######## resp_analyzer ########
==> resp_analyzer/port_trees.png <==
Drawn at 8 px/µm.
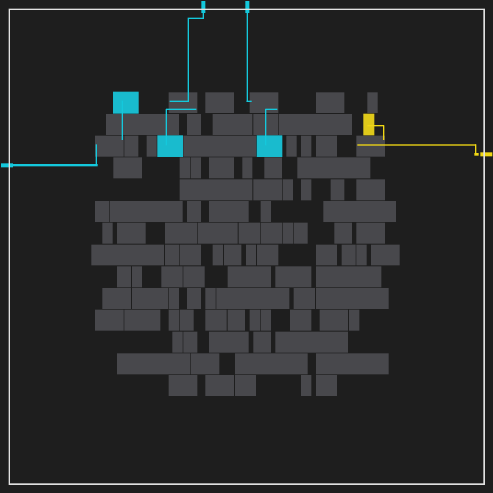

--- config.mk ---
export PLATFORM = sky130hd
export DESIGN_NAME = resp_analyzer
export DESIGN_NICKNAME = d
export VERILOG_FILES = /design/src/rtl/resp_analyzer.sv
export SDC_FILE = /design/constraint.sdc
export NUM_CORES = 1
export LEC_CHECK = 0
export CORE_MARGIN = 10
export CORE_UTILIZATION = 44
export CTS_BUF_LIST = sky130_fd_sc_hd__clkbuf_8
export DETAILED_ROUTE_END_ITERATION = 10
export PLACE_DENSITY_LB_ADDON = 0.15
export SLEW_MARGIN = 30
export SYNTH_ARGS = -nofsm -noshare
export SYNTH_HDL_FRONTEND = slang
export SYNTH_SLANG_ARGS = --single-unit
--- constraint.sdc ---
create_clock -name clk -period 1.7 [get_ports clk]
set_input_delay 0.34 -clock clk [delete_from_list [all_inputs] [get_ports clk]]
set_output_delay 0.34 -clock clk [all_outputs]
set_load 0.01 [all_outputs]
--- src/rtl/resp_analyzer.sv ---
// MISR-based output response analyzer for the BIST chain: compacts PATTERNS CUT words, then
// compares the signature against GOLDEN. Optional stall timeout is enabled by RA_TIMEOUT_EN.
module resp_analyzer #(
  parameter int                 WIDTH    = 3,
  parameter int                 PATTERNS = 7,
  parameter logic [WIDTH-1:0]   TAPS     = 3'b110,
  parameter logic [WIDTH-1:0]   SEED     = 3'b000,
  parameter logic [WIDTH-1:0]   GOLDEN   = 3'b100,
  parameter int                 TIMEOUT  = 16
) (
  input  logic                        clk,
  input  logic                        reset,
  input  logic                        start,
  input  logic                        din_valid,
  input  logic [WIDTH-1:0]            din,
  output logic                        busy,
  output logic                        done,
  output logic                        pass,
  output logic [WIDTH-1:0]            signature,
  output logic [$clog2(PATTERNS):0]   count,
  output logic                        timeout
);

  localparam int CW = $clog2(PATTERNS) + 1;
  localparam logic [CW-1:0] LAST = CW'(PATTERNS - 1);

  localparam logic [1:0] IDLE    = 2'd0;
  localparam logic [1:0] COMPACT = 2'd1;
  localparam logic [1:0] COMPARE = 2'd2;
  localparam logic [1:0] DONE    = 2'd3;

  logic [1:0]       state;
  logic             fb;
  logic [WIDTH-1:0] nextsig;

  // MISR next value: tapped feedback into bit 0, shift upward, response word XORed in
  always_comb begin
    nextsig    = '0;
    fb         = ^(signature & TAPS);
    nextsig[0] = fb ^ din[0];
    for (int i = 1; i < WIDTH; i++) begin
      nextsig[i] = signature[i-1] ^ din[i];
    end
  end

`ifdef RA_TIMEOUT_EN
  localparam int SW = $clog2(TIMEOUT + 1);
  logic [SW-1:0] stall;
`else
  assign timeout = 1'b0;
`endif

  always_ff @(posedge clk or posedge reset) begin
    if (reset) begin
      state     <= IDLE;
      signature <= SEED;
      count     <= '0;
      busy      <= 1'b0;
      done      <= 1'b0;
      pass      <= 1'b0;
`ifdef RA_TIMEOUT_EN
      stall     <= '0;
      timeout   <= 1'b0;
`endif
    end else begin
      case (state)
        IDLE, DONE: begin
          if (start) begin
            state     <= COMPACT;
            signature <= SEED;
            count     <= '0;
            busy      <= 1'b1;
            done      <= 1'b0;
            pass      <= 1'b0;
`ifdef RA_TIMEOUT_EN
            stall     <= '0;
            timeout   <= 1'b0;
`endif
          end
        end
        COMPACT: begin
`ifdef RA_TIMEOUT_EN
          if (stall == SW'(TIMEOUT)) begin
            state   <= DONE;
            done    <= 1'b1;
            pass    <= 1'b0;
            timeout <= 1'b1;
            busy    <= 1'b0;
          end else
`endif
          if (din_valid) begin
            signature <= nextsig;
            count     <= count + 1'b1;
`ifdef RA_TIMEOUT_EN
            stall     <= '0;
`endif
            // The word that brings count to PATTERNS closes the run
            if (count == LAST) begin
              state <= COMPARE;
            end
          end
`ifdef RA_TIMEOUT_EN
          else begin
            stall <= stall + 1'b1;
          end
`endif
        end
        COMPARE: begin
          pass  <= (signature == GOLDEN);
          done  <= 1'b1;
          busy  <= 1'b0;
          state <= DONE;
        end
        default: state <= IDLE;
      endcase
    end
  end

endmodule

######## bs_seq_controller ########
--- src/rtl/bs_pkg.sv ---
// +--------------------------------------------------------------------------+
// | bs_pkg: opcodes, FSM states, move-mode codes and slice base helpers.      |
// | Rev 1.0                                                                   |
// +--------------------------------------------------------------------------+
`default_nettype none

package bs_pkg;

    localparam logic [5:0] OP_ADD  = 6'd0;
    localparam logic [5:0] OP_SUB  = 6'd1;
    localparam logic [5:0] OP_MV_E = 6'd5;
    localparam logic [5:0] OP_MV_W = 6'd6;
    localparam logic [5:0] OP_MV_S = 6'd7;
    localparam logic [5:0] OP_MV_N = 6'd8;
    localparam logic [5:0] OP_BADD = 6'd9;
    localparam logic [5:0] OP_BSUB = 6'd10;

    localparam logic [1:0] MV_IDLE  = 2'd0;
    localparam logic [1:0] MV_XFER  = 2'd1;
    localparam logic [1:0] MV_LATCH = 2'd2;

    typedef enum logic [2:0] {
        IDLE  = 3'd0,
        RD    = 3'd1,
        ALU   = 3'd2,
        WB    = 3'd3,
        LATCH = 3'd4,
        DONE  = 3'd5
    } state_e;

    function automatic logic op_is_backward(input logic [5:0] op);
        return (op == OP_BADD) || (op == OP_BSUB);
    endfunction

    function automatic logic op_is_move(input logic [5:0] op);
        return (op >= OP_MV_E) && (op <= OP_MV_N);
    endfunction

    function automatic logic op_is_legal(input logic [5:0] op);
        return (op == OP_ADD) || (op == OP_SUB) || op_is_backward(op) || op_is_move(op);
    endfunction

    // Backward ops walk from the MSB slice, so their base is the top word of the register.
    function automatic logic [31:0] slice_base(input logic [4:0] r, input logic backward,
                                               input int unsigned nsl);
        return (32'(r) * nsl) + (backward ? (nsl - 32'd1) : 32'd0);
    endfunction

endpackage

`default_nettype wire

--- src/rtl/bs_seq_controller_addr_gen.sv ---
// +--------------------------------------------------------------------------+
// | bs_addr_gen: slice address = base +/- index, ADDR_W-bit unsigned.         |
// | Rev 1.0                                                                   |
// +--------------------------------------------------------------------------+
`default_nettype none

module bs_addr_gen #(
    parameter int ADDR_W = 10
) (
    input  logic [ADDR_W-1:0] base_i,
    input  logic              backward_i,
    input  logic [ADDR_W-1:0] index_i,
    output logic [ADDR_W-1:0] addr_o
);

    assign addr_o = backward_i ? (base_i - index_i) : (base_i + index_i);

endmodule

`default_nettype wire

--- src/rtl/bs_seq_controller.sv ---
// +--------------------------------------------------------------------------+
// | bs_seq_controller: sequences BRAM reads/writes, ALU select and neighbour  |
// | moves for one latched instruction of the bit-sliced PIM array. Rev 1.0    |
// +--------------------------------------------------------------------------+
`default_nettype none

module bs_seq_controller
    import bs_pkg::*;
#(
    parameter int LENGTH = 32,
    parameter int SLICE  = 4,
    parameter int NREG   = 32,
    parameter int ADDR_W = 10
) (
    input  logic              clk_i,
    input  logic              reset_ni,
    input  logic              instr_valid_i,
    output logic              instr_ready_o,
    input  logic [31:0]       instruction_i,
    output logic [3:0]        alu_op_o,
    output logic              wea_o,
    output logic              web_o,
    output logic [ADDR_W-1:0] addra_o,
    output logic [ADDR_W-1:0] addrb_o,
    output logic [3:0]        mv_dir_o,
    output logic [1:0]        mv_mode_o,
    output logic              busy_o,
    output logic              done_o,
    output logic              err_o,
    output logic [9:0]        cycle_cnt_o
);

    localparam int unsigned NSL   = LENGTH / SLICE;
    localparam int          IDX_W = (NSL > 1) ? $clog2(NSL) : 1;

    if (ADDR_W < $clog2(NREG * NSL)) begin : g_addr_w_check
        $error("ADDR_W too small for NREG*NSL words");
    end

    state_e            state_q, state_d;
    logic [5:0]        op_q, op_d;
    logic [4:0]        rd_q, rd_d, rs1_q, rs1_d, rs2_q, rs2_d;
    logic [IDX_W-1:0]  idx_q, idx_d;
    logic [9:0]        cnt_q, cnt_d;

    logic              w_bwd, w_mv, w_alu, w_last;
    logic [ADDR_W-1:0] w_base_rs1, w_base_rs2, w_base_rd;
    logic [ADDR_W-1:0] w_idx_a, w_idx_b;
    logic [ADDR_W-1:0] w_rs1_addr, w_b_addr, w_rd_addr;
    logic              unused_instr;

    assign unused_instr = ^instruction_i[10:0];

    assign w_bwd = op_is_backward(op_q);
    assign w_mv  = op_is_move(op_q);
    assign w_alu = (op_q == OP_ADD) || (op_q == OP_SUB) || w_bwd;
    assign w_last = w_mv ? (idx_q == IDX_W'(NSL / 2 - 1)) : (idx_q == IDX_W'(NSL - 1));

    assign w_base_rs1 = ADDR_W'(slice_base(rs1_q, w_bwd, NSL));
    assign w_base_rs2 = w_mv ? w_base_rs1 : ADDR_W'(slice_base(rs2_q, w_bwd, NSL));
    assign w_base_rd  = ADDR_W'(slice_base(rd_q, w_bwd, NSL));

    // Moves walk word pairs (2j, 2j+1); element ops walk one slice per step.
    assign w_idx_a = w_mv ? (ADDR_W'(idx_q) << 1)          : ADDR_W'(idx_q);
    assign w_idx_b = w_mv ? ((ADDR_W'(idx_q) << 1) | ADDR_W'(1)) : ADDR_W'(idx_q);

    bs_addr_gen #(.ADDR_W(ADDR_W)) u_gen_rs1 (
        .base_i(w_base_rs1), .backward_i(w_bwd), .index_i(w_idx_a), .addr_o(w_rs1_addr)
    );
    bs_addr_gen #(.ADDR_W(ADDR_W)) u_gen_b (
        .base_i(w_base_rs2), .backward_i(w_bwd), .index_i(w_idx_b), .addr_o(w_b_addr)
    );
    bs_addr_gen #(.ADDR_W(ADDR_W)) u_gen_rd (
        .base_i(w_base_rd), .backward_i(w_bwd), .index_i(w_idx_a), .addr_o(w_rd_addr)
    );

    always_ff @(posedge clk_i) begin
        if (!reset_ni) begin
            state_q <= IDLE;
            op_q    <= '0;
            rd_q    <= '0;
            rs1_q   <= '0;
            rs2_q   <= '0;
            idx_q   <= '0;
            cnt_q   <= '0;
        end else begin
            state_q <= state_d;
            op_q    <= op_d;
            rd_q    <= rd_d;
            rs1_q   <= rs1_d;
            rs2_q   <= rs2_d;
            idx_q   <= idx_d;
            cnt_q   <= cnt_d;
        end
    end

    always_comb begin
        state_d = state_q;
        op_d    = op_q;
        rd_d    = rd_q;
        rs1_d   = rs1_q;
        rs2_d   = rs2_q;
        idx_d   = idx_q;
        cnt_d   = cnt_q;
        case (state_q)
            IDLE: begin
                if (instr_valid_i) begin
                    op_d    = instruction_i[31:26];
                    rd_d    = instruction_i[25:21];
                    rs1_d   = instruction_i[20:16];
                    rs2_d   = instruction_i[15:11];
                    idx_d   = '0;
                    cnt_d   = '0;
                    state_d = op_is_legal(instruction_i[31:26]) ? RD : DONE;
                end
            end
            RD: begin
                cnt_d   = cnt_q + 10'd1;
                state_d = w_mv ? WB : ALU;
            end
            ALU: begin
                cnt_d   = cnt_q + 10'd1;
                state_d = WB;
            end
            WB: begin
                cnt_d = cnt_q + 10'd1;
                if (w_last) begin
                    state_d = w_mv ? LATCH : DONE;
                end else begin
                    idx_d   = idx_q + IDX_W'(1);
                    state_d = RD;
                end
            end
            LATCH: begin
                cnt_d   = cnt_q + 10'd1;
                state_d = DONE;
            end
            DONE:    state_d = IDLE;
            default: state_d = IDLE;
        endcase
    end

    always_comb begin
        instr_ready_o = (state_q == IDLE);
        busy_o        = (state_q != IDLE);
        done_o        = (state_q == DONE);
        err_o         = (state_q == DONE) && !op_is_legal(op_q);
        cycle_cnt_o   = cnt_q;
        alu_op_o      = 4'h0;
        wea_o         = 1'b0;
        web_o         = 1'b0;
        addra_o       = '0;
        addrb_o       = '0;
        mv_dir_o      = 4'b0000;
        mv_mode_o     = MV_IDLE;

        if (state_q != IDLE) begin
            if (w_alu)     alu_op_o = op_q[3:0];
            else if (w_mv) alu_op_o = 4'hF;
        end

        if (w_mv && (state_q == RD || state_q == WB || state_q == LATCH)) begin
            case (op_q)
                OP_MV_E: mv_dir_o = 4'b0001;
                OP_MV_W: mv_dir_o = 4'b0010;
                OP_MV_S: mv_dir_o = 4'b0100;
                default: mv_dir_o = 4'b1000;
            endcase
        end

        case (state_q)
            RD, ALU: begin
                addra_o = w_rs1_addr;
                addrb_o = w_b_addr;
                if (w_mv) mv_mode_o = MV_XFER;
            end
            WB: begin
                addra_o = w_rd_addr;
                wea_o   = 1'b1;
                if (w_mv) begin
                    addrb_o   = w_rd_addr + ADDR_W'(1);
                    web_o     = 1'b1;
                    mv_mode_o = MV_XFER;
                end
            end
            LATCH:   mv_mode_o = MV_LATCH;
            default: ;
        endcase
    end

endmodule

`default_nettype wire

--- config.mk ---
export PLATFORM = sky130hd
export DESIGN_NAME = bs_seq_controller
export DESIGN_NICKNAME = d
export VERILOG_FILES = /design/src/rtl/bs_pkg.sv /design/src/rtl/bs_seq_controller_addr_gen.sv /design/src/rtl/bs_seq_controller.sv
export SDC_FILE = /design/constraint.sdc
export NUM_CORES = 1
export LEC_CHECK = 0
export CORE_MARGIN = 8
export CORE_UTILIZATION = 30
export DETAILED_ROUTE_END_ITERATION = 12
export GPL_ROUTABILITY_DRIVEN = 0
export GPL_TIMING_DRIVEN = 0
export SLEW_MARGIN = 20
export SYNTH_ARGS = -nofsm -noshare
export SYNTH_HDL_FRONTEND = slang
export SYNTH_SLANG_ARGS = --single-unit
export TNS_END_PERCENT = 1
--- constraint.sdc ---
create_clock -name clk_i -period 13.4 [get_ports clk_i]
set_clock_uncertainty 0.1 [all_clocks]
set_input_delay 3.35 -clock clk_i [delete_from_list [all_inputs] [get_ports clk_i]]
set_output_delay 3.35 -clock clk_i [all_outputs]
set_load 0.02 [all_outputs]
######## add_result_fifo ########
File: src/rtl/add_result_fifo.sv
// add_result_fifo
//   Capture stage for the 4-bit carry-look-ahead adder. Each accepted result
//   {cout, s} is stored in a small synchronous FIFO and handed to the consumer
//   in order. A saturating counter tracks accepted results whose carry-out was
//   set (4-bit overflow events).
//
// Ports
//   clk        in   clock, all state updates on the rising edge
//   rst        in   asynchronous active-high reset
//   in_valid   in   adder result on in_s/in_cout is valid
//   in_s       in   adder sum [3:0]
//   in_cout    in   adder carry-out
//   in_ready   out  FIFO not full
//   out_valid  out  FIFO not empty
//   out_data   out  head entry {cout, s}
//   out_ready  in   consumer takes the head this cycle
//   flush      in   synchronous clear of FIFO contents (wins over push/pop)
//   level      out  occupancy 0..DEPTH
//   ovf_cnt    out  saturating count of accepted pushes with in_cout=1
module add_result_fifo #(
    parameter int DEPTH = 4,
    parameter int OVF_W = 8
) (
    input  logic                     clk,
    input  logic                     rst,
    input  logic                     in_valid,
    input  logic [3:0]               in_s,
    input  logic                     in_cout,
    output logic                     in_ready,
    output logic                     out_valid,
    output logic [4:0]               out_data,
    input  logic                     out_ready,
    input  logic                     flush,
    output logic [$clog2(DEPTH):0]   level,
    output logic [OVF_W-1:0]         ovf_cnt
);

    localparam int AW = $clog2(DEPTH);
    localparam int LW = AW + 1;

    logic [4:0]       mem [DEPTH];

    logic [AW-1:0]    wr_ptr_q, wr_ptr_d;
    logic [AW-1:0]    rd_ptr_q, rd_ptr_d;
    logic [LW-1:0]    level_q,  level_d;
    logic [OVF_W-1:0] ovf_q,    ovf_d;

    logic push;
    logic pop;
    logic wr_en;

    // Handshake flags come only from registered occupancy, never from the
    // opposite side's request, so there is no bypass or fall-through path.
    assign in_ready  = (level_q != LW'(DEPTH));
    assign out_valid = (level_q != '0);
    assign out_data  = mem[rd_ptr_q];
    assign level     = level_q;
    assign ovf_cnt   = ovf_q;

    assign push  = in_valid && in_ready;
    assign pop   = out_valid && out_ready;
    // A flush swallows any same-cycle push, including its overflow count.
    assign wr_en = push && !flush;

    always_comb begin
        wr_ptr_d = wr_ptr_q;
        rd_ptr_d = rd_ptr_q;
        level_d  = level_q;
        ovf_d    = ovf_q;

        if (flush) begin
            wr_ptr_d = '0;
            rd_ptr_d = '0;
            level_d  = '0;
        end else begin
            if (push) begin
                wr_ptr_d = wr_ptr_q + AW'(1);
            end
            if (pop) begin
                rd_ptr_d = rd_ptr_q + AW'(1);
            end
            unique case ({push, pop})
                2'b10:   level_d = level_q + LW'(1);
                2'b01:   level_d = level_q - LW'(1);
                default: level_d = level_q;
            endcase
            // Saturate at all-ones rather than wrapping back to zero.
            if (push && in_cout && (ovf_q != '1)) begin
                ovf_d = ovf_q + OVF_W'(1);
            end
        end
    end

    always_ff @(posedge clk or posedge rst) begin
        if (rst) begin
            wr_ptr_q <= '0;
            rd_ptr_q <= '0;
            level_q  <= '0;
            ovf_q    <= '0;
        end else begin
            wr_ptr_q <= wr_ptr_d;
            rd_ptr_q <= rd_ptr_d;
            level_q  <= level_d;
            ovf_q    <= ovf_d;
        end
    end

    // Storage is intentionally not reset; contents are don't-care until written.
    always_ff @(posedge clk) begin
        if (wr_en) begin
            mem[wr_ptr_q] <= {in_cout, in_s};
        end
    end

endmodule

File: config.mk
export PLATFORM = sky130hd
export DESIGN_NAME = add_result_fifo
export DESIGN_NICKNAME = d
export VERILOG_FILES = /design/src/rtl/add_result_fifo.sv
export SDC_FILE = /design/constraint.sdc
export NUM_CORES = 1
export LEC_CHECK = 0
export CORE_ASPECT_RATIO = 0.7
export CORE_MARGIN = 4
export CORE_UTILIZATION = 40
export CTS_BUF_LIST = sky130_fd_sc_hd__clkbuf_8
export CTS_CLUSTER_SIZE = 40
export DETAILED_ROUTE_END_ITERATION = 10
export PLACE_DENSITY = 0.65
export SLEW_MARGIN = 15
export SYNTH_ARGS = -nofsm -noshare
export SYNTH_HDL_FRONTEND = slang
export SYNTH_SLANG_ARGS = --single-unit
File: constraint.sdc
create_clock -name clk -period 1.7 [get_ports clk]
set_clock_uncertainty 0.1 [all_clocks]
set_input_delay 0.17 -clock clk [delete_from_list [all_inputs] [get_ports clk]]
set_output_delay 0.17 -clock clk [all_outputs]
set_load 0.01 [all_outputs]
######## uart_rx ########
File: config.mk
export PLATFORM = sky130hd
export DESIGN_NAME = uart_rx
export DESIGN_NICKNAME = d
export VERILOG_FILES = /design/src/rtl/uart_rx.sv
export SDC_FILE = /design/constraint.sdc
export NUM_CORES = 1
export LEC_CHECK = 0
export CAP_MARGIN = 20
export CORE_MARGIN = 3
export CORE_UTILIZATION = 65
export CTS_BUF_LIST = sky130_fd_sc_hd__clkbuf_8
export CTS_CLUSTER_SIZE = 40
export DETAILED_ROUTE_END_ITERATION = 6
export DONT_BUFFER_PORTS = 1
export MAX_ROUTING_LAYER = met4
export PLACE_DENSITY = 0.91
export SYNTH_ARGS = -nofsm -noshare
export SYNTH_HDL_FRONTEND = slang
export SYNTH_SLANG_ARGS = --single-unit
File: constraint.sdc
create_clock -name clk -period 2.45 [get_ports clk]
set_clock_uncertainty 0.05 [all_clocks]
set_input_delay 0.735 -clock clk [delete_from_list [all_inputs] [get_ports clk]]
set_output_delay 0.735 -clock clk [all_outputs]
set_load 0.01 [all_outputs]
File: src/rtl/uart_rx.sv
// ---------------------------------------------------------------------------
// uart_rx -- UART receiver for 8-N-1 frames (8-E-1 when UART_RX_PARITY_EN is
// defined), LSB first. Synchronises rxd, validates the start bit at mid-bit,
// samples every following bit at mid-bit and reports the byte with a
// one-cycle rx_done strobe. A low stop bit gives a frame_err strobe and parks
// the receiver until the line returns high.
//
// Build option:
//   UART_RX_PARITY_EN  adds an even-parity bit between data and stop;
//                      parity_err pulses with rx_done on mismatch.
//
// Parameters:
//   BAUD_DIV  clock cycles per serial bit (>= 4)
//   HALF_DIV  cycles from the synchronised start edge to the start mid-sample
//
// Ports:
//   clk         system clock, rising edge
//   reset       asynchronous active-low reset
//   rxd         serial input, idles high, asynchronous to clk
//   data_out    last good byte, held until the next good frame completes
//   rx_done     one-cycle strobe, frame received with a valid stop bit
//   frame_err   one-cycle strobe, stop bit sampled low
//   parity_err  one-cycle strobe with rx_done on parity mismatch (0 if no parity)
//   busy        high whenever the receiver is not idle
// ---------------------------------------------------------------------------
module uart_rx #(
  parameter int BAUD_DIV = 2605,
  parameter int HALF_DIV = BAUD_DIV / 2
) (
  input  logic       clk,
  input  logic       reset,
  input  logic       rxd,
  output logic [7:0] data_out,
  output logic       rx_done,
  output logic       frame_err,
  output logic       parity_err,
  output logic       busy
);

  localparam int CW = $clog2(BAUD_DIV);
  localparam logic [CW-1:0] BIT_LAST  = CW'(BAUD_DIV - 1);
  localparam logic [CW-1:0] HALF_LAST = CW'(HALF_DIV - 1);

  typedef enum logic [2:0] {
    S_IDLE    = 3'd0,
    S_START   = 3'd1,
    S_DATA    = 3'd2,
    S_STOP    = 3'd3,
    S_RECOVER = 3'd4
`ifdef UART_RX_PARITY_EN
    ,
    S_PARITY  = 3'd5
`endif
  } state_t;

  state_t          state;
  state_t          state_nxt;
  logic            rx_meta;
  logic            rx_s;
  logic [CW-1:0]   cnt;
  logic [2:0]      bit_cnt;
  logic [7:0]      shreg;
  logic            bit_tick;
  logic            cnt_clr;
  logic            shift_en;
  logic            enter_data;
  logic            stop_ok;
  logic            stop_bad;
`ifdef UART_RX_PARITY_EN
  logic            par_en;
  logic            par_bit;
`endif

  // Two-flop synchroniser; resets to the idle (high) line level so a reset
  // never looks like a start edge.
  always_ff @(posedge clk or negedge reset) begin
    if (!reset) begin
      rx_meta <= 1'b1;
      rx_s    <= 1'b1;
    end else begin
      rx_meta <= rxd;
      rx_s    <= rx_meta;
    end
  end

  always_ff @(posedge clk or negedge reset) begin
    if (!reset) state <= S_IDLE;
    else        state <= state_nxt;
  end

  always_comb begin
    state_nxt = state;
    bit_tick  = (cnt == BIT_LAST);
    cnt_clr   = 1'b0;
    shift_en  = 1'b0;
    stop_ok   = 1'b0;
    stop_bad  = 1'b0;
`ifdef UART_RX_PARITY_EN
    par_en    = 1'b0;
`endif
    case (state)
      S_IDLE: begin
        if (!rx_s) state_nxt = S_START;
      end
      S_START: begin
        // Still high at mid start bit means the edge was a glitch.
        if (cnt == HALF_LAST) state_nxt = rx_s ? S_IDLE : S_DATA;
      end
      S_DATA: begin
        if (bit_tick) begin
          shift_en = 1'b1;
          cnt_clr  = 1'b1;
          if (bit_cnt == 3'd7) begin
`ifdef UART_RX_PARITY_EN
            state_nxt = S_PARITY;
`else
            state_nxt = S_STOP;
`endif
          end
        end
      end
`ifdef UART_RX_PARITY_EN
      S_PARITY: begin
        if (bit_tick) begin
          par_en    = 1'b1;
          state_nxt = S_STOP;
        end
      end
`endif
      S_STOP: begin
        // Leaving at mid stop bit lets a back-to-back start edge be seen.
        if (bit_tick) begin
          if (rx_s) begin
            stop_ok   = 1'b1;
            state_nxt = S_IDLE;
          end else begin
            stop_bad  = 1'b1;
            state_nxt = S_RECOVER;
          end
        end
      end
      S_RECOVER: begin
        // A stuck-low line must not be taken as a new start bit.
        if (rx_s) state_nxt = S_IDLE;
      end
      default: state_nxt = S_IDLE;
    endcase
    if (state_nxt != state) cnt_clr = 1'b1;
  end

  assign enter_data = (state_nxt == S_DATA) && (state != S_DATA);
  assign busy       = (state != S_IDLE);

  always_ff @(posedge clk or negedge reset) begin
    if (!reset) begin
      cnt     <= '0;
      bit_cnt <= 3'd0;
    end else begin
      if (cnt_clr) cnt <= '0;
      else         cnt <= cnt + CW'(1);
      if (enter_data)    bit_cnt <= 3'd0;
      else if (shift_en) bit_cnt <= bit_cnt + 3'd1;
    end
  end

  // LSB arrives first, so shifting in at the MSB leaves bit 0 at shreg[0].
  always_ff @(posedge clk or negedge reset) begin
    if (!reset) begin
      shreg     <= 8'h00;
      data_out  <= 8'h00;
      rx_done   <= 1'b0;
      frame_err <= 1'b0;
    end else begin
      rx_done   <= stop_ok;
      frame_err <= stop_bad;
      if (shift_en) shreg    <= {rx_s, shreg[7:1]};
      if (stop_ok)  data_out <= shreg;
    end
  end

`ifdef UART_RX_PARITY_EN
  // Even parity: XOR over data and parity bit is 1 only on mismatch.
  function automatic logic even_parity_err(input logic [7:0] d, input logic p);
    return ^{d, p};
  endfunction

  always_ff @(posedge clk or negedge reset) begin
    if (!reset) begin
      par_bit    <= 1'b0;
      parity_err <= 1'b0;
    end else begin
      if (par_en) par_bit <= rx_s;
      parity_err <= stop_ok & even_parity_err(shreg, par_bit);
    end
  end
`else
  assign parity_err = 1'b0;
`endif

endmodule

==> resp_analyzer/ff_map.png <==
Drawn at 4 px/µm. Other sequential cells in the stronger gray, the rest of the logic in the fainter gray.
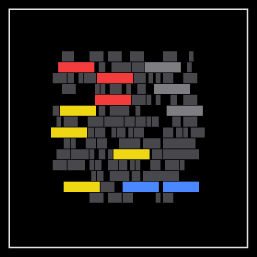
Key: red = signature [sequential cells 3]; blue = state [sequential cells 2]; yellow = count [sequential cells 4]
Seq. pwr: 0.000515 W
final standard cell utilization of the core: 0.692
area occupied by registers: 300 µm²
sequential cell area share: 0.295

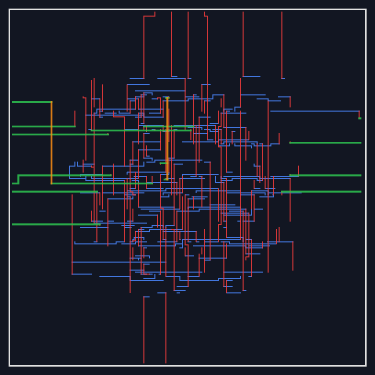
(resp_analyzer/layers.png)
Drawn at 6 px/µm.
Key: orange = M4 [wire length 27.2 µm]; blue = M1 [wire length 658 µm]; red = M2 [wire length 774 µm]; green = M3 [wire length 159 µm]
overall routed net length: 1620 µm
total routing resource utilization after global routing: 0.0981
Routed WL per cell: 13.7 µm
number of vias after detailed routing: 624

## Picture notes: resp_analyzer/port_trees.png
Key: yellow = reset [bits 1, direction input, edge right, end cells 1, buffers 1, wire 19.8 µm]; cyan = din [bits 3, direction input, edge 2 top, 1 left, end cells 3, buffers 3, wire 58.3 µm]
Top Ports: 18
Port Buf Inserts: 16

==> flow_summary.json, resp_analyzer <==
{
  "run_status": "complete, no violations",
  "worst_setup_path_startpoint": "state[0]$_DFFE_PP0P_",
  "max_cap_viol_count": 0,
  "postCtsHoldBufs": 0,
  "grt_pass1_wl_um": 2730,
  "achievable-frequency_mhz": 605,
  "wl_met3_um": 158,
  "htreeDepth": 1,
  "setup_violations": 0,
  "finalMaxSlewViolations": 0,
  "timing.critical_path.required_ns": 1.88,
  "most_instantiated_flip_flop_cell_in_the_synthesis_netlist": "sky130_fd_sc_hd__dfrtp_1",
  "die_span_in_x_um": 59.2,
  "synth-seq-area-share": 0.444,
  "synthMuxAreaShare": 0.0296,
  "pwr.group.combinational_w": 0.00118,
  "chip_area_mm2": 0.00350,
  "comb_power_share": 0.589,
  "signal_buffer_area_fraction": 0.231,
  "post-route-period-util": 0.972,
  "tapcell.inserted": 16,
  "worst_setup_path_start_kind": "flop",
  "top_area_cell": "sky130_fd_sc_hd__dfrtp_1",
  "worst_skew_pair.late_latency_ns": 0.24,
  "ctsRootBufferMaster": "sky130_fd_sc_hd__clkbuf_8",
  "synth.cellmix.adderShare": 0.0926,
  "area_growth_pct": 50.7,
  "syn-instance-count": 74,
  "top_cell_area_share": 0.444,
  "irDropWorstVdd_mv": 0.989
}
-- resp_analyzer: layer usage --
layer / vias up / GRT usage
met1: 298 / 0.109
met2: 18 / 0.155
met5: - / 0
li1: 303 / -
met3: 5 / 0.0451
met4: 0 / 0.0459
-- resp_analyzer: through the flow --
| step | area, µm² | TNS (ns) |
|---|---|---|
| floorplan | 688 | 0 |
| global placement | 917 | -0.0879 |
| detailed placement | 917 | -0.120 |
| CTS | 972 | 0 |
| global route | 1020 | -0.0191 |
| finish | 1020 | 0 |
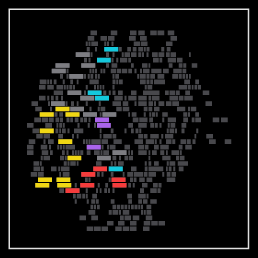
(bs_seq_controller/ff_map.png)
Drawn at 2 px/µm. Other sequential cells in the stronger gray, the rest of the logic in the fainter gray.
Key: purple = idx_q [sequential cells 3]; yellow = cycle_cnt_o [sequential cells 10]; cyan = rd_q [sequential cells 5]; red = op_q [sequential cells 6]
final standard cell utilization of the core: 0.399
Seq. pwr: 0.000150 W

==> flow_summary.json, bs_seq_controller <==
{
  "worst_setup_path_start_kind": "flop",
  "post_synth_edffs": 0,
  "number_of_vias_after_detailed_routing": 3284,
  "crit_family": "buffers and inverters",
  "globalRouteTotalUtil": 0.135,
  "global_route.usage.met3": 0.0203,
  "finalMaxSlewViolations": 0,
  "number_of_buffers_created_by_cts": 5,
  "post_cts.repair.setup_buffers": 0,
  "run_status": "complete, no violations",
  "cts.sink_count": 37,
  "worstHoldStart": "rs2_q[1]$_SDFFE_PN0P_",
  "vias_per_cell": 5.08,
  "power.clock.fraction": 0.106,
  "max_cap_viol_count": 0,
  "synthAoiAreaFrac": 0.203,
  "cell_area_synth_mm2": 0.00318
}
bs_seq_controller: final cells by class:
| type | count | area [µm²] |
|---|---|---|
| Buffer | 19 | 85.1 |
| Clock buffer | 6 | 72.6 |
| Clock inverter | 2 | 10.0 |
| Fill cell | 1079 | 6200 |
| Inverter | 20 | 75.1 |
| Multi-Input combinational cell | 358 | 2270 |
| Sequential cell | 37 | 741 |
| Tap cell | 136 | 170 |
| Timing Repair Buffer | 69 | 691 |
bs_seq_controller: routing by layer:
layer	vias up	wire (µm)
li1	1664	-
met1	1528	4300
met2	82	4850
met3	10	522
met4	0	112
met5	-	0
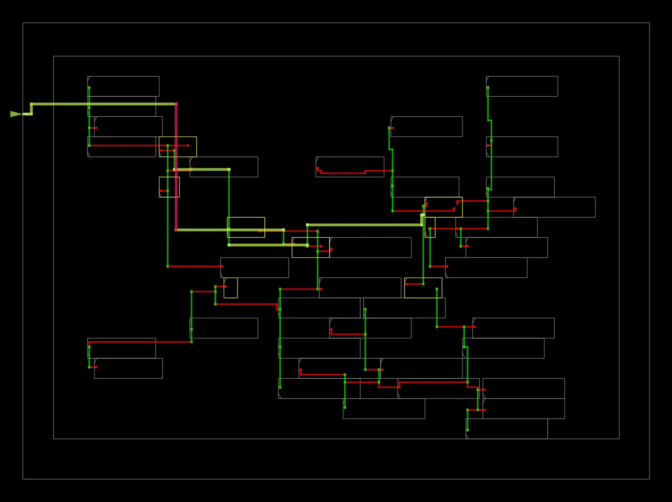
(add_result_fifo/clock_nets.png)
number of buffers created by CTS: 5
Clock Latency Late Sink: 0.28 ns
Clock group: 0.000568 W
num sequential: 35

==> flow_summary.json, add_result_fifo <==
{
  "run_status": "finished, violations left",
  "violations": "negative setup slack",
  "setup_slack_ns": -0.138,
  "postCtsHoldBufs": 0,
  "finalMaxSlewViolations": 0,
  "timing.critical_path.to_type": "flop",
  "area_leaders": "sky130_fd_sc_hd__edfxtp_1, sky130_fd_sc_hd__dfrtp_1, sky130_fd_sc_hd__mux4_2",
  "post-route-period-util": 1.08,
  "postPlaceCellArea_mm2": 0.00219,
  "ctsRootBufferMaster": "sky130_fd_sc_hd__clkbuf_8",
  "post-synth-top-count-cell": "sky130_fd_sc_hd__edfxtp_1",
  "registers.top_by_ff_count": "mem",
  "timing.critical_path.required_ns": 1.79,
  "synth-seq-area-share": 0.594,
  "netlist-cell-type-count": 36,
  "setup_violations": 8,
  "post_synth_edffs": 20,
  "layout_top_cell_excl_fill_tap": "sky130_fd_sc_hd__buf_4",
  "antenna_found_initial": 0,
  "n_fill_cell": 336,
  "grt_max_degree": 16,
  "vias_per_cell": 5.05,
  "p_leak_nw": 0.995,
  "tapcell.inserted": 52,
  "final_core_utilization": 0.615,
  "cp.arrival_ns": 1.92,
  "crit_family": "AND-OR/OR-AND gates",
  "post_synth.cell_area_avg_um2": 13.8,
  "buffers": 60,
  "globalRouteTotalUtil": 0.153,
  "syn-instance-count": 119,
  "r2r_cells": 6,
  "path_buffers": 0,
  "worst_setup_path_startpoint": "level[1]$_DFFE_PP0P_"
}
## add_result_fifo: routing by layer
metal / wire, µm / global-route usage
met5: 0 / 0
met4: 17 / 0.0474
met3: 159 / 0.0441
met2: 1660 / 0.233
met1: 1800 / 0.214
## add_result_fifo: tightest hold or removal path, cell delays in order
cell	delay, ns
sky130_fd_sc_hd__clkdlybuf4s50_1	0.40
sky130_fd_sc_hd__inv_1	0.06
sky130_fd_sc_hd__buf_4	0.22
## add_result_fifo: power breakdown
group | internal (W) | switching, W
logic | 0.000861 | 0.000616
clock network | 0.000280 | 0.000288
registers | 0.00104 | 0.000143
total | 0.00219 | 0.00105
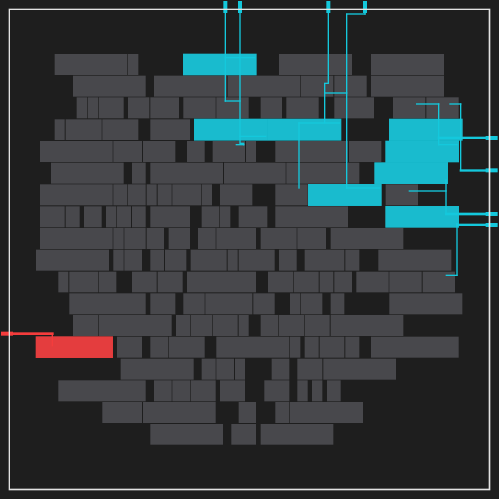
(uart_rx/port_trees.png)
Drawn at 8 px/µm.
Key: red = rxd [bits 1, direction input, edge left, end cells 1, buffers 0, wire 6.40 µm]; cyan = data_out [bits 8, direction output, edge 4 right, 4 top, end cells 8, buffers 0, wire 150 µm]
Top Ports: 15
Port Buf Inserts: 0

==> flow_summary.json, uart_rx <==
{
  "top_power_group": "clock",
  "maxSlewHeadroom": 0.529,
  "run_status": "complete, no violations",
  "switch_pwr_w": 0.000213,
  "grt_pass1_wl_um": 6130,
  "wire_per_inst_um": 18.9,
  "netlist_top_cells_count": "sky130_fd_sc_hd__dfrtp_1, sky130_fd_sc_hd__mux2_2, sky130_fd_sc_hd__nor3_1, sky130_fd_sc_hd__nor2_1, sky130_fd_sc_hd__nor4_1",
  "xor_share": 0.0511,
  "simple_gate_area_frac": 0.204,
  "met2_wire_length_um": 1770,
  "final_antenna_net_count": 0,
  "post_route_cell_area_mm2": 0.00199,
  "yosys-dominant-comb-family": "simple AND/OR/NAND/NOR gates",
  "log.warning_count": 28,
  "seq_area_frac": 0.478,
  "use_met2": 0.386,
  "top_cell_area_share": 0.478,
  "clkSlewWorstSetupHoldPaths_ns": 0.07,
  "globalRouteMet1Util": 0.299,
  "synth.yosys.num_cells": 156,
  "postCtsHoldBufs": 0,
  "post-route-period-util": 0.868,
  "irDropWorstVdd_mv": 0.641,
  "synthMuxAreaShare": 0.106,
  "htreeDepth": 2,
  "largest_cell_class": "sequential cells",
  "overall_routed_net_length_um": 3520,
  "globalRouteTotalUtil": 0.241,
  "worst_setup_path_startpoint": "cnt[9]$_DFF_PN0_",
  "cellInternalPower_w": 0.00107,
  "layout.nets": 163,
  "max_cap_viol_count": 0,
  "wl_met3_um": 195,
  "chip_area_mm2": 0.00358,
  "cts_tree": "done",
  "syn-instance-count": 156,
  "fraction_of_standard_cell_area_in_multi_input_logic": 0.411,
  "tapcell.inserted": 30,
  "power.clock.fraction": 0.502,
  "synth-warning-count": 0,
  "netlist-cell-type-count": 41,
  "topRoutingLayerUsed": "met4",
  "final_core_utilization": 0.763,
  "layout_top_cell_excl_fill_tap": "sky130_fd_sc_hd__dfrtp_1",
  "number_of_global_route_vias_before_repair": 1270,
  "mappedNetlistNets": 164,
  "worst_setup_path_start_kind": "flop",
  "clkCellAreaFrac": 0.0716,
  "number_of_vias_after_detailed_routing": 1247,
  "totalPowerFinal_w": 0.00128,
  "ys_chip_area_mm2": 0.00188
}
## uart_rx: sequential cells by signal, indices dropped and copies added, names as in the netlist
signal and flops:
data_out 8, frame_err 1, shreg 8, rx_s 1, cnt 12, bit_cnt 3
rx_done 1, state 3, rx_meta 1
## uart_rx: critical path, cell delays in order, from the launching register on
cell	delay, ns
sky130_fd_sc_hd__dfrtp_1	0.42
sky130_fd_sc_hd__nor4bb_1	0.64
sky130_fd_sc_hd__nand4b_1	0.29
sky130_fd_sc_hd__a32oi_1	0.28
sky130_fd_sc_hd__buf_4	0.23
sky130_fd_sc_hd__nor4_1	0.09

==> gallery <==
Logic cells by family.
picture 1
Drawn at 6 px/µm.
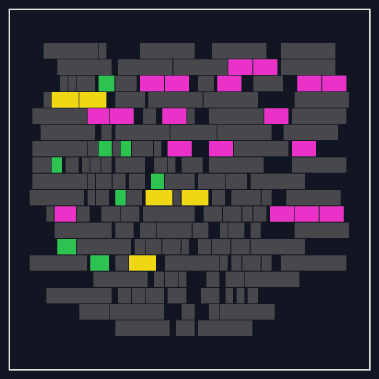
picture 2
Drawn at 3 px/µm.
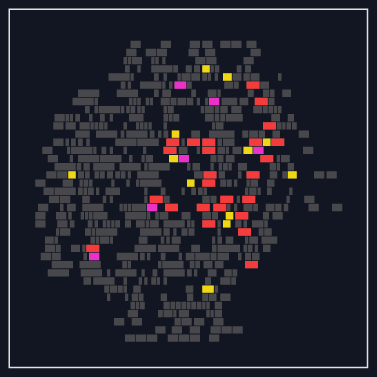
picture 3
Drawn at 6 px/µm.
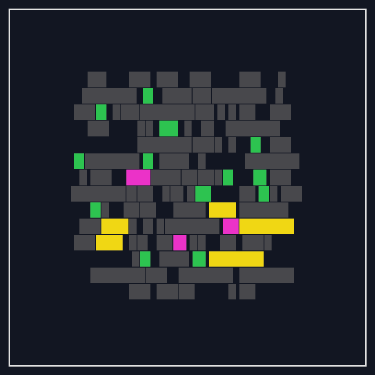
picture 4
Drawn at 4 px/µm.
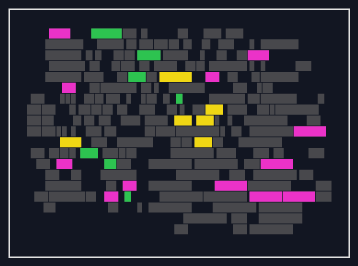
- largest die: picture 2
- fewest cells: picture 3
| from | picture |
|---|---|
| uart_rx | picture 1 |
| add_result_fifo | picture 4 |
| resp_analyzer | picture 3 |
| bs_seq_controller | picture 2 |

Key to picture 3:
Key: green = aoi and oai cells [cells 13, most used o21ai_0]; magenta = and/or cells [cells 3]; yellow = fa/ha/maj cells [cells 5, most used ha_1]


######## wb_port_arbiter ########
==> wb_port_arbiter/clock_nets.png <==
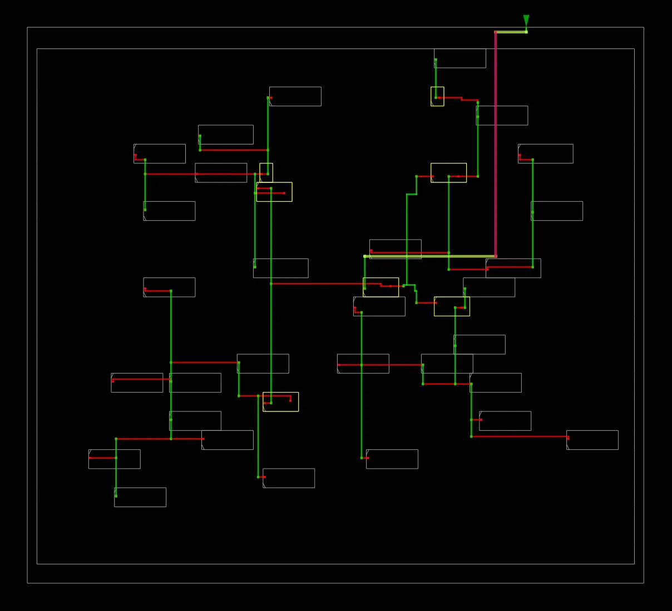

File: config.mk
export PLATFORM = sky130hd
export DESIGN_NAME = wb_port_arbiter
export DESIGN_NICKNAME = d
export VERILOG_FILES = /design/src/rtl/wb_port_arbiter.sv
export SDC_FILE = /design/constraint.sdc
export NUM_CORES = 1
export LEC_CHECK = 0
export CELL_PAD_IN_SITES_DETAIL_PLACEMENT = 1
export CELL_PAD_IN_SITES_GLOBAL_PLACEMENT = 1
export CORE_ASPECT_RATIO = 0.9
export CORE_UTILIZATION = 24
export CTS_CLUSTER_DIAMETER = 30
export DETAILED_ROUTE_END_ITERATION = 8
export GPL_TIMING_DRIVEN = 1
export PLACE_DENSITY_LB_ADDON = 0.25
export SLEW_MARGIN = 25
export SYNTH_ARGS = -nofsm -noshare
export SYNTH_HDL_FRONTEND = slang
export SYNTH_SLANG_ARGS = --single-unit
File: constraint.sdc
create_clock -name clk -period 2.43 [get_ports clk]
set_input_delay 0.486 -clock clk [delete_from_list [all_inputs] [get_ports clk]]
set_output_delay 0.486 -clock clk [all_outputs]
set_load 0.05 [all_outputs]
File: src/rtl/wb_port_arbiter.sv
// Write-port arbiter for the register file: the pipeline source has fixed priority,
// the load and mul/div sources share the remaining slots round-robin, and a starvation guard protects them.
module wb_port_arbiter #(
  parameter int DATA_W       = 16,
  parameter int ADDR_W       = 3,
  parameter int STARVE_LIMIT = 4
) (
  input  logic              clk,
  input  logic              reset,
  input  logic              s0_valid,
  output logic              s0_ready,
  input  logic [ADDR_W-1:0] s0_addr,
  input  logic [DATA_W-1:0] s0_data,
  input  logic              s1_valid,
  output logic              s1_ready,
  input  logic [ADDR_W-1:0] s1_addr,
  input  logic [DATA_W-1:0] s1_data,
  input  logic              s2_valid,
  output logic              s2_ready,
  input  logic [ADDR_W-1:0] s2_addr,
  input  logic [DATA_W-1:0] s2_data,
  output logic              rf_we,
  output logic [ADDR_W-1:0] rf_waddr,
  output logic [DATA_W-1:0] rf_wdata,
  output logic [2:0]        grant
);

  localparam int                CNT_W = $clog2(STARVE_LIMIT + 1);
  localparam logic [CNT_W-1:0]  LIMIT = CNT_W'(STARVE_LIMIT);

  logic              rr_two;    // 0: rr_ptr names source 1, 1: rr_ptr names source 2
  logic [CNT_W-1:0]  cnt1, cnt2;
  logic              starve1, starve2;
  logic [2:0]        win;
  logic              xfer;
  logic [ADDR_W-1:0] win_addr;
  logic [DATA_W-1:0] win_data;

  // A counter only saturates while its source keeps valid high, so gating with valid is a safety net.
  assign starve1 = s1_valid && (cnt1 == LIMIT);
  assign starve2 = s2_valid && (cnt2 == LIMIT);

  always_comb begin
    // NOTE: every combinational output gets a default first so no path leaves it unassigned (no latch).
    win = 3'b000;
    if (!reset) begin
      if (starve1 && starve2)      win = rr_two ? 3'b100 : 3'b010;
      else if (starve1)            win = 3'b010;
      else if (starve2)            win = 3'b100;
      else if (s0_valid)           win = 3'b001;
      else if (s1_valid && s2_valid) win = rr_two ? 3'b100 : 3'b010;
      else if (s1_valid)           win = 3'b010;
      else if (s2_valid)           win = 3'b100;
    end
  end

  assign s0_ready = win[0];
  assign s1_ready = win[1];
  assign s2_ready = win[2];
  assign xfer     = |win;

  always_comb begin
    win_addr = s0_addr;
    win_data = s0_data;
    if (win[1]) begin
      win_addr = s1_addr;
      win_data = s1_data;
    end else if (win[2]) begin
      win_addr = s2_addr;
      win_data = s2_data;
    end
  end

  // NOTE: sequential state uses non-blocking assignments so all registers sample pre-edge values.
  always_ff @(posedge clk) begin
    if (reset) begin
      rr_two <= 1'b0;
      cnt1   <= '0;
      cnt2   <= '0;
    end else begin
      if (win[1])      rr_two <= 1'b1;
      else if (win[2]) rr_two <= 1'b0;

      if (!s1_valid || win[1]) cnt1 <= '0;
      else if (cnt1 != LIMIT)  cnt1 <= cnt1 + CNT_W'(1);

      if (!s2_valid || win[2]) cnt2 <= '0;
      else if (cnt2 != LIMIT)  cnt2 <= cnt2 + CNT_W'(1);
    end
  end

  // Register $0 is hard-wired: the handshake and grant still happen, only the write enable is suppressed.
  always_ff @(posedge clk) begin
    if (reset) begin
      rf_we    <= 1'b0;
      rf_waddr <= '0;
      rf_wdata <= '0;
      grant    <= 3'b000;
    end else begin
      rf_we <= xfer && (win_addr != '0);
      grant <= win;
      if (xfer) begin
        rf_waddr <= win_addr;
        rf_wdata <= win_data;
      end
    end
  end

endmodule

######## io_sw_debounce ########
==> config.mk <==
export PLATFORM = sky130hd
export DESIGN_NAME = io_sw_debounce
export DESIGN_NICKNAME = d
export VERILOG_FILES = /design/src/rtl/io_expander_pkg.sv /design/src/rtl/io_ev_fifo.sv /design/src/rtl/io_sw_debounce.sv
export SDC_FILE = /design/constraint.sdc
export NUM_CORES = 1
export LEC_CHECK = 0
export ABC_AREA = 0
export ABC_CLOCK_PERIOD_IN_PS = 5810
export CORE_MARGIN = 4
export CORE_UTILIZATION = 60
export CTS_CLUSTER_DIAMETER = 200
export DETAILED_ROUTE_END_ITERATION = 6
export PLACE_DENSITY = 0.89
export SYNTH_ARGS = -nofsm -noshare
export SYNTH_HDL_FRONTEND = slang
export SYNTH_HIERARCHICAL = 1
export SYNTH_SLANG_ARGS = --single-unit
==> constraint.sdc <==
create_clock -name clk -period 5.81 [get_ports clk]
set_input_delay 0.8715 -clock clk [delete_from_list [all_inputs] [get_ports clk]]
set_output_delay 0.8715 -clock clk [all_outputs]
set_load 0.01 [all_outputs]
==> src/rtl/io_expander_pkg.sv <==
// Shared constants and the event-code layout used by the switch debouncer
// and its event FIFO.
package io_expander_pkg;
  localparam int SW_W        = 16;
  localparam int FIFO_DEPTH  = 4;
  localparam int EV_W        = 5;
  localparam int EV_EDGE_BIT = 4;
  localparam int EV_IDX_MSB  = 3;

  typedef logic [EV_W-1:0] ev_code_t;

  function automatic ev_code_t make_ev(input logic rise, input logic [EV_IDX_MSB:0] idx);
    ev_code_t ev;
    ev = '0;
    ev[EV_EDGE_BIT] = rise;
    ev[EV_IDX_MSB:0] = idx;
    return ev;
  endfunction
endpackage

==> src/rtl/io_ev_fifo.sv <==
// 4-deep event FIFO. The head is shown combinationally from the storage
// registers and reads as zero while the FIFO is empty.
module io_ev_fifo
  import io_expander_pkg::*;
(
  input  logic     clk,
  input  logic     rst,
  input  logic     push,
  input  ev_code_t push_data,
  input  logic     pop,
  output ev_code_t head,
  output logic     full,
  output logic     empty,
  output logic [2:0] count
);
  logic [1:0] wr_ptr;
  logic [1:0] rd_ptr;
  ev_code_t   mem [FIFO_DEPTH];
  logic       do_pop;
  logic       do_push;

  assign empty   = (count == 3'd0);
  assign full    = (count == 3'(FIFO_DEPTH));
  assign do_pop  = pop && !empty;
  // A full FIFO still takes a push when the same cycle frees a slot.
  assign do_push = push && (!full || do_pop);
  assign head    = empty ? '0 : mem[rd_ptr];

  always_ff @(posedge clk or posedge rst) begin
    if (rst) begin
      wr_ptr <= '0;
      rd_ptr <= '0;
      count  <= '0;
    end else begin
      if (do_push) wr_ptr <= wr_ptr + 2'd1;
      if (do_pop)  rd_ptr <= rd_ptr + 2'd1;
      count <= count + 3'(do_push) - 3'(do_pop);
    end
  end

  always_ff @(posedge clk) begin
    if (do_push) mem[wr_ptr] <= push_data;
  end
endmodule

==> src/rtl/io_sw_debounce.sv <==
// 16-switch debouncer: sampled per-bit counters accept a level after
// STABLE_CNT equal samples; each accepted edge becomes a queued event.
module io_sw_debounce
  import io_expander_pkg::*;
#(
  parameter int SAMPLE_DIV = 50000,
  parameter int STABLE_CNT = 4
) (
  input  logic            clk,
  input  logic            rst,
  input  logic [SW_W-1:0] sw_raw,
  output logic [SW_W-1:0] sw_stable,
  output logic            ev_valid,
  output logic [EV_W-1:0] ev_data,
  input  logic            ev_ack,
  output logic            ev_ovf
);
  localparam int PW = $clog2(SAMPLE_DIV + 1);

  logic [PW-1:0]   presc;
  logic            tick;
  logic [SW_W-1:0] sync1, sync2;
  logic [SW_W-1:0] diff, tog;
  logic [3:0]      cnt [SW_W];
  logic [SW_W-1:0] rise_pend, fall_pend, rise_nxt, fall_nxt, clr;
  logic            ovf_hit;
  logic            sel_found, sel_rise;
  logic [3:0]      sel_idx;
  logic            push, fifo_full, fifo_empty;
  logic [2:0]      fifo_count;

  assign tick = (presc == PW'(SAMPLE_DIV - 1));
  assign diff = sync2 ^ sw_stable;
  always_comb begin
    tog = '0;
    for (int i = 0; i < SW_W; i++)
      tog[i] = tick && diff[i] && (cnt[i] == 4'(STABLE_CNT - 1));
  end

  always_ff @(posedge clk or posedge rst) begin
    if (rst) begin
      presc     <= '0;
      sync1     <= '0;
      sync2     <= '0;
      sw_stable <= '0;
      for (int i = 0; i < SW_W; i++) cnt[i] <= '0;
    end else begin
      presc <= tick ? '0 : presc + PW'(1);
      sync1 <= sw_raw;
      sync2 <= sync1;
      sw_stable <= sw_stable ^ tog;
      if (tick) begin
        for (int i = 0; i < SW_W; i++)
          cnt[i] <= (!diff[i] || tog[i]) ? 4'd0 : cnt[i] + 4'd1;
      end
    end
  end

  // Lowest pending index wins; at most one direction is pending per index.
  always_comb begin
    sel_found = 1'b0;
    sel_rise  = 1'b0;
    sel_idx   = '0;
    for (int i = SW_W - 1; i >= 0; i--) begin
      if (rise_pend[i] || fall_pend[i]) begin
        sel_found = 1'b1;
        sel_rise  = rise_pend[i];
        sel_idx   = 4'(i);
      end
    end
  end

  assign push = sel_found && (!fifo_full || (ev_ack && !fifo_empty));

  always_comb begin
    clr      = push ? (SW_W'(1) << sel_idx) : '0;
    rise_nxt = rise_pend & ~clr;
    fall_nxt = fall_pend & ~clr;
    ovf_hit  = 1'b0;
    for (int i = 0; i < SW_W; i++) begin
      if (tog[i]) begin
        if (!sw_stable[i]) begin
          if (fall_nxt[i]) ovf_hit = 1'b1;
          rise_nxt[i] = 1'b1;
          fall_nxt[i] = 1'b0;
        end else begin
          if (rise_nxt[i]) ovf_hit = 1'b1;
          fall_nxt[i] = 1'b1;
          rise_nxt[i] = 1'b0;
        end
      end
    end
  end

  always_ff @(posedge clk or posedge rst) begin
    if (rst) begin
      rise_pend <= '0;
      fall_pend <= '0;
      ev_ovf    <= 1'b0;
    end else begin
      rise_pend <= rise_nxt;
      fall_pend <= fall_nxt;
      if (ovf_hit) ev_ovf <= 1'b1;
    end
  end

  // Handshake: ev_data is the head event whenever ev_valid=1; a cycle with
  // ev_valid=1 and ev_ack=1 consumes it. ev_ack with ev_valid=0 has no effect.
  io_ev_fifo u_fifo (
    .clk       (clk),
    .rst       (rst),
    .push      (push),
    .push_data (make_ev(sel_rise, sel_idx)),
    .pop       (ev_ack),
    .head      (ev_data),
    .full      (fifo_full),
    .empty     (fifo_empty),
    .count     (fifo_count)
  );

  assign ev_valid = !fifo_empty;
endmodule

######## intr_gateway_arb ########
--- config.mk ---
export PLATFORM = sky130hd
export DESIGN_NAME = intr_gateway_arb
export DESIGN_NICKNAME = d
export VERILOG_FILES = /design/src/rtl/intr_gateway_arb.sv
export SDC_FILE = /design/constraint.sdc
export NUM_CORES = 1
export LEC_CHECK = 0
export CAP_MARGIN = 30
export CELL_PAD_IN_SITES_DETAIL_PLACEMENT = 1
export CELL_PAD_IN_SITES_GLOBAL_PLACEMENT = 1
export CORE_MARGIN = 1.5
export CORE_UTILIZATION = 37
export CTS_CLUSTER_SIZE = 30
export DETAILED_ROUTE_END_ITERATION = 16
export PLACE_DENSITY_LB_ADDON = 0.05
export SYNTH_ARGS = -nofsm -noshare
export SYNTH_HDL_FRONTEND = slang
export SYNTH_SLANG_ARGS = --single-unit
--- constraint.sdc ---
create_clock -name clk_i -period 13.1 [get_ports clk_i]
set_input_delay 3.93 -clock clk_i [delete_from_list [all_inputs] [get_ports clk_i]]
set_output_delay 3.93 -clock clk_i [all_outputs]
set_load 0.02 [all_outputs]
--- src/rtl/intr_gateway_arb.sv ---
// Interrupt gateway and arbiter: one IDLE/PENDING/ACTIVE gateway per level
// source, a highest-priority pick over pending sources above threshold, and a
// registered request plus claim/complete handshake towards the core.
module intr_gateway_arb #(
  parameter int unsigned NumSrc = 8,
  parameter int unsigned PrioW  = 2,
  parameter int unsigned IdW    = $clog2(NumSrc + 1)
) (
  input  logic                    clk_i,
  input  logic                    rst_i,
  input  logic [NumSrc-1:0]       intr_src_i,
  input  logic [NumSrc*PrioW-1:0] prio_i,
  input  logic [PrioW-1:0]        threshold_i,
  input  logic                    claim_i,
  input  logic                    complete_i,
  input  logic [IdW-1:0]          complete_id_i,
  output logic                    irq_o,
  output logic [IdW-1:0]          irq_id_o,
  output logic [IdW-1:0]          claim_id_o,
  output logic                    claim_valid_o,
  output logic [NumSrc-1:0]       pending_o
);

  typedef enum logic [1:0] {
    StIdle,
    StPending,
    StActive
  } gw_state_e;

  gw_state_e        r_state   [NumSrc];
  gw_state_e        w_state_d [NumSrc];
  logic             r_irq;
  logic [IdW-1:0]   r_irq_id;
  logic [IdW-1:0]   r_claim_id;
  logic             r_claim_valid;
  logic [IdW-1:0]   w_best_id;
  logic [PrioW-1:0] w_best_prio;
  logic             w_claim_ok;
  logic [IdW-1:0]   w_claim_id_d;

  // Pick the best eligible pending source; strict '>' keeps the lowest index on ties.
  always_comb begin
    w_best_id   = '0;
    w_best_prio = '0;
    for (int k = 0; k < NumSrc; k++) begin
      if (r_state[k] == StPending && prio_i[k*PrioW +: PrioW] > threshold_i &&
          (w_best_id == '0 || prio_i[k*PrioW +: PrioW] > w_best_prio)) begin
        w_best_id   = IdW'(k + 1);
        w_best_prio = prio_i[k*PrioW +: PrioW];
      end
    end
  end

  // Gateway next-state; a claim only hits the source named by the registered ID.
  always_comb begin
    w_claim_ok = 1'b0;
    for (int k = 0; k < NumSrc; k++) begin
      w_state_d[k] = r_state[k];
      unique case (r_state[k])
        StIdle: begin
          if (intr_src_i[k]) w_state_d[k] = StPending;
        end
        StPending: begin
          if (claim_i && r_irq_id == IdW'(k + 1)) begin
            w_state_d[k] = StActive;
            w_claim_ok   = 1'b1;
          end
        end
        StActive: begin
          if (complete_i && complete_id_i == IdW'(k + 1)) w_state_d[k] = StIdle;
        end
        default: w_state_d[k] = StIdle;
      endcase
    end
    w_claim_id_d = w_claim_ok ? r_irq_id : '0;
  end

  // Status view of which gateways hold a pending request.
  always_comb begin
    pending_o = '0;
    for (int k = 0; k < NumSrc; k++) begin
      pending_o[k] = (r_state[k] == StPending);
    end
  end

  // State, request and claim-response registers with synchronous reset.
  always_ff @(posedge clk_i) begin
    if (rst_i) begin
      for (int k = 0; k < NumSrc; k++) begin
        r_state[k] <= StIdle;
      end
      r_irq         <= 1'b0;
      r_irq_id      <= '0;
      r_claim_id    <= '0;
      r_claim_valid <= 1'b0;
    end else begin
      for (int k = 0; k < NumSrc; k++) begin
        r_state[k] <= w_state_d[k];
      end
      r_irq         <= (w_best_id != '0);
      r_irq_id      <= w_best_id;
      r_claim_valid <= claim_i;
      if (claim_i) r_claim_id <= w_claim_id_d;
    end
  end

  assign irq_o         = r_irq;
  assign irq_id_o      = r_irq_id;
  assign claim_id_o    = r_claim_id;
  assign claim_valid_o = r_claim_valid;

endmodule
######## mux_select_arbiter_flat ########
--- config.mk ---
export PLATFORM = sky130hd
export DESIGN_NAME = mux_select_arbiter_flat
export DESIGN_NICKNAME = d
export VERILOG_FILES = /design/src/rtl/mux_select_arbiter_pkg.sv /design/src/rtl/mux_select_arbiter_if.sv /design/src/rtl/mux_select_arbiter_hold_counter.sv /design/src/rtl/mux_select_arbiter.sv /design/src/flat_wrapper.sv
export SDC_FILE = /design/constraint.sdc
export NUM_CORES = 1
export LEC_CHECK = 0
export CELL_PAD_IN_SITES_DETAIL_PLACEMENT = 1
export CELL_PAD_IN_SITES_GLOBAL_PLACEMENT = 2
export CORE_MARGIN = 5
export CORE_UTILIZATION = 34
export DETAILED_ROUTE_END_ITERATION = 6
export PLACE_DENSITY_LB_ADDON = 0.1
export SLEW_MARGIN = 20
export SYNTH_ARGS = -nofsm -noshare
export SYNTH_HDL_FRONTEND = slang
export SYNTH_SLANG_ARGS = --single-unit
--- constraint.sdc ---
create_clock -name Clk -period 6.8 [get_ports Clk]
set_clock_uncertainty 0.15 [all_clocks]
set_input_delay 2.04 -clock Clk [delete_from_list [all_inputs] [get_ports Clk]]
set_output_delay 2.04 -clock Clk [all_outputs]
set_load 0.02 [all_outputs]
--- src/rtl/mux_select_arbiter_pkg.sv ---
// Shared encodings for the two-channel mux select arbiter.
package mux_arb_pkg;

  localparam logic [1:0] ST_IDLE = 2'b00;
  localparam logic [1:0] ST_G0   = 2'b01;
  localparam logic [1:0] ST_G1   = 2'b10;

  localparam logic CH0 = 1'b0;
  localparam logic CH1 = 1'b1;

  function automatic logic [1:0] grant_state(input logic ch);
    return (ch == CH1) ? ST_G1 : ST_G0;
  endfunction

endpackage

--- src/rtl/mux_select_arbiter_if.sv ---
// Request/grant bundle between the two requesters, the arbiter and the mux select.
interface mux_select_arbiter_if;
  logic Req0;
  logic Req1;
  logic Gnt0;
  logic Gnt1;
  logic Sel;
  logic Busy;
  logic Preempt;

  modport master (output Req0, Req1, input Gnt0, Gnt1, Sel, Busy, Preempt);
  modport slave  (input Req0, Req1, output Gnt0, Gnt1, Sel, Busy, Preempt);
endinterface

--- src/rtl/mux_select_arbiter_hold_counter.sv ---
// Grant tenure counter; wraps at MAX_HOLD-1 and flags the last allowed cycle.
module hold_counter #(
  parameter int  MAX_HOLD = 8,
  localparam int CW       = $clog2(MAX_HOLD)
) (
  input  logic          Clk,
  input  logic          Rst,
  input  logic          Clr,
  input  logic          En,
  output logic [CW-1:0] Cnt,
  output logic          AtMax
);

  assign AtMax = (Cnt == CW'(MAX_HOLD - 1));

  always_ff @(posedge Clk or posedge Rst) begin
    if (Rst)
      Cnt <= '0;
    else if (Clr)
      Cnt <= '0;
    else if (En)
      Cnt <= AtMax ? '0 : Cnt + CW'(1);
  end

endmodule

--- src/rtl/mux_select_arbiter.sv ---
// Round-robin arbiter driving the select of a 2:1 data mux, with a hold
// limit that only bites while the other channel is waiting.
//
//   state   | meaning
//   IDLE    | nobody owns the mux; Sel keeps its last value
//   G0      | channel 0 owns the mux (Sel=0)
//   G1      | channel 1 owns the mux (Sel=1)
module mux_select_arbiter
  import mux_arb_pkg::*;
#(
  parameter int MAX_HOLD = 8
) (
  input  logic                  Clk,
  input  logic                  Rst,
  mux_select_arbiter_if.slave   bus
);

  localparam int CW = $clog2(MAX_HOLD);

  logic [1:0]    state;
  logic [1:0]    state_next;
  logic          last_gnt;
  logic          sel_q;
  logic          preempt_q;
  logic          preempt_next;
  logic          entering;
  logic          hold_clr;
  logic          hold_en;
  logic          at_max;
  // Tenure count is only consumed through AtMax.
  logic [CW-1:0] hold_cnt_unused;

  hold_counter #(.MAX_HOLD(MAX_HOLD)) u_hold (
    .Clk   (Clk),
    .Rst   (Rst),
    .Clr   (hold_clr),
    .En    (hold_en),
    .Cnt   (hold_cnt_unused),
    .AtMax (at_max)
  );

  always_comb begin
    state_next   = state;
    preempt_next = 1'b0;
    case (state)
      ST_IDLE: begin
        if (bus.Req0 && bus.Req1)
          state_next = grant_state(~last_gnt);
        else if (bus.Req0)
          state_next = ST_G0;
        else if (bus.Req1)
          state_next = ST_G1;
      end
      ST_G0: begin
        if (!bus.Req0) begin
          state_next = bus.Req1 ? ST_G1 : ST_IDLE;
        end else if (bus.Req1 && at_max) begin
          state_next   = ST_G1;
          preempt_next = 1'b1;
        end
      end
      ST_G1: begin
        if (!bus.Req1) begin
          state_next = bus.Req0 ? ST_G0 : ST_IDLE;
        end else if (bus.Req0 && at_max) begin
          state_next   = ST_G0;
          preempt_next = 1'b1;
        end
      end
      default: state_next = ST_IDLE;
    endcase
  end

  assign entering = (state_next != state) && (state_next != ST_IDLE);
  assign hold_clr = entering || (state == ST_IDLE);
  assign hold_en  = (state != ST_IDLE);

  always_ff @(posedge Clk or posedge Rst) begin
    if (Rst) begin
      state     <= ST_IDLE;
      last_gnt  <= CH1;
      sel_q     <= CH0;
      preempt_q <= 1'b0;
    end else begin
      state     <= state_next;
      preempt_q <= preempt_next;
      if (entering) begin
        last_gnt <= (state_next == ST_G1) ? CH1 : CH0;
        sel_q    <= (state_next == ST_G1) ? CH1 : CH0;
      end
    end
  end

  assign bus.Gnt0    = (state == ST_G0);
  assign bus.Gnt1    = (state == ST_G1);
  assign bus.Busy    = (state == ST_G0) || (state == ST_G1);
  assign bus.Sel     = sel_q;
  assign bus.Preempt = preempt_q;

endmodule

--- src/flat_wrapper.sv ---
// flat-port wrapper written by rule: the top's interface ports become plain ports
module mux_select_arbiter_flat import mux_arb_pkg::*;
#(
  parameter int MAX_HOLD = 8
)
  (Clk, Rst, bus_Req0, bus_Req1, bus_Gnt0, bus_Gnt1, bus_Sel, bus_Busy, bus_Preempt);
  mux_select_arbiter_if bus_i ();
  input  logic Clk;
  input  logic Rst;
  input wire logic [$bits(bus_i.Req0)-1:0] bus_Req0;
  input wire logic [$bits(bus_i.Req1)-1:0] bus_Req1;
  output wire logic [$bits(bus_i.Gnt0)-1:0] bus_Gnt0;
  output wire logic [$bits(bus_i.Gnt1)-1:0] bus_Gnt1;
  output wire logic [$bits(bus_i.Sel)-1:0] bus_Sel;
  output wire logic [$bits(bus_i.Busy)-1:0] bus_Busy;
  output wire logic [$bits(bus_i.Preempt)-1:0] bus_Preempt;
  assign bus_i.Req0 = bus_Req0;
  assign bus_i.Req1 = bus_Req1;
  assign bus_Gnt0 = bus_i.Gnt0;
  assign bus_Gnt1 = bus_i.Gnt1;
  assign bus_Sel = bus_i.Sel;
  assign bus_Busy = bus_i.Busy;
  assign bus_Preempt = bus_i.Preempt;
  mux_select_arbiter #(.MAX_HOLD(MAX_HOLD)) u_core (.Clk(Clk), .Rst(Rst), .bus(bus_i));
endmodule
######## spi_reg_config ########
===== src/rtl/spi_reg_pkg.sv =====
// Shared definitions for the SPI register controller and the PWM peripheral:
// register map, frame geometry and controller state encoding.
package spi_reg_pkg;

    localparam logic [6:0] ADDR_EN_OUT_LO = 7'h00;
    localparam logic [6:0] ADDR_EN_OUT_HI = 7'h01;
    localparam logic [6:0] ADDR_EN_PWM_LO = 7'h02;
    localparam logic [6:0] ADDR_EN_PWM_HI = 7'h03;
    localparam logic [6:0] ADDR_PWM_DUTY  = 7'h04;

    localparam int FRAME_BITS = 16;
    localparam int NUM_REGS   = 5;
    localparam int CNT_W      = 5;
    // One past a full frame, so over-long frames stay distinguishable.
    localparam logic [CNT_W-1:0] CNT_SAT = CNT_W'(FRAME_BITS + 1);

    typedef enum logic [1:0] {
        IDLE   = 2'd0,
        SHIFT  = 2'd1,
        COMMIT = 2'd2
    } state_t;

    function automatic logic frame_ok(
        input logic [CNT_W-1:0]      cnt,
        input logic [FRAME_BITS-1:0] frame,
        input logic [6:0]            max_addr
    );
        return (cnt == CNT_W'(FRAME_BITS)) && frame[15] && (frame[14:8] <= max_addr);
    endfunction

endpackage


===== src/rtl/spi_sync_edge.sv =====
// Multi-flop synchroniser for one asynchronous pin, with a history flop
// that turns the synchronised level into single-cycle rise/fall pulses.
module spi_sync_edge #(
    parameter int   SYNC_STAGES = 2,
    parameter logic RESET_VAL   = 1'b0
) (
    input  logic clk,
    input  logic rst_n,
    input  logic pin,
    output logic level,
    output logic rise,
    output logic fall
);

    logic [SYNC_STAGES-1:0] sync_reg;
    logic                   hist_reg;

    always_ff @(posedge clk or negedge rst_n) begin
        if (!rst_n) begin
            sync_reg <= {SYNC_STAGES{RESET_VAL}};
            hist_reg <= RESET_VAL;
        end else begin
            sync_reg <= {sync_reg[SYNC_STAGES-2:0], pin};
            hist_reg <= sync_reg[SYNC_STAGES-1];
        end
    end

    assign level = sync_reg[SYNC_STAGES-1];
    assign rise  = level & ~hist_reg;
    assign fall  = ~level & hist_reg;

endmodule


===== src/rtl/spi_reg_config.sv =====
// Write-only SPI (mode 0) register controller: shifts 16-bit frames in from
// synchronised pins and commits validated writes into five control registers.
module spi_reg_config
    import spi_reg_pkg::*;
#(
    parameter int         SYNC_STAGES = 2,
    parameter logic [6:0] MAX_ADDR    = 7'h04
) (
    input  logic       clk,
    input  logic       rst_n,
    input  logic       sclk,
    input  logic       copi,
    input  logic       ncs,
    output logic [7:0] en_reg_out_7_0,
    output logic [7:0] en_reg_out_15_8,
    output logic [7:0] en_reg_pwm_7_0,
    output logic [7:0] en_reg_pwm_15_8,
    output logic [7:0] pwm_duty_cycle,
    output logic       wr_strobe
);

    logic sclk_level, sclk_rise, sclk_fall;
    logic copi_level, copi_rise, copi_fall;
    logic ncs_level, ncs_rise, ncs_fall;

    spi_sync_edge #(.SYNC_STAGES(SYNC_STAGES), .RESET_VAL(1'b0)) u_sync_sclk (
        .clk(clk), .rst_n(rst_n), .pin(sclk),
        .level(sclk_level), .rise(sclk_rise), .fall(sclk_fall)
    );

    spi_sync_edge #(.SYNC_STAGES(SYNC_STAGES), .RESET_VAL(1'b0)) u_sync_copi (
        .clk(clk), .rst_n(rst_n), .pin(copi),
        .level(copi_level), .rise(copi_rise), .fall(copi_fall)
    );

    spi_sync_edge #(.SYNC_STAGES(SYNC_STAGES), .RESET_VAL(1'b1)) u_sync_ncs (
        .clk(clk), .rst_n(rst_n), .pin(ncs),
        .level(ncs_level), .rise(ncs_rise), .fall(ncs_fall)
    );

    // Only the copi level and the sclk/ncs edges drive the controller.
    logic unused_sync;
    assign unused_sync = &{1'b0, sclk_level, sclk_fall, copi_rise, copi_fall, ncs_level};

    state_t                  state_reg, state_next;
    logic [FRAME_BITS-1:0]   shift_reg;
    logic [CNT_W-1:0]        bit_cnt_reg;
    logic                    clear_en, shift_en, commit_en;
    logic [NUM_REGS-1:0][7:0] cfg_reg;
    logic                    wr_strobe_reg;

    always_ff @(posedge clk or negedge rst_n) begin
        if (!rst_n) begin
            state_reg <= IDLE;
        end else begin
            state_reg <= state_next;
        end
    end

    always_comb begin
        state_next = state_reg;
        case (state_reg)
            IDLE:    if (ncs_fall) state_next = SHIFT;
            SHIFT:   if (ncs_rise) state_next = COMMIT;
            COMMIT:  state_next = IDLE;
            default: state_next = IDLE;
        endcase
    end

    // A coincident ncs rise masks the sclk edge: the frame is closed first.
    always_comb begin
        clear_en  = 1'b0;
        shift_en  = 1'b0;
        commit_en = 1'b0;
        case (state_reg)
            IDLE:    clear_en  = ncs_fall;
            SHIFT:   shift_en  = sclk_rise && !ncs_rise;
            COMMIT:  commit_en = frame_ok(bit_cnt_reg, shift_reg, MAX_ADDR);
            default: ;
        endcase
    end

    always_ff @(posedge clk or negedge rst_n) begin
        if (!rst_n) begin
            shift_reg   <= '0;
            bit_cnt_reg <= '0;
        end else if (clear_en) begin
            shift_reg   <= '0;
            bit_cnt_reg <= '0;
        end else if (shift_en) begin
            shift_reg <= {shift_reg[FRAME_BITS-2:0], copi_level};
            if (bit_cnt_reg != CNT_SAT) begin
                bit_cnt_reg <= bit_cnt_reg + 1'b1;
            end
        end
    end

    always_ff @(posedge clk or negedge rst_n) begin
        if (!rst_n) begin
            cfg_reg       <= '0;
            wr_strobe_reg <= 1'b0;
        end else begin
            wr_strobe_reg <= commit_en;
            for (int i = 0; i < NUM_REGS; i++) begin
                if (commit_en && (shift_reg[14:8] == 7'(i))) begin
                    cfg_reg[i] <= shift_reg[7:0];
                end
            end
        end
    end

    assign en_reg_out_7_0  = cfg_reg[int'(ADDR_EN_OUT_LO)];
    assign en_reg_out_15_8 = cfg_reg[int'(ADDR_EN_OUT_HI)];
    assign en_reg_pwm_7_0  = cfg_reg[int'(ADDR_EN_PWM_LO)];
    assign en_reg_pwm_15_8 = cfg_reg[int'(ADDR_EN_PWM_HI)];
    assign pwm_duty_cycle  = cfg_reg[int'(ADDR_PWM_DUTY)];
    assign wr_strobe       = wr_strobe_reg;

endmodule

===== config.mk =====
export PLATFORM = sky130hd
export DESIGN_NAME = spi_reg_config
export DESIGN_NICKNAME = d
export VERILOG_FILES = /design/src/rtl/spi_reg_pkg.sv /design/src/rtl/spi_sync_edge.sv /design/src/rtl/spi_reg_config.sv
export SDC_FILE = /design/constraint.sdc
export NUM_CORES = 1
export LEC_CHECK = 0
export ABC_CLOCK_PERIOD_IN_PS = 1750
export CORE_UTILIZATION = 50
export CTS_BUF_LIST = sky130_fd_sc_hd__clkbuf_8
export DETAILED_ROUTE_END_ITERATION = 10
export PLACE_DENSITY = 0.78
export SETUP_SLACK_MARGIN = 0.02
export SLEW_MARGIN = 20
export SYNTH_ARGS = -nofsm -noshare
export SYNTH_HDL_FRONTEND = slang
export SYNTH_HIERARCHICAL = 1
export SYNTH_SLANG_ARGS = --single-unit

===== constraint.sdc =====
create_clock -name clk -period 1.75 [get_ports clk]
set_input_delay 0.4375 -clock clk [delete_from_list [all_inputs] [get_ports clk]]
set_output_delay 0.4375 -clock clk [all_outputs]
set_load 0.02 [all_outputs]

==> io_sw_debounce/ff_map.png <==
Drawn at 2 px/µm. Other sequential cells in the stronger gray, the rest of the logic in the fainter gray.
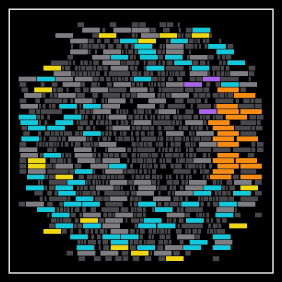
Key: cyan = cnt [sequential cells 64, where spread over the die]; purple = u_fifo/count [sequential cells 3]; orange = u_fifo/mem [sequential cells 20, where right middle]; yellow = sync2 [sequential cells 16, where spread over the die]
Another 85 sequential cells are not colored.
sequential cell area share: 0.465
area occupied by registers: 0.00480 mm²
final standard cell utilization of the core: 0.703

==> flow_summary.json, io_sw_debounce <==
{
  "run_status": "complete, no violations",
  "timing.critical_path.cells": "or3_2, inv_1, inv_1, a21boi_0, a21oi_1, o21ai_0, mux2i_1, ha_1, fa_1, xnor2_1, xnor2_1",
  "min_path_type": "reg -> reg",
  "number_of_buffers_created_by_cts": 17,
  "most_instantiated_flip_flop_cell_in_the_synthesis_netlist": "sky130_fd_sc_hd__dfrtp_1",
  "synthMuxAreaShare": 0.0278,
  "cell_area_synth_mm2": 0.00909,
  "vias_per_cell": 6.18,
  "registers.top_by_ff_count": "cnt",
  "post_route_met1_wirelength_um": 8090,
  "topRoutingLayerUsed": "met4",
  "worst_setup_path_startpoint": "u_fifo/count[1]$_DFF_PP0_",
  "area_growth_pct": 13.7,
  "top_area_cell": "sky130_fd_sc_hd__dfrtp_1",
  "cellInternalPower_w": 0.00290,
  "post-synth-top-count-cell": "sky130_fd_sc_hd__dfrtp_1"
}
-- io_sw_debounce: through the flow --
stage | power (W) | std cells | setup WS [ns]
after floorplan | 0.00247 | 890 | 0.590
after CTS | 0.00417 | 1116 | 2.62
after global routing | 0.00438 | 1116 | 2.31
after global placement | 0.00274 | 1084 | 2.39
final | 0.00418 | 1116 | 2.59
after detailed placement | 0.00279 | 1084 | 2.27
-- io_sw_debounce: cell type report --
type | instances | area, µm²
sequential | 188 | 4800
multi-input combinational | 629 | 4010
timing repair buffer | 46 | 448
fill | 994 | 4360
inverter | 37 | 144
tap | 184 | 230
clock buffer | 18 | 450
clock inverter | 14 | 251
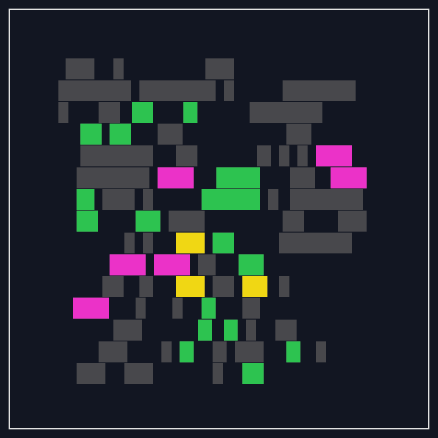
(mux_select_arbiter_flat/gates.png)
Drawn at 8 px/µm.
Key: yellow = non-inverting ao/oa cells [cells 3]; magenta = fa/ha/maj cells [cells 6, most used ha_1]; green = aoi and oai cells [cells 17]
non-filler cells, final: 99
fraction of standard cell area in multi-input logic: 0.507
top logic cell by instance count in the layout: sky130_fd_sc_hd__clkdlybuf4s50_1

==> flow_summary.json, mux_select_arbiter_flat <==
{
  "topRoutingLayerUsed": "met3",
  "place_inst": 95,
  "power.switching_fraction": 0.451,
  "post_cts.repair.setup_buffers": 0,
  "hold_end": "u_core.u_hold.Cnt[0]$_DFFE_PP0P_",
  "worst-path-stages": 3,
  "setup_violations": 0,
  "crit_family": "buffers and inverters",
  "max_stage_delay_ns": 0.66,
  "seq_area_frac": 0.275,
  "timing.critical_path.cells": "inv_1, ha_1, clkdlybuf4s50_1",
  "buffers": 8,
  "netlist_top_cells_count": "sky130_fd_sc_hd__dfrtp_1, sky130_fd_sc_hd__ha_1, sky130_fd_sc_hd__nand2_1",
  "yosys-dominant-comb-family": "AND-OR/OR-AND gates",
  "regToRegSetupSlack_ns": 4.44,
  "numPortBuffers": 8,
  "cts_tree": "done",
  "ctsRootBufferMaster": "sky130_fd_sc_hd__clkbuf_4",
  "postCtsHoldBufs": 0,
  "mappedNetlistNets": 74,
  "xor_share": 0,
  "achievable-frequency_mhz": 243,
  "postPlaceCellArea_um2": 707,
  "top_cell_area_share": 0.289,
  "area_growth_pct": 20.8,
  "core_region_area_mm2": 0.00171,
  "insertedDiodeCount": 0,
  "synthMuxAreaShare": 0,
  "post_synth_edffs": 0,
  "power.clock.fraction": 0.121,
  "run_status": "complete, no violations",
  "max_cap_viol_count": 0,
  "worst-setup-path-type": "reg -> out",
  "cellInternalPower_w": 0.000177,
  "critical_path_peak_fanout": 10,
  "synth.cellmix.adderShare": 0.124,
  "global_route.usage.met3": 0.0627,
  "r2r_cells": 7,
  "ys_chip_area_um2": 607,
  "final_core_utilization": 0.429,
  "globalRouteMet1Util": 0.165,
  "inverters": 6,
  "synth.ff_latch_count": 8,
  "number_of_vias_after_detailed_routing": 507,
  "synth.yosys.num_cells": 64,
  "num-multi-input-gates": 48,
  "drt_pre_antenna_iters": 3,
  "sequentialPowerShare": 0.282,
  "path_buffers": 2,
  "comb_power_share": 0.596,
  "p_leak_nw": 0.304,
  "tapcell.inserted": 25,
  "post_cts.resized_instances": 0,
  "drt-initial-drc-count": 9,
  "number_of_buffers_created_by_cts": 3,
  "post-route-period-util": 0.605,
  "overall_routed_net_length_um": 1430,
  "final_antenna_net_count": 0,
  "vertical_die_dimension_um": 52.2,
  "crit_path_top_delay_cell": "sky130_fd_sc_hd__clkdlybuf4s50_1"
}
[mux_select_arbiter_flat: power by group through the flow]
stage	registers, W	clock network, W	logic, W
finish	0.0000912	0.0000392	0.000193
global route	0.0000946	0.0000462	0.000213
CTS	0.0000917	0.0000407	0.000196
detailed placement	0.0000921	0	0.000193
global placement	0.0000928	0	0.000194
floorplan	0.0000844	0	0.000147
[mux_select_arbiter_flat: sequential cells by signal, summed over array words and instances (netlist names)]
register and count:
u_core.bus.Preempt 1, u_core.bus.Sel 1, u_core.last_gnt 1, u_core.state 2, u_core.u_hold.Cnt 3
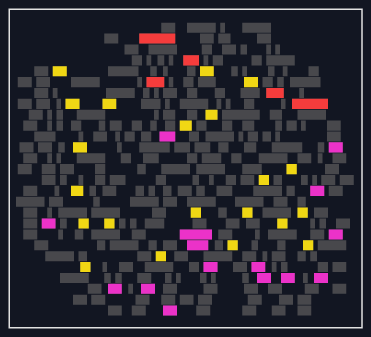
(wb_port_arbiter/gates.png)
Drawn at 4 px/µm.
Key: red = fa/ha/maj cells [cells 5, where top middle]; magenta = mux cells [cells 15, most used mux2i_1]; yellow = non-inverting ao/oa cells [cells 21, most used a21o_1]
non-filler cells, final: 389
fraction of standard cell area in multi-input logic: 0.325
top logic cell by instance count in the layout: sky130_fd_sc_hd__clkdlybuf4s50_1

About wb_port_arbiter/clock_nets.png:
number of buffers created by CTS: 5
number of clock buffers in the layout: 5
num sequential: 30
setup clock skew after layout: 0.00688 ns

==> flow_summary.json, wb_port_arbiter <==
{
  "run_status": "finished, violations left",
  "violations": "negative setup slack",
  "layout.nets": 368,
  "seq_area_frac": 0.205,
  "setup_slack_ns": -0.103,
  "grt_pass1_wl_um": 8920,
  "finalWeightedCongestion": 0.702,
  "mi_logic_area_um2": 958,
  "cell_area_synth_mm2": 0.00159,
  "n_fill_cell": 728,
  "htreeDepth": 2,
  "tapcell.inserted": 87,
  "setup_violations": 1,
  "cp.arrival_ns": 2.05,
  "synth.ff_latch_count": 30,
  "maxSlewHeadroom": 0.641,
  "min_path_type": "reg -> reg"
}
-- wb_port_arbiter: through the flow --
stage | cells | utilization | hold slack [ns] | total power (W)
4_1_cts | 387 | 0.466 | 0.460 | 0.00150
3_5_place_dp | 377 | 0.442 | 0.450 | 0.00110
6_report | 389 | 0.472 | 0.458 | 0.00148
3_3_place_gp | 377 | 0.442 | 0.439 | 0.00110
5_1_grt | 389 | 0.472 | 0.488 | 0.00158
2_1_floorplan | 187 | - | 0.449 | 0.000847
-- wb_port_arbiter: layer usage --
metal  vias up  track usage
li1        889            -
met1       803        0.196
met2        44        0.299
met3         4       0.0447
met4         0       0.0508
met5         -            0
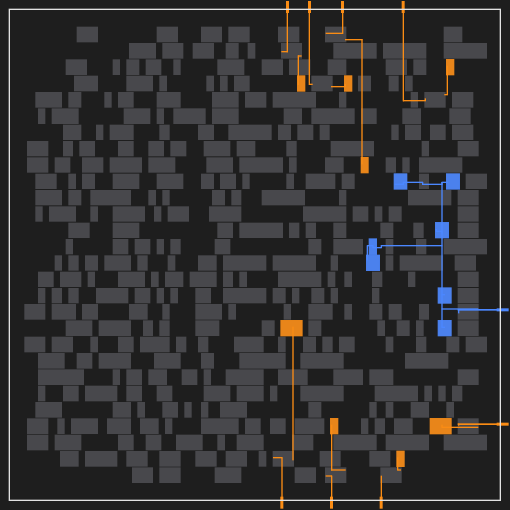
(intr_gateway_arb/port_trees.png)
Drawn at 6 px/µm.
Key: orange = intr_src_i [bits 8, direction input, edge 4 top, 3 bottom, 1 right, end cells 8, buffers 8, wire 145 µm]; blue = claim_i [bits 1, direction input, edge right, end cells 7, buffers 1, wire 65.1 µm]
Port Buf Inserts: 51
Top Ports: 52

==> flow_summary.json, intr_gateway_arb <==
{
  "xor_share": 0,
  "top_area_cell": "sky130_fd_sc_hd__dfxtp_1",
  "die_span_in_x_um": 81.6,
  "post_synth.cell_area_avg_um2": 8.31,
  "met2_wire_length_um": 3470,
  "grt.busiest_layer": "met2",
  "area_growth_pct": 34.6,
  "number_of_buffers_created_by_cts": 3,
  "synth-warning-count": 0,
  "totalPowerFinal_w": 0.000270,
  "drt_pre_antenna_iters": 4,
  "buffers": 70,
  "top_cell_area_share": 0.228,
  "share_of_flip_flops_with_an_asynchronous_set_or_reset": 0,
  "global_route.usage.met3": 0.0133,
  "yosys-dominant-comb-family": "simple AND/OR/NAND/NOR gates",
  "core_region_area_mm2": 0.00596,
  "synth.ff_latch_count": 26,
  "final_layout_top_logic_cells": "sky130_fd_sc_hd__clkdlybuf4s50_1, sky130_fd_sc_hd__nor2_1, sky130_fd_sc_hd__nand2_1, sky130_fd_sc_hd__ha_1, sky130_fd_sc_hd__dfxtp_1",
  "grt_pass1_wl_um": 10400,
  "cellInternalPower_w": 0.000173,
  "comb_power_share": 0.492,
  "pwr.group.combinational_w": 0.000133,
  "setup_slack_ns": 0.306,
  "final.clkbuf_count": 3,
  "power_per_unit_of_standard_cell_area_mw_per_mm2": 87.7,
  "design.seq.count": 26,
  "run_status": "complete, no violations",
  "timing.critical_path.to_type": "flop",
  "switch_pwr_w": 0.0000962,
  "synthAoiAreaFrac": 0.245,
  "power.switching_fraction": 0.357,
  "netlist_top_cells_count": "sky130_fd_sc_hd__nor2_1, sky130_fd_sc_hd__ha_1, sky130_fd_sc_hd__nand2_1, sky130_fd_sc_hd__dfxtp_1, sky130_fd_sc_hd__inv_1",
  "maxSlewHeadroom": 0.400,
  "chip_area_mm2": 0.00666
}
==> intr_gateway_arb: stage by stage <==
stage           util  instance area, µm²  instances
2_1_floorplan      -                2290        275
3_3_place_gp   0.490                2920        404
3_5_place_dp   0.490                2920        404
4_1_cts        0.497                2960        407
5_1_grt        0.517                3080        413
6_report       0.517                3080        413
==> intr_gateway_arb: sequential cells by signal, summed over array words and instances (netlist names) <==
| register | count |
|---|---|
| irq_o | 1 |
| r_state | 16 |
| irq_id_o | 4 |
| claim_id_o | 4 |
| claim_valid_o | 1 |
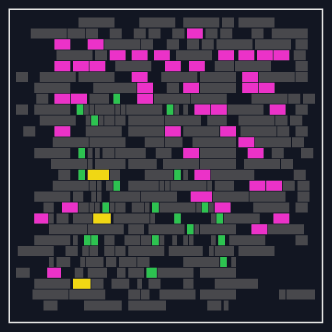
(spi_reg_config/gates.png)
Drawn at 4 px/µm.
Key: yellow = fa/ha/maj cells [cells 3, most used ha_1]; magenta = mux cells [cells 43, most used mux2_2]; green = aoi and oai cells [cells 20, most used a21oi_1]
non-filler cells, final: 355
top logic cell by instance count in the layout: sky130_fd_sc_hd__dfrtp_1
fraction of standard cell area in multi-input logic: 0.286

==> flow_summary.json, spi_reg_config <==
{
  "switch_pwr_w": 0.000882,
  "worst_setup_path_start_kind": "flop",
  "post_route_cells_drive_above_1_share": 0.325,
  "run_status": "complete, no violations",
  "cell_area_synth_mm2": 0.00288,
  "regToRegSetupSlack_ns": 0.08,
  "grt_remaining_overflow": 0,
  "crit_path_top_delay_cell": "sky130_fd_sc_hd__dfrtp_1",
  "final-hold-violation-count": 0,
  "regArea_mm2": 0.00181,
  "power.sequential.total_w": 0.00179,
  "post_route_cell_area_mm2": 0.00383,
  "drt-initial-drc-count": 115,
  "timing.hold.ws_ns": 0.0989,
  "number_of_buffers_created_by_cts": 9,
  "finalWeightedCongestion": 0.754,
  "dpl.hpwl_um": 3690,
  "min_path_type": "in -> async",
  "comb_power_share": 0.093,
  "critical_path_peak_fanout": 8,
  "cp.arrival_ns": 1.89,
  "rr_endpoint": "en_reg_pwm_7_0[2]$_DFFE_PN0P_",
  "initial_utilization": 0.521,
  "worst-path-stages": 6,
  "core_region_area_mm2": 0.00554,
  "p_clk_w": 0.00172,
  "setup_violations": 0,
  "top_power_group": "registers",
  "timing.critical_path.required_ns": 1.98,
  "insertedDiodeCount": 0,
  "finalMaxSlewViolations": 0,
  "cts.sink_count": 72,
  "critical_register_to_register_path_startpoint": "bit_cnt_reg[1]$_DFFE_PN0P_",
  "grt.busiest_layer": "met2",
  "layout.nets": 286,
  "crit_family": "flip-flops",
  "overall_routed_net_length_um": 5770,
  "worst_setup_path_endpoint": "en_reg_pwm_7_0[2]$_DFFE_PN0P_",
  "power_per_unit_of_standard_cell_area_mw_per_mm2": 1010,
  "post_synth.cell_area_avg_um2": 13.5,
  "wire_per_inst_um": 16.2,
  "grt_pass1_wl_um": 9730,
  "number_of_vias_after_detailed_routing": 1908,
  "path_buffers": 2,
  "rsz0062_at_grt": "false",
  "max_stage_delay_ns": 0.39,
  "drt_pre_antenna_iters": 4,
  "final_antenna_net_count": 0,
  "global_route.usage.met3": 0.0376
}
[spi_reg_config: area by class of cell]
type | instances | area share
Multi-Input combinational cell | 132 | 0.286
Tap cell | 72 | 0.0235
Sequential cell | 72 | 0.471
Timing Repair Buffer | 61 | 0.148
Clock buffer | 9 | 0.0323
Inverter | 2 | 0.00196
Clock inverter | 7 | 0.0372
[spi_reg_config: per-layer routing]
layer	routed length [µm]	part of all wire
met1	2720	0.47
met2	2700	0.47
met5	0	0
met3	223	0.039
met4	118	0.020

######## spook_bdo_formatter ########
==> spook_bdo_formatter/port_trees.png <==
Drawn at 3 px/µm.
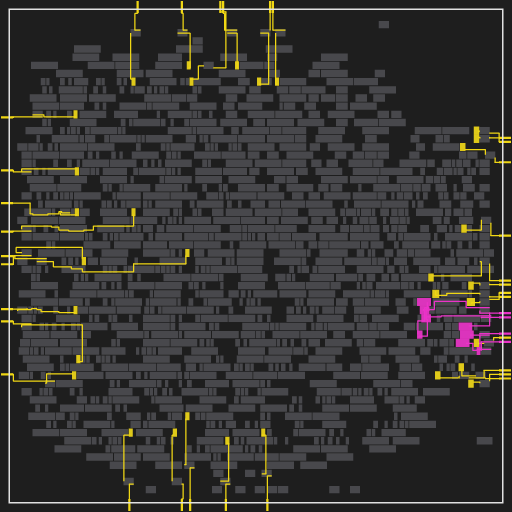

<file path="config.mk">
export PLATFORM = sky130hd
export DESIGN_NAME = spook_bdo_formatter
export DESIGN_NICKNAME = d
export VERILOG_FILES = /design/src/rtl/spook_bdo_formatter.sv
export SDC_FILE = /design/constraint.sdc
export NUM_CORES = 1
export LEC_CHECK = 0
export CORE_MARGIN = 2
export CORE_UTILIZATION = 50
export CTS_CLUSTER_SIZE = 16
export DETAILED_ROUTE_END_ITERATION = 10
export PLACE_DENSITY = 0.75
export SLEW_MARGIN = 20
export SYNTH_ARGS = -nofsm -noshare
export SYNTH_HDL_FRONTEND = slang
export SYNTH_SLANG_ARGS = --single-unit
</file>
<file path="constraint.sdc">
create_clock -name clk -period 6.8 [get_ports clk]
set_input_delay 2.04 -clock clk [delete_from_list [all_inputs] [get_ports clk]]
set_output_delay 2.04 -clock clk [all_outputs]
set_load 0.03 [all_outputs]
</file>
<file path="src/rtl/spook_bdo_formatter.sv">
// Spook output formatter: buffers one rate block of bdo words, then emits a
// segment header, the buffered data words and, at the end of an operation, a status word.
module spook_bdo_formatter #(
  parameter int unsigned BUF_WORDS = 8
) (
  input  logic        clk,
  input  logic        rst,
  input  logic [31:0] bdo,
  input  logic        bdo_valid,
  output logic        bdo_ready,
  input  logic [3:0]  bdo_size,
  input  logic        end_of_block,
  input  logic        bdo_last,
  input  logic        bdo_tag,
  input  logic        decrypt,
  input  logic        msg_auth,
  input  logic        msg_auth_valid,
  output logic        msg_auth_ready,
  output logic [31:0] do_data,
  output logic        do_valid,
  input  logic        do_ready,
  output logic        do_last
);

  localparam int unsigned WCNT_W = $clog2(BUF_WORDS + 1);
  localparam int unsigned IDX_W  = (BUF_WORDS > 1) ? $clog2(BUF_WORDS) : 1;
  localparam int unsigned BCNT_W = $clog2(4 * BUF_WORDS + 1);

  localparam logic [3:0] TYPE_TAG = 4'b1000;
  localparam logic [3:0] TYPE_PT  = 4'b0100;
  localparam logic [3:0] TYPE_CT  = 4'b0101;
  localparam logic [3:0] ST_PASS  = 4'b1110;
  localparam logic [3:0] ST_FAIL  = 4'b1111;

  typedef enum logic [2:0] {
    S_FILL,
    S_HDR,
    S_DATA,
    S_WAIT_AUTH,
    S_STATUS
  } state_e;

  state_e              state_q, state_d;
  logic [WCNT_W-1:0]   wcnt_q, wcnt_d;
  logic [WCNT_W-1:0]   rcnt_q, rcnt_d;
  logic [BCNT_W-1:0]   bcnt_q, bcnt_d;
  logic [3:0]          type_q, type_d;
  logic [3:0]          status_q, status_d;
  logic                last_q, last_d;
  logic                decrypt_q, decrypt_d;
  logic                pend_q, pend_d;
  logic [31:0]         blk_q [BUF_WORDS];
  logic [31:0]         blk_d [BUF_WORDS];
  logic [31:0]         wmask;
  logic                fill_acc;

  // Keep only the valid leading bytes; byte 0 sits in [31:24].
  always_comb begin
    wmask = 32'hFFFF_FFFF;
    case (bdo_size)
      4'd1:    wmask = 32'hFF00_0000;
      4'd2:    wmask = 32'hFFFF_0000;
      4'd3:    wmask = 32'hFFFF_FF00;
      default: wmask = 32'hFFFF_FFFF;
    endcase
  end

  always_comb begin
    state_d   = state_q;
    wcnt_d    = wcnt_q;
    rcnt_d    = rcnt_q;
    bcnt_d    = bcnt_q;
    type_d    = type_q;
    status_d  = status_q;
    last_d    = last_q;
    decrypt_d = decrypt_q;
    pend_d    = pend_q;
    blk_d     = blk_q;
    fill_acc  = 1'b0;

    bdo_ready      = 1'b0;
    msg_auth_ready = 1'b0;
    do_valid       = 1'b0;
    do_last        = 1'b0;
    do_data        = '0;

    case (state_q)
      S_FILL: begin
        // Gated by rst so nothing is advertised while reset is held.
        bdo_ready      = rst && (wcnt_q < WCNT_W'(BUF_WORDS));
        msg_auth_ready = rst && (wcnt_q == '0) && pend_q && decrypt_q;
        fill_acc       = bdo_valid && bdo_ready;
        if (fill_acc) begin
          blk_d[wcnt_q[IDX_W-1:0]] = bdo & wmask;
          wcnt_d = wcnt_q + WCNT_W'(1);
          bcnt_d = bcnt_q + BCNT_W'(bdo_size);
          if (wcnt_q == '0) begin
            type_d    = bdo_tag ? TYPE_TAG : (decrypt ? TYPE_PT : TYPE_CT);
            decrypt_d = decrypt;
          end
          if (end_of_block || (wcnt_d == WCNT_W'(BUF_WORDS))) begin
            last_d  = bdo_last && end_of_block;
            state_d = S_HDR;
          end
        end else if (msg_auth_ready && msg_auth_valid) begin
          status_d = msg_auth ? ST_PASS : ST_FAIL;
          pend_d   = 1'b0;
          state_d  = S_STATUS;
        end
      end

      S_HDR: begin
        do_valid = 1'b1;
        do_data  = {type_q, 2'b00, last_q, last_q, 8'h00, 16'(bcnt_q)};
        if (do_ready) begin
          rcnt_d  = '0;
          state_d = S_DATA;
        end
      end

      S_DATA: begin
        do_valid = 1'b1;
        do_data  = blk_q[rcnt_q[IDX_W-1:0]];
        if (do_ready) begin
          if (rcnt_q == (wcnt_q - WCNT_W'(1))) begin
            wcnt_d = '0;
            bcnt_d = '0;
            rcnt_d = '0;
            if (last_q && (type_q == TYPE_TAG)) begin
              status_d = ST_PASS;
              state_d  = S_STATUS;
            end else if (last_q && (type_q == TYPE_PT)) begin
              pend_d  = 1'b1;
              state_d = S_WAIT_AUTH;
            end else begin
              state_d = S_FILL;
            end
          end else begin
            rcnt_d = rcnt_q + WCNT_W'(1);
          end
        end
      end

      S_WAIT_AUTH: begin
        msg_auth_ready = 1'b1;
        if (msg_auth_valid) begin
          status_d = msg_auth ? ST_PASS : ST_FAIL;
          pend_d   = 1'b0;
          state_d  = S_STATUS;
        end
      end

      S_STATUS: begin
        do_valid = 1'b1;
        do_last  = 1'b1;
        do_data  = {status_q, 28'h0};
        if (do_ready) state_d = S_FILL;
      end

      default: state_d = S_FILL;
    endcase
  end

  always_ff @(posedge clk or negedge rst) begin
    if (!rst) begin
      state_q   <= S_FILL;
      wcnt_q    <= '0;
      rcnt_q    <= '0;
      bcnt_q    <= '0;
      type_q    <= '0;
      status_q  <= '0;
      last_q    <= 1'b0;
      decrypt_q <= 1'b0;
      pend_q    <= 1'b0;
      blk_q     <= '{default: '0};
    end else begin
      state_q   <= state_d;
      wcnt_q    <= wcnt_d;
      rcnt_q    <= rcnt_d;
      bcnt_q    <= bcnt_d;
      type_q    <= type_d;
      status_q  <= status_d;
      last_q    <= last_d;
      decrypt_q <= decrypt_d;
      pend_q    <= pend_d;
      blk_q     <= blk_d;
    end
  end

endmodule

</file>
######## pc_sequencer ########
## config.mk

```make
export PLATFORM = sky130hd
export DESIGN_NAME = pc_sequencer
export DESIGN_NICKNAME = d
export VERILOG_FILES = /design/src/rtl/pc_sequencer.sv
export SDC_FILE = /design/constraint.sdc
export NUM_CORES = 1
export LEC_CHECK = 0
export CAP_MARGIN = 20
export CELL_PAD_IN_SITES_DETAIL_PLACEMENT = 0
export CELL_PAD_IN_SITES_GLOBAL_PLACEMENT = 1
export CORE_MARGIN = 3
export CORE_UTILIZATION = 44
export DETAILED_ROUTE_END_ITERATION = 16
export PLACE_DENSITY_LB_ADDON = 0.1
export RECOVER_POWER = 25
export SLEW_MARGIN = 0
export SYNTH_ARGS = -nofsm -noshare
export SYNTH_HDL_FRONTEND = slang
export SYNTH_SLANG_ARGS = --single-unit
```

## constraint.sdc

```tcl
create_clock -name clk -period 5 [get_ports clk]
set_input_delay 1 -clock clk [delete_from_list [all_inputs] [get_ports clk]]
set_output_delay 1 -clock clk [all_outputs]
set_load 0.02 [all_outputs]
```

## src/rtl/pc_sequencer.sv

```systemverilog
`default_nettype none
// ============================================================================
// Module      : pc_sequencer
// Description : Program-counter sequencer with fetch handshake and a
//               3-entry call stack.
// Revision    : 1.0 - initial release
// ============================================================================
module pc_sequencer (
  input  logic        clk,
  input  logic        reset,
  input  logic        run,
  output logic        fetch_start,
  output logic [11:0] fetch_pc,
  input  logic        fetch_done,
  input  logic [2:0]  inst_len,
  output logic        inst_ready,
  input  logic        cmd_valid,
  input  logic [2:0]  cmd,
  input  logic [11:0] cmd_target,
  output logic [11:0] pc,
  output logic [1:0]  stack_depth,
  output logic        stack_err
);

  localparam logic [2:0] c_CMD_NEXT      = 3'd0;
  localparam logic [2:0] c_CMD_JUMP      = 3'd1;
  localparam logic [2:0] c_CMD_CALL      = 3'd2;
  localparam logic [2:0] c_CMD_RETURN    = 3'd3;
  localparam logic [2:0] c_CMD_JUMP_PAGE = 3'd4;
  localparam logic [2:0] c_CMD_HALT      = 3'd5;

  typedef enum logic [1:0] {
    ST_IDLE       = 2'd0,
    ST_ISSUE      = 2'd1,
    ST_WAIT_FETCH = 2'd2,
    ST_WAIT_CMD   = 2'd3
  } state_t;

  state_t      state_q, state_d;
  logic [11:0] pc_q, pc_d;
  logic [11:0] stk_q [3];
  logic [11:0] stk_d [3];
  logic [1:0]  depth_q, depth_d;
  logic        err_q, err_d;
  logic [11:0] w_next_seq;

  // Wraps naturally at 12 bits.
  assign w_next_seq = pc_q + ((inst_len == 3'd2) ? 12'd2 : 12'd1);

  always_ff @(posedge clk) begin
    if (reset) begin
      state_q <= ST_IDLE;
      pc_q    <= 12'h000;
      stk_q   <= '{default: 12'h000};
      depth_q <= 2'd0;
      err_q   <= 1'b0;
    end else begin
      state_q <= state_d;
      pc_q    <= pc_d;
      stk_q   <= stk_d;
      depth_q <= depth_d;
      err_q   <= err_d;
    end
  end

  always_comb begin
    state_d = state_q;
    pc_d    = pc_q;
    stk_d   = stk_q;
    depth_d = depth_q;
    err_d   = err_q;
    case (state_q)
      ST_IDLE:       if (run) state_d = ST_ISSUE;
      ST_ISSUE:      state_d = ST_WAIT_FETCH;
      ST_WAIT_FETCH: if (fetch_done) state_d = ST_WAIT_CMD;
      ST_WAIT_CMD: begin
        if (cmd_valid) begin
          state_d = ((cmd == c_CMD_HALT) || !run) ? ST_IDLE : ST_ISSUE;
          case (cmd)
            c_CMD_JUMP: pc_d = cmd_target;
            c_CMD_CALL: begin
              pc_d = cmd_target;
              if (depth_q == 2'd3) begin
                // Full stack: drop the oldest return address.
                stk_d[0] = stk_q[1];
                stk_d[1] = stk_q[2];
                stk_d[2] = w_next_seq;
                err_d    = 1'b1;
              end else begin
                stk_d[depth_q] = w_next_seq;
                depth_d        = depth_q + 2'd1;
              end
            end
            c_CMD_RETURN: begin
              if (depth_q == 2'd0) begin
                pc_d  = 12'h000;
                err_d = 1'b1;
              end else begin
                pc_d    = stk_q[depth_q - 2'd1];
                depth_d = depth_q - 2'd1;
              end
            end
            c_CMD_JUMP_PAGE: pc_d = {w_next_seq[11:8], cmd_target[7:0]};
            c_CMD_NEXT:      pc_d = w_next_seq;
            default:         pc_d = w_next_seq;
          endcase
        end
      end
      default: state_d = ST_IDLE;
    endcase
  end

  assign fetch_start = (state_q == ST_ISSUE);
  assign inst_ready  = (state_q == ST_WAIT_CMD);
  assign fetch_pc    = pc_q;
  assign pc          = pc_q;
  assign stack_depth = depth_q;
  assign stack_err   = err_q;

endmodule
`default_nettype wire

```


==> screenshots <==
Sequential cells grouped by signal name.
image #1
Drawn at 1.5 px/µm. Other sequential cells in the stronger gray, the rest of the logic in the fainter gray.
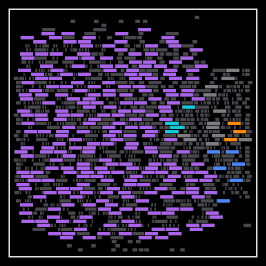
image #2
Drawn at 3 px/µm. Other sequential cells in the stronger gray, the rest of the logic in the fainter gray.
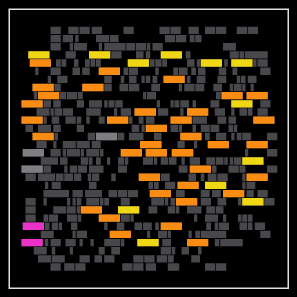
- largest die: image #1
Image #2 is pc_sequencer.
Image #1 is spook_bdo_formatter.

Key to image #1:
Key: orange = type_q [sequential cells 3]; cyan = rcnt_q [sequential cells 4]; blue = bcnt_q [sequential cells 6]; purple = blk_q [sequential cells 256]
Another 12 sequential cells are not colored.

==> pc_sequencer/clock_nets.png <==
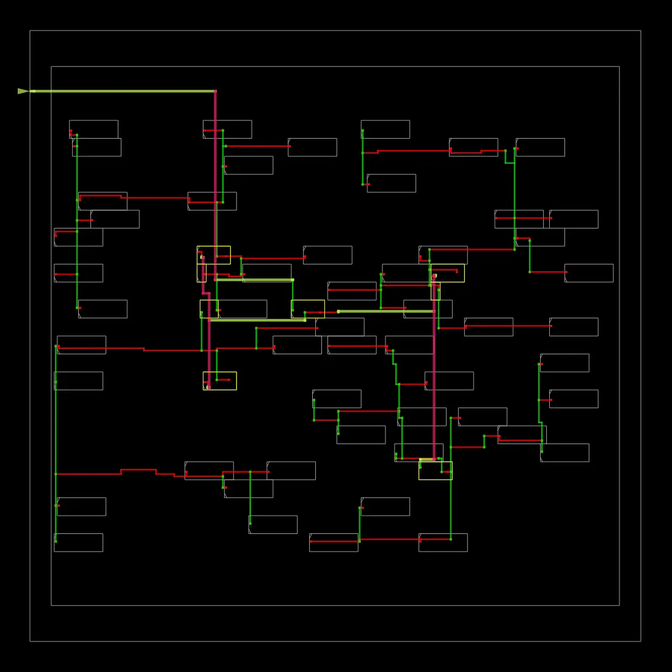
clock sinks: 53
number of buffers created by CTS: 5
setup clock skew after layout: 0.00904 ns
num sequential: 53
Clock group: 0.000247 W

==> flow_summary.json, pc_sequencer <==
{
  "run_status": "complete, no violations",
  "area_growth_pct": 15.7,
  "critical_register_to_register_path_startpoint": "stack_depth[0]$_SDFFE_PP0P_",
  "top_area_cell": "sky130_fd_sc_hd__dfxtp_1",
  "initial_utilization": 0.469,
  "sequentialPowerShare": 0.481,
  "log.warning_count": 33,
  "final-instance-count-excl-fill": 494,
  "postCtsHoldBufs": 0,
  "regArea_mm2": 0.00106,
  "cell_area_synth_mm2": 0.00329,
  "postPlaceCellArea_mm2": 0.00372,
  "power.sequential.total_w": 0.000468,
  "wl_met3_um": 523,
  "grt_remaining_overflow": 0,
  "die_span_in_x_um": 92.5,
  "overall_routed_net_length_um": 9090,
  "r2r_cells": 6,
  "largest_cell_class": "combinational gates",
  "final_core_utilization": 0.542,
  "antenna_found_initial": 0,
  "dpl.hpwl_um": 6220,
  "number_of_vias_after_detailed_routing": 2878,
  "post_cts.resized_instances": 0,
  "grt_max_degree": 44,
  "final-hold-violation-count": 0,
  "cellInternalPower_w": 0.000656,
  "htreeDepth": 2,
  "comb_power_share": 0.265,
  "ys_chip_area_mm2": 0.00329,
  "clkCellAreaFrac": 0.0220,
  "synth.cellmix.adderShare": 0.0479,
  "globalRouteTotalUtil": 0.219,
  "synthMuxAreaShare": 0.0582,
  "regToRegSetupSlack_ns": 1.73,
  "post_route_met1_wirelength_um": 4180,
  "place_ws_ns": 1.71,
  "clock_tree.buffer_depth": 2,
  "fraction_of_standard_cell_area_in_multi_input_logic": 0.515,
  "share_of_flip_flops_with_an_asynchronous_set_or_reset": 0,
  "globalRouteMet1Util": 0.300,
  "wire_per_inst_um": 18.4,
  "tapcell.inserted": 96,
  "seq_area_frac": 0.279,
  "io_pins": 52,
  "ctsRootBufferMaster": "sky130_fd_sc_hd__clkbuf_8",
  "finalSetupTns_ns": 0,
  "core.rowCount": 30,
  "worstHoldStart": "stack_err$_SDFFE_PP0P_",
  "most_instantiated_flip_flop_cell_in_the_synthesis_netlist": "sky130_fd_sc_hd__dfxtp_1",
  "final.clkbuf_count": 7
}
-- pc_sequencer: state kept, by name (all words and copies together), names as in the netlist --
signal       cells
stack_err        1
state_q          2
stk_q           36
fetch_pc        12
stack_depth      2
-- pc_sequencer: worst max-delay path: stages (launching register included) --
cell	delay, ns
sky130_fd_sc_hd__dfxtp_1	0.48
sky130_fd_sc_hd__inv_1	0.33
sky130_fd_sc_hd__ha_1	1.06
sky130_fd_sc_hd__nor2b_1	0.76
sky130_fd_sc_hd__o2bb2ai_1	0.19
sky130_fd_sc_hd__a22oi_1	0.08
sky130_fd_sc_hd__a221oi_1	0.26
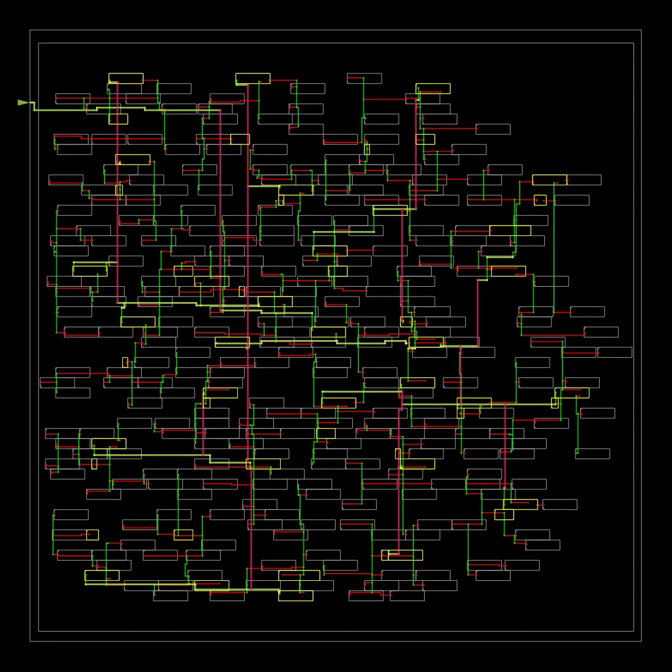
(spook_bdo_formatter/clock_nets.png)
Clock group: 0.00160 W
number of buffers created by CTS: 29
setup clock skew after layout: 0.0131 ns
clock sinks: 281

Notes on spook_bdo_formatter/port_trees.png above:
Key: yellow = do_data [bits 32, direction output, edge 12 right, 9 left, 6 top, 5 bottom, end cells 32, buffers 32, wire 783 µm]; magenta = bdo_size [bits 4, direction input, edge right, end cells 9, buffers 4, wire 143 µm]
Top Ports: 82
Port Buf Inserts: 81

==> flow_summary.json, spook_bdo_formatter <==
{
  "run_status": "complete, no violations",
  "cp.arrival_ns": 3.47,
  "p_leak_nw": 6.70,
  "place_inst": 1468,
  "netlist-cell-type-count": 55,
  "insertedDiodeCount": 0,
  "overall_routed_net_length_um": 29500,
  "worst_setup_path_startpoint": "rst",
  "synthAoiAreaFrac": 0.103,
  "use_met2": 0.376,
  "synth-warning-count": 0,
  "syn-instance-count": 1119,
  "critical_path_peak_fanout": 54,
  "worstHoldStart": "blk_q[240]$_DFFE_PN0P_",
  "num-multi-input-gates": 746,
  "grt_max_degree": 155,
  "buffers": 100,
  "vias_per_cell": 5.73,
  "top_cell_area_share": 0.550,
  "worst-setup-path-type": "in -> out",
  "post_cts.resized_instances": 0,
  "largest_registers": "blk_q x256, bcnt_q x6",
  "postPlaceCellArea_mm2": 0.0139,
  "xor_share": 0.00890,
  "totalPowerFinal_w": 0.00499,
  "clock_tree.buffer_depth": 3,
  "post_synth_edffs": 0,
  "clkSlewWorstSetupHoldPaths_ns": 0.06,
  "mappedNetlistNets": 1173,
  "timing.critical_path.cells": "buf_8, nand2b_4, nor2_1, nand2_1, a21oi_1, clkdlybuf4s50_1",
  "grt.busiest_layer": "met2",
  "chip_area_mm2": 0.0269,
  "vertical_die_dimension_um": 164,
  "ys_chip_area_mm2": 0.0128,
  "ctsRootBufferMaster": "sky130_fd_sc_hd__clkbuf_16",
  "synth-seq-area-share": 0.550,
  "post_route_cell_area_mm2": 0.0149,
  "seq_area_frac": 0.473,
  "number_of_vias_after_detailed_routing": 8725,
  "cell_area_synth_mm2": 0.0128,
  "power_per_unit_of_standard_cell_area_mw_per_mm2": 336,
  "maxSlewHeadroom": 0.319,
  "hold_end": "blk_q[240]$_DFFE_PN0P_",
  "tapcell.inserted": 330,
  "worst_pin_slew_ns": 1.02
}
[spook_bdo_formatter: metrics by stage]
stage          hold WS [ns]  setup WS, ns
2_1_floorplan         0.426          2.05
3_3_place_gp          0.452          1.25
3_5_place_dp          0.465          1.26
5_1_grt               0.498          1.14
4_1_cts               0.479          1.10
6_report              0.475          1.29
[spook_bdo_formatter: power by group]
part / switching, W / internal, W / leakage (nW) / total (W)
clock network: 0.000656 / 0.000946 / 0.483 / 0.00160
registers: 0.000270 / 0.00192 / 3.83 / 0.00219
logic: 0.000588 / 0.000612 / 2.39 / 0.00120

######## month_year_counter_flat ########
[config.mk]
export PLATFORM = sky130hd
export DESIGN_NAME = month_year_counter_flat
export DESIGN_NICKNAME = d
export VERILOG_FILES = /design/src/rtl/month_year_counter_if.sv /design/src/rtl/month_year_counter.sv /design/src/flat_wrapper.sv
export SDC_FILE = /design/constraint.sdc
export NUM_CORES = 1
export LEC_CHECK = 0
export CAP_MARGIN = 20
export CELL_PAD_IN_SITES_DETAIL_PLACEMENT = 1
export CELL_PAD_IN_SITES_GLOBAL_PLACEMENT = 1
export CORE_MARGIN = 2
export CORE_UTILIZATION = 35
export DETAILED_ROUTE_END_ITERATION = 8
export PLACE_DENSITY = 0.74
export SETUP_SLACK_MARGIN = 0.1
export SLEW_MARGIN = 25
export SYNTH_ARGS = -nofsm -noshare
export SYNTH_HDL_FRONTEND = slang
export SYNTH_SLANG_ARGS = --single-unit
[constraint.sdc]
create_clock -name clk -period 2.6 [get_ports clk]
set_clock_uncertainty 0.15 [all_clocks]
set_input_delay 0.26 -clock clk [delete_from_list [all_inputs] [get_ports clk]]
set_output_delay 0.26 -clock clk [all_outputs]
set_load 0.05 [all_outputs]
[src/rtl/month_year_counter_if.sv]
// Bundle between the day counter and the month/year counter.
// The master drives the mode, set and carry inputs; the slave (the counter)
// returns the current month, year, leap flag and millennium carry.
interface month_year_counter_if #(
  parameter int YEAR_W = 12
);
  logic              ctrl_set;
  logic              sel_year;
  logic              inc;
  logic              dec;
  logic              carry_in_day;
  logic [3:0]        month_count;
  logic [YEAR_W-1:0] year_count;
  logic              is_leap_year;
  logic              carry_out;

  modport master (
    output ctrl_set, sel_year, inc, dec, carry_in_day,
    input  month_count, year_count, is_leap_year, carry_out
  );

  modport slave (
    input  ctrl_set, sel_year, inc, dec, carry_in_day,
    output month_count, year_count, is_leap_year, carry_out
  );
endinterface

[src/rtl/month_year_counter.sv]
// Month (1..12) and year (YEAR_MIN..YEAR_MAX) counter fed by the day counter's
// end-of-month carry, with manual inc/dec of either field in set mode.
// Leap status comes from year residues kept in step with the year register,
// so no divider is needed.
// Optional feature: define GREGORIAN_CENTURY_EN to add the mod-100/mod-400
// century rule; without it a year is leap whenever it is divisible by 4.
module month_year_counter #(
  parameter int YEAR_MIN = 2000,
  parameter int YEAR_MAX = 2999,
  parameter int YEAR_W   = 12
) (
  input  logic                 clk,
  input  logic                 rst_n,
  month_year_counter_if.slave  bus
);

  localparam logic [YEAR_W-1:0] YEAR_MIN_C = YEAR_W'(YEAR_MIN);
  localparam logic [YEAR_W-1:0] YEAR_MAX_C = YEAR_W'(YEAR_MAX);
  localparam logic [1:0]        R4_MIN     = 2'(YEAR_MIN % 4);
  localparam logic [1:0]        R4_MAX     = 2'(YEAR_MAX % 4);
`ifdef GREGORIAN_CENTURY_EN
  localparam logic [6:0]        R100_MIN   = 7'(YEAR_MIN % 100);
  localparam logic [6:0]        R100_MAX   = 7'(YEAR_MAX % 100);
  localparam logic [8:0]        R400_MIN   = 9'(YEAR_MIN % 400);
  localparam logic [8:0]        R400_MAX   = 9'(YEAR_MAX % 400);
`endif

  logic [3:0]        r_month;
  logic [YEAR_W-1:0] r_year;
  logic [1:0]        r_r4;
`ifdef GREGORIAN_CENTURY_EN
  logic [6:0]        r_r100;
  logic [8:0]        r_r400;
`endif

  logic w_month_inc;
  logic w_month_dec;
  logic w_year_inc;
  logic w_year_dec;
  logic w_at_max;
  logic w_at_min;
  logic w_leap;

  assign w_at_max = (r_year == YEAR_MAX_C);
  assign w_at_min = (r_year == YEAR_MIN_C);

  // Decode the single step (if any) each field takes this cycle.
  always_comb begin
    // NOTE: every output of a combinational block gets a default first so no
    // path leaves it unassigned and no latch is inferred.
    w_month_inc = 1'b0;
    w_month_dec = 1'b0;
    w_year_inc  = 1'b0;
    w_year_dec  = 1'b0;
    if (!bus.ctrl_set) begin
      if (bus.carry_in_day) begin
        w_month_inc = 1'b1;
        w_year_inc  = (r_month == 4'd12);
      end
    end else if (bus.sel_year) begin
      w_year_inc = bus.inc;
      w_year_dec = !bus.inc && bus.dec;
    end else begin
      w_month_inc = bus.inc;
      w_month_dec = !bus.inc && bus.dec;
    end
  end

  // Month register: wraps 12->1 upward and 1->12 downward.
  always_ff @(posedge clk or negedge rst_n) begin
    // NOTE: state registers use non-blocking assignments so every flop samples
    // the pre-edge values regardless of block ordering.
    if (!rst_n) begin
      r_month <= 4'd1;
    end else if (w_month_inc) begin
      r_month <= (r_month == 4'd12) ? 4'd1 : r_month + 4'd1;
    end else if (w_month_dec) begin
      r_month <= (r_month == 4'd1) ? 4'd12 : r_month - 4'd1;
    end
  end

  // Year register and its mod-4 residue, reloaded from constants on wrap.
  always_ff @(posedge clk or negedge rst_n) begin
    if (!rst_n) begin
      r_year <= YEAR_MIN_C;
      r_r4   <= R4_MIN;
    end else if (w_year_inc) begin
      if (w_at_max) begin
        r_year <= YEAR_MIN_C;
        r_r4   <= R4_MIN;
      end else begin
        r_year <= r_year + YEAR_W'(1);
        r_r4   <= r_r4 + 2'd1;
      end
    end else if (w_year_dec) begin
      if (w_at_min) begin
        r_year <= YEAR_MAX_C;
        r_r4   <= R4_MAX;
      end else begin
        r_year <= r_year - YEAR_W'(1);
        r_r4   <= r_r4 - 2'd1;
      end
    end
  end

`ifdef GREGORIAN_CENTURY_EN
  // Century residues track the year register step for step.
  always_ff @(posedge clk or negedge rst_n) begin
    if (!rst_n) begin
      r_r100 <= R100_MIN;
      r_r400 <= R400_MIN;
    end else if (w_year_inc) begin
      if (w_at_max) begin
        r_r100 <= R100_MIN;
        r_r400 <= R400_MIN;
      end else begin
        r_r100 <= (r_r100 == 7'd99)  ? 7'd0 : r_r100 + 7'd1;
        r_r400 <= (r_r400 == 9'd399) ? 9'd0 : r_r400 + 9'd1;
      end
    end else if (w_year_dec) begin
      if (w_at_min) begin
        r_r100 <= R100_MAX;
        r_r400 <= R400_MAX;
      end else begin
        r_r100 <= (r_r100 == 7'd0) ? 7'd99  : r_r100 - 7'd1;
        r_r400 <= (r_r400 == 9'd0) ? 9'd399 : r_r400 - 9'd1;
      end
    end
  end

  assign w_leap = (r_r4 == 2'd0) && ((r_r100 != 7'd0) || (r_r400 == 9'd0));
`else
  assign w_leap = (r_r4 == 2'd0);
`endif

  assign bus.month_count  = r_month;
  assign bus.year_count   = r_year;
  assign bus.is_leap_year = w_leap;
  assign bus.carry_out    = !bus.ctrl_set && bus.carry_in_day &&
                            (r_month == 4'd12) && w_at_max;

endmodule

[src/flat_wrapper.sv]
// flat-port wrapper written by rule: the top's interface ports become plain ports
module month_year_counter_flat 
#(
  parameter int YEAR_MIN = 2000,
  parameter int YEAR_MAX = 2999,
  parameter int YEAR_W   = 12
)
  (clk, rst_n, bus_ctrl_set, bus_sel_year, bus_inc, bus_dec, bus_carry_in_day, bus_month_count, bus_year_count, bus_is_leap_year, bus_carry_out);
  month_year_counter_if #(.YEAR_W(YEAR_W)) bus_i ();
  input  logic clk;
  input  logic rst_n;
  input wire logic [$bits(bus_i.ctrl_set)-1:0] bus_ctrl_set;
  input wire logic [$bits(bus_i.sel_year)-1:0] bus_sel_year;
  input wire logic [$bits(bus_i.inc)-1:0] bus_inc;
  input wire logic [$bits(bus_i.dec)-1:0] bus_dec;
  input wire logic [$bits(bus_i.carry_in_day)-1:0] bus_carry_in_day;
  output wire logic [$bits(bus_i.month_count)-1:0] bus_month_count;
  output wire logic [$bits(bus_i.year_count)-1:0] bus_year_count;
  output wire logic [$bits(bus_i.is_leap_year)-1:0] bus_is_leap_year;
  output wire logic [$bits(bus_i.carry_out)-1:0] bus_carry_out;
  assign bus_i.ctrl_set = bus_ctrl_set;
  assign bus_i.sel_year = bus_sel_year;
  assign bus_i.inc = bus_inc;
  assign bus_i.dec = bus_dec;
  assign bus_i.carry_in_day = bus_carry_in_day;
  assign bus_month_count = bus_i.month_count;
  assign bus_year_count = bus_i.year_count;
  assign bus_is_leap_year = bus_i.is_leap_year;
  assign bus_carry_out = bus_i.carry_out;
  month_year_counter #(.YEAR_MIN(YEAR_MIN), .YEAR_MAX(YEAR_MAX), .YEAR_W(YEAR_W)) u_core (.clk(clk), .rst_n(rst_n), .bus(bus_i));
endmodule
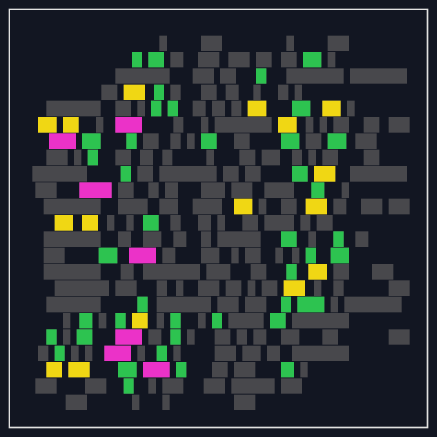
(month_year_counter_flat/gates.png)
Drawn at 6 px/µm.
Key: yellow = non-inverting ao/oa cells [cells 16]; magenta = fa/ha/maj cells [cells 7, most used ha_1]; green = aoi and oai cells [cells 41, most used a21oi_1]
fraction of standard cell area in multi-input logic: 0.472
non-filler cells, final: 279
top logic cell by instance count in the layout: sky130_fd_sc_hd__buf_4

==> flow_summary.json <==
{
  "log.warning_count": 32,
  "netlist-cell-type-count": 52,
  "insertedDiodeCount": 0,
  "share_of_flip_flops_with_an_asynchronous_set_or_reset": 1.00,
  "n_fill_cell": 483,
  "clkCellAreaFrac": 0.0267,
  "drt_pre_antenna_iters": 4,
  "remaining_drc_errors": 0,
  "vias_per_cell": 6.09,
  "crit_path_top_delay_cell": "sky130_fd_sc_hd__or4b_1",
  "timing.critical_path.required_ns": 2.60,
  "top_cell_area_share": 0.183,
  "final_layout_top_logic_cells": "sky130_fd_sc_hd__buf_4, sky130_fd_sc_hd__clkdlybuf4s50_1, sky130_fd_sc_hd__nor2_1, sky130_fd_sc_hd__nand2_1, sky130_fd_sc_hd__a21oi_1",
  "run_status": "complete, no violations",
  "core.rowCount": 23
}
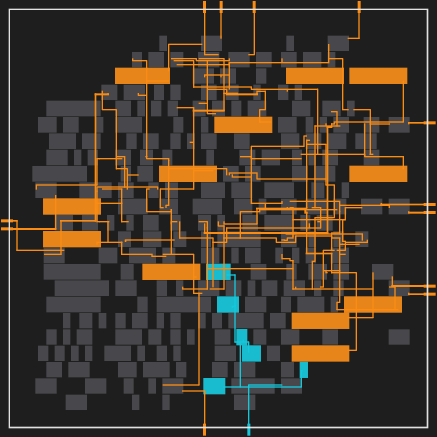
(month_year_counter_flat/port_trees.png)
Drawn at 6 px/µm.
Key: cyan = bus_sel_year [bits 1, direction input, edge bottom, end cells 6, buffers 1, wire 53.3 µm]; orange = bus_year_count [bits 12, direction output, edge 5 right, 4 top, 2 left, 1 bottom, end cells 12, buffers 19, wire 1070 µm]
Top Ports: 25
Port Buf Inserts: 24

==> registers in the layout (all words and copies together) (netlist names) <==
register                cells
u_core.bus.year_count      12
u_core.bus.month_count      4
u_core.r_r4                 2
==> logic make-up after synthesis <==
family | count (synthesis) | synth area share
multiplexers | 1 | 0.00667
adder cells (fa/ha/maj) | 7 | 0.0584
AND/OR/NAND/NOR | 79 | 0.284
flip-flops | 18 | 0.306
AND-OR/OR-AND | 57 | 0.266
XOR/XNOR | 2 | 0.0117
buffers and inverters | 22 | 0.0667


==> notes/layouts.md <==
Pictures saved along the way, in no particular order.

Clock wiring as the flow saved it.
shot_01.png
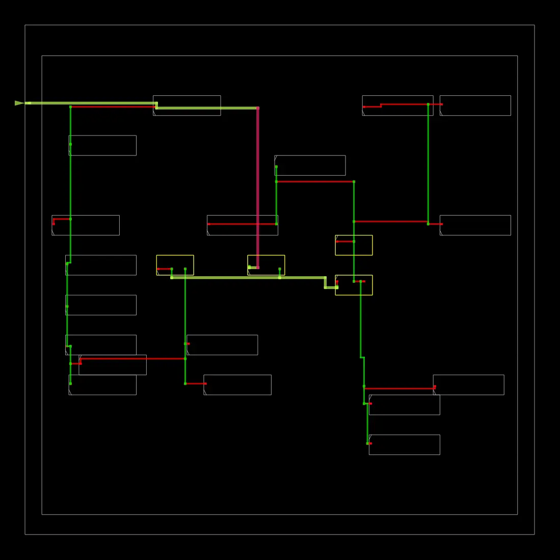
shot_02.png
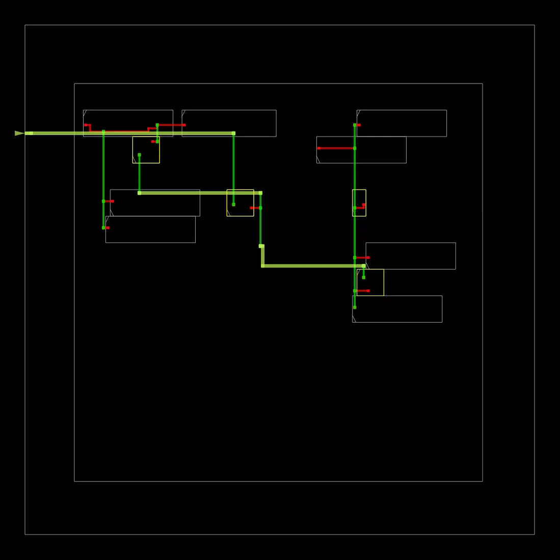
shot_03.png
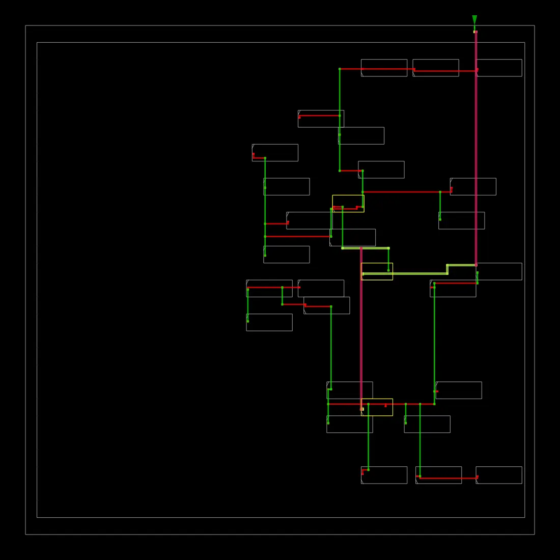
shot_04.png
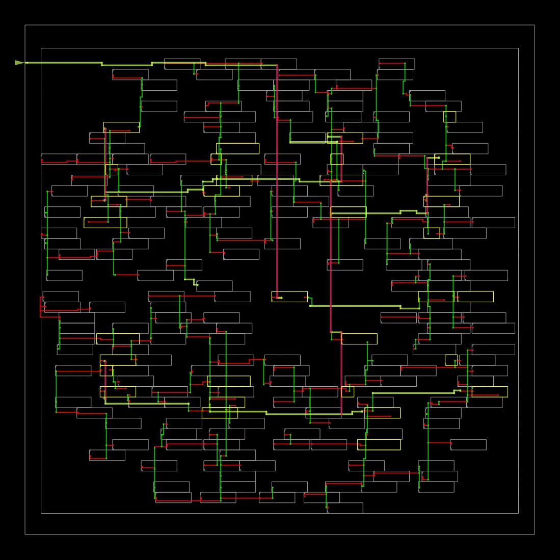
shot_05.png
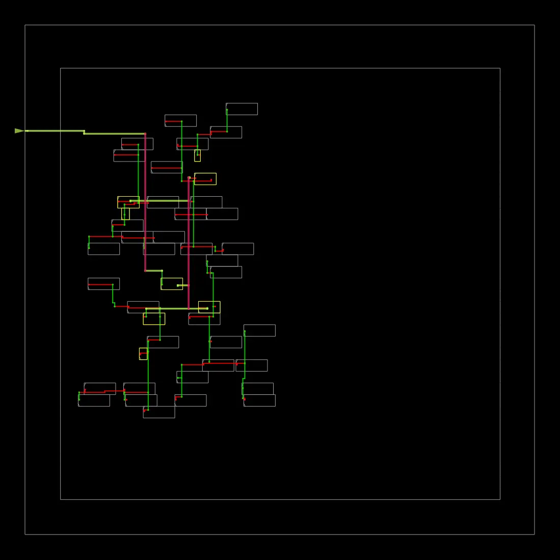
shot_06.png
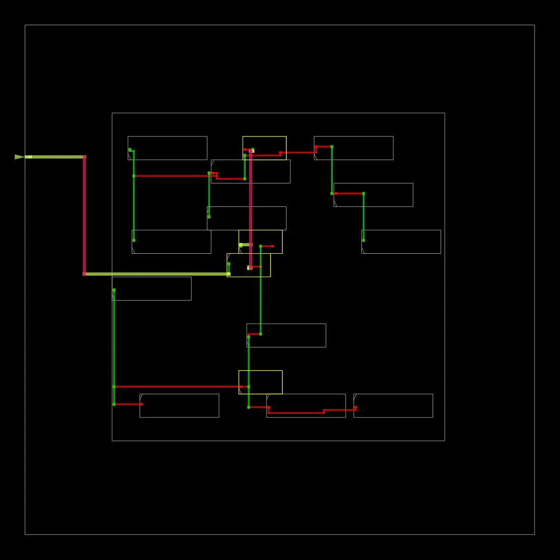
The one with the fewest sequential cells is shot_02.png.
For resp_analyzer, see shot_06.png.
For bs_seq_controller, see shot_05.png.
For intr_gateway_arb, see shot_03.png.
For mux_select_arbiter_flat, see shot_02.png.
For month_year_counter_flat, see shot_01.png.
For io_sw_debounce, see shot_04.png.


==> gallery <==
Logic cells by family.
(a)
Drawn at 2 px/µm.
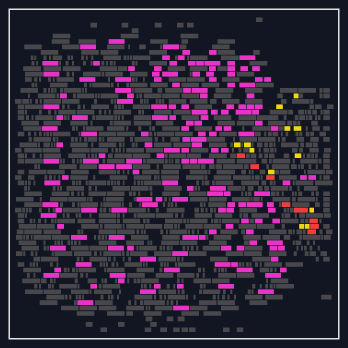
(b)
Drawn at 3 px/µm.
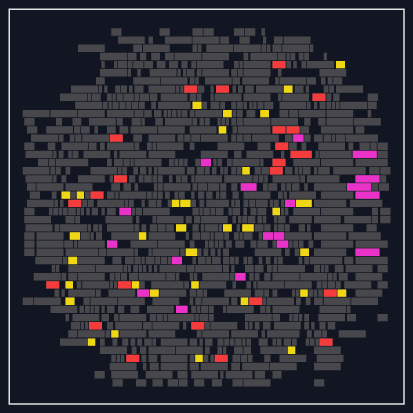
(c)
Drawn at 4 px/µm.
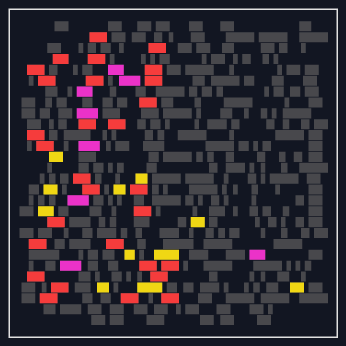
(d)
Drawn at 4 px/µm.
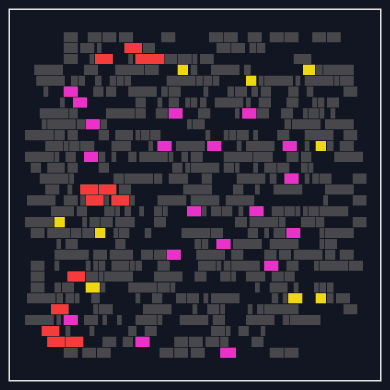
- pc_sequencer = (d)
- spook_bdo_formatter = (a)
- io_sw_debounce = (b)
- intr_gateway_arb = (c)
- smallest die: (c)

No activity file was given, so power comes from the tool's default toggle rates.
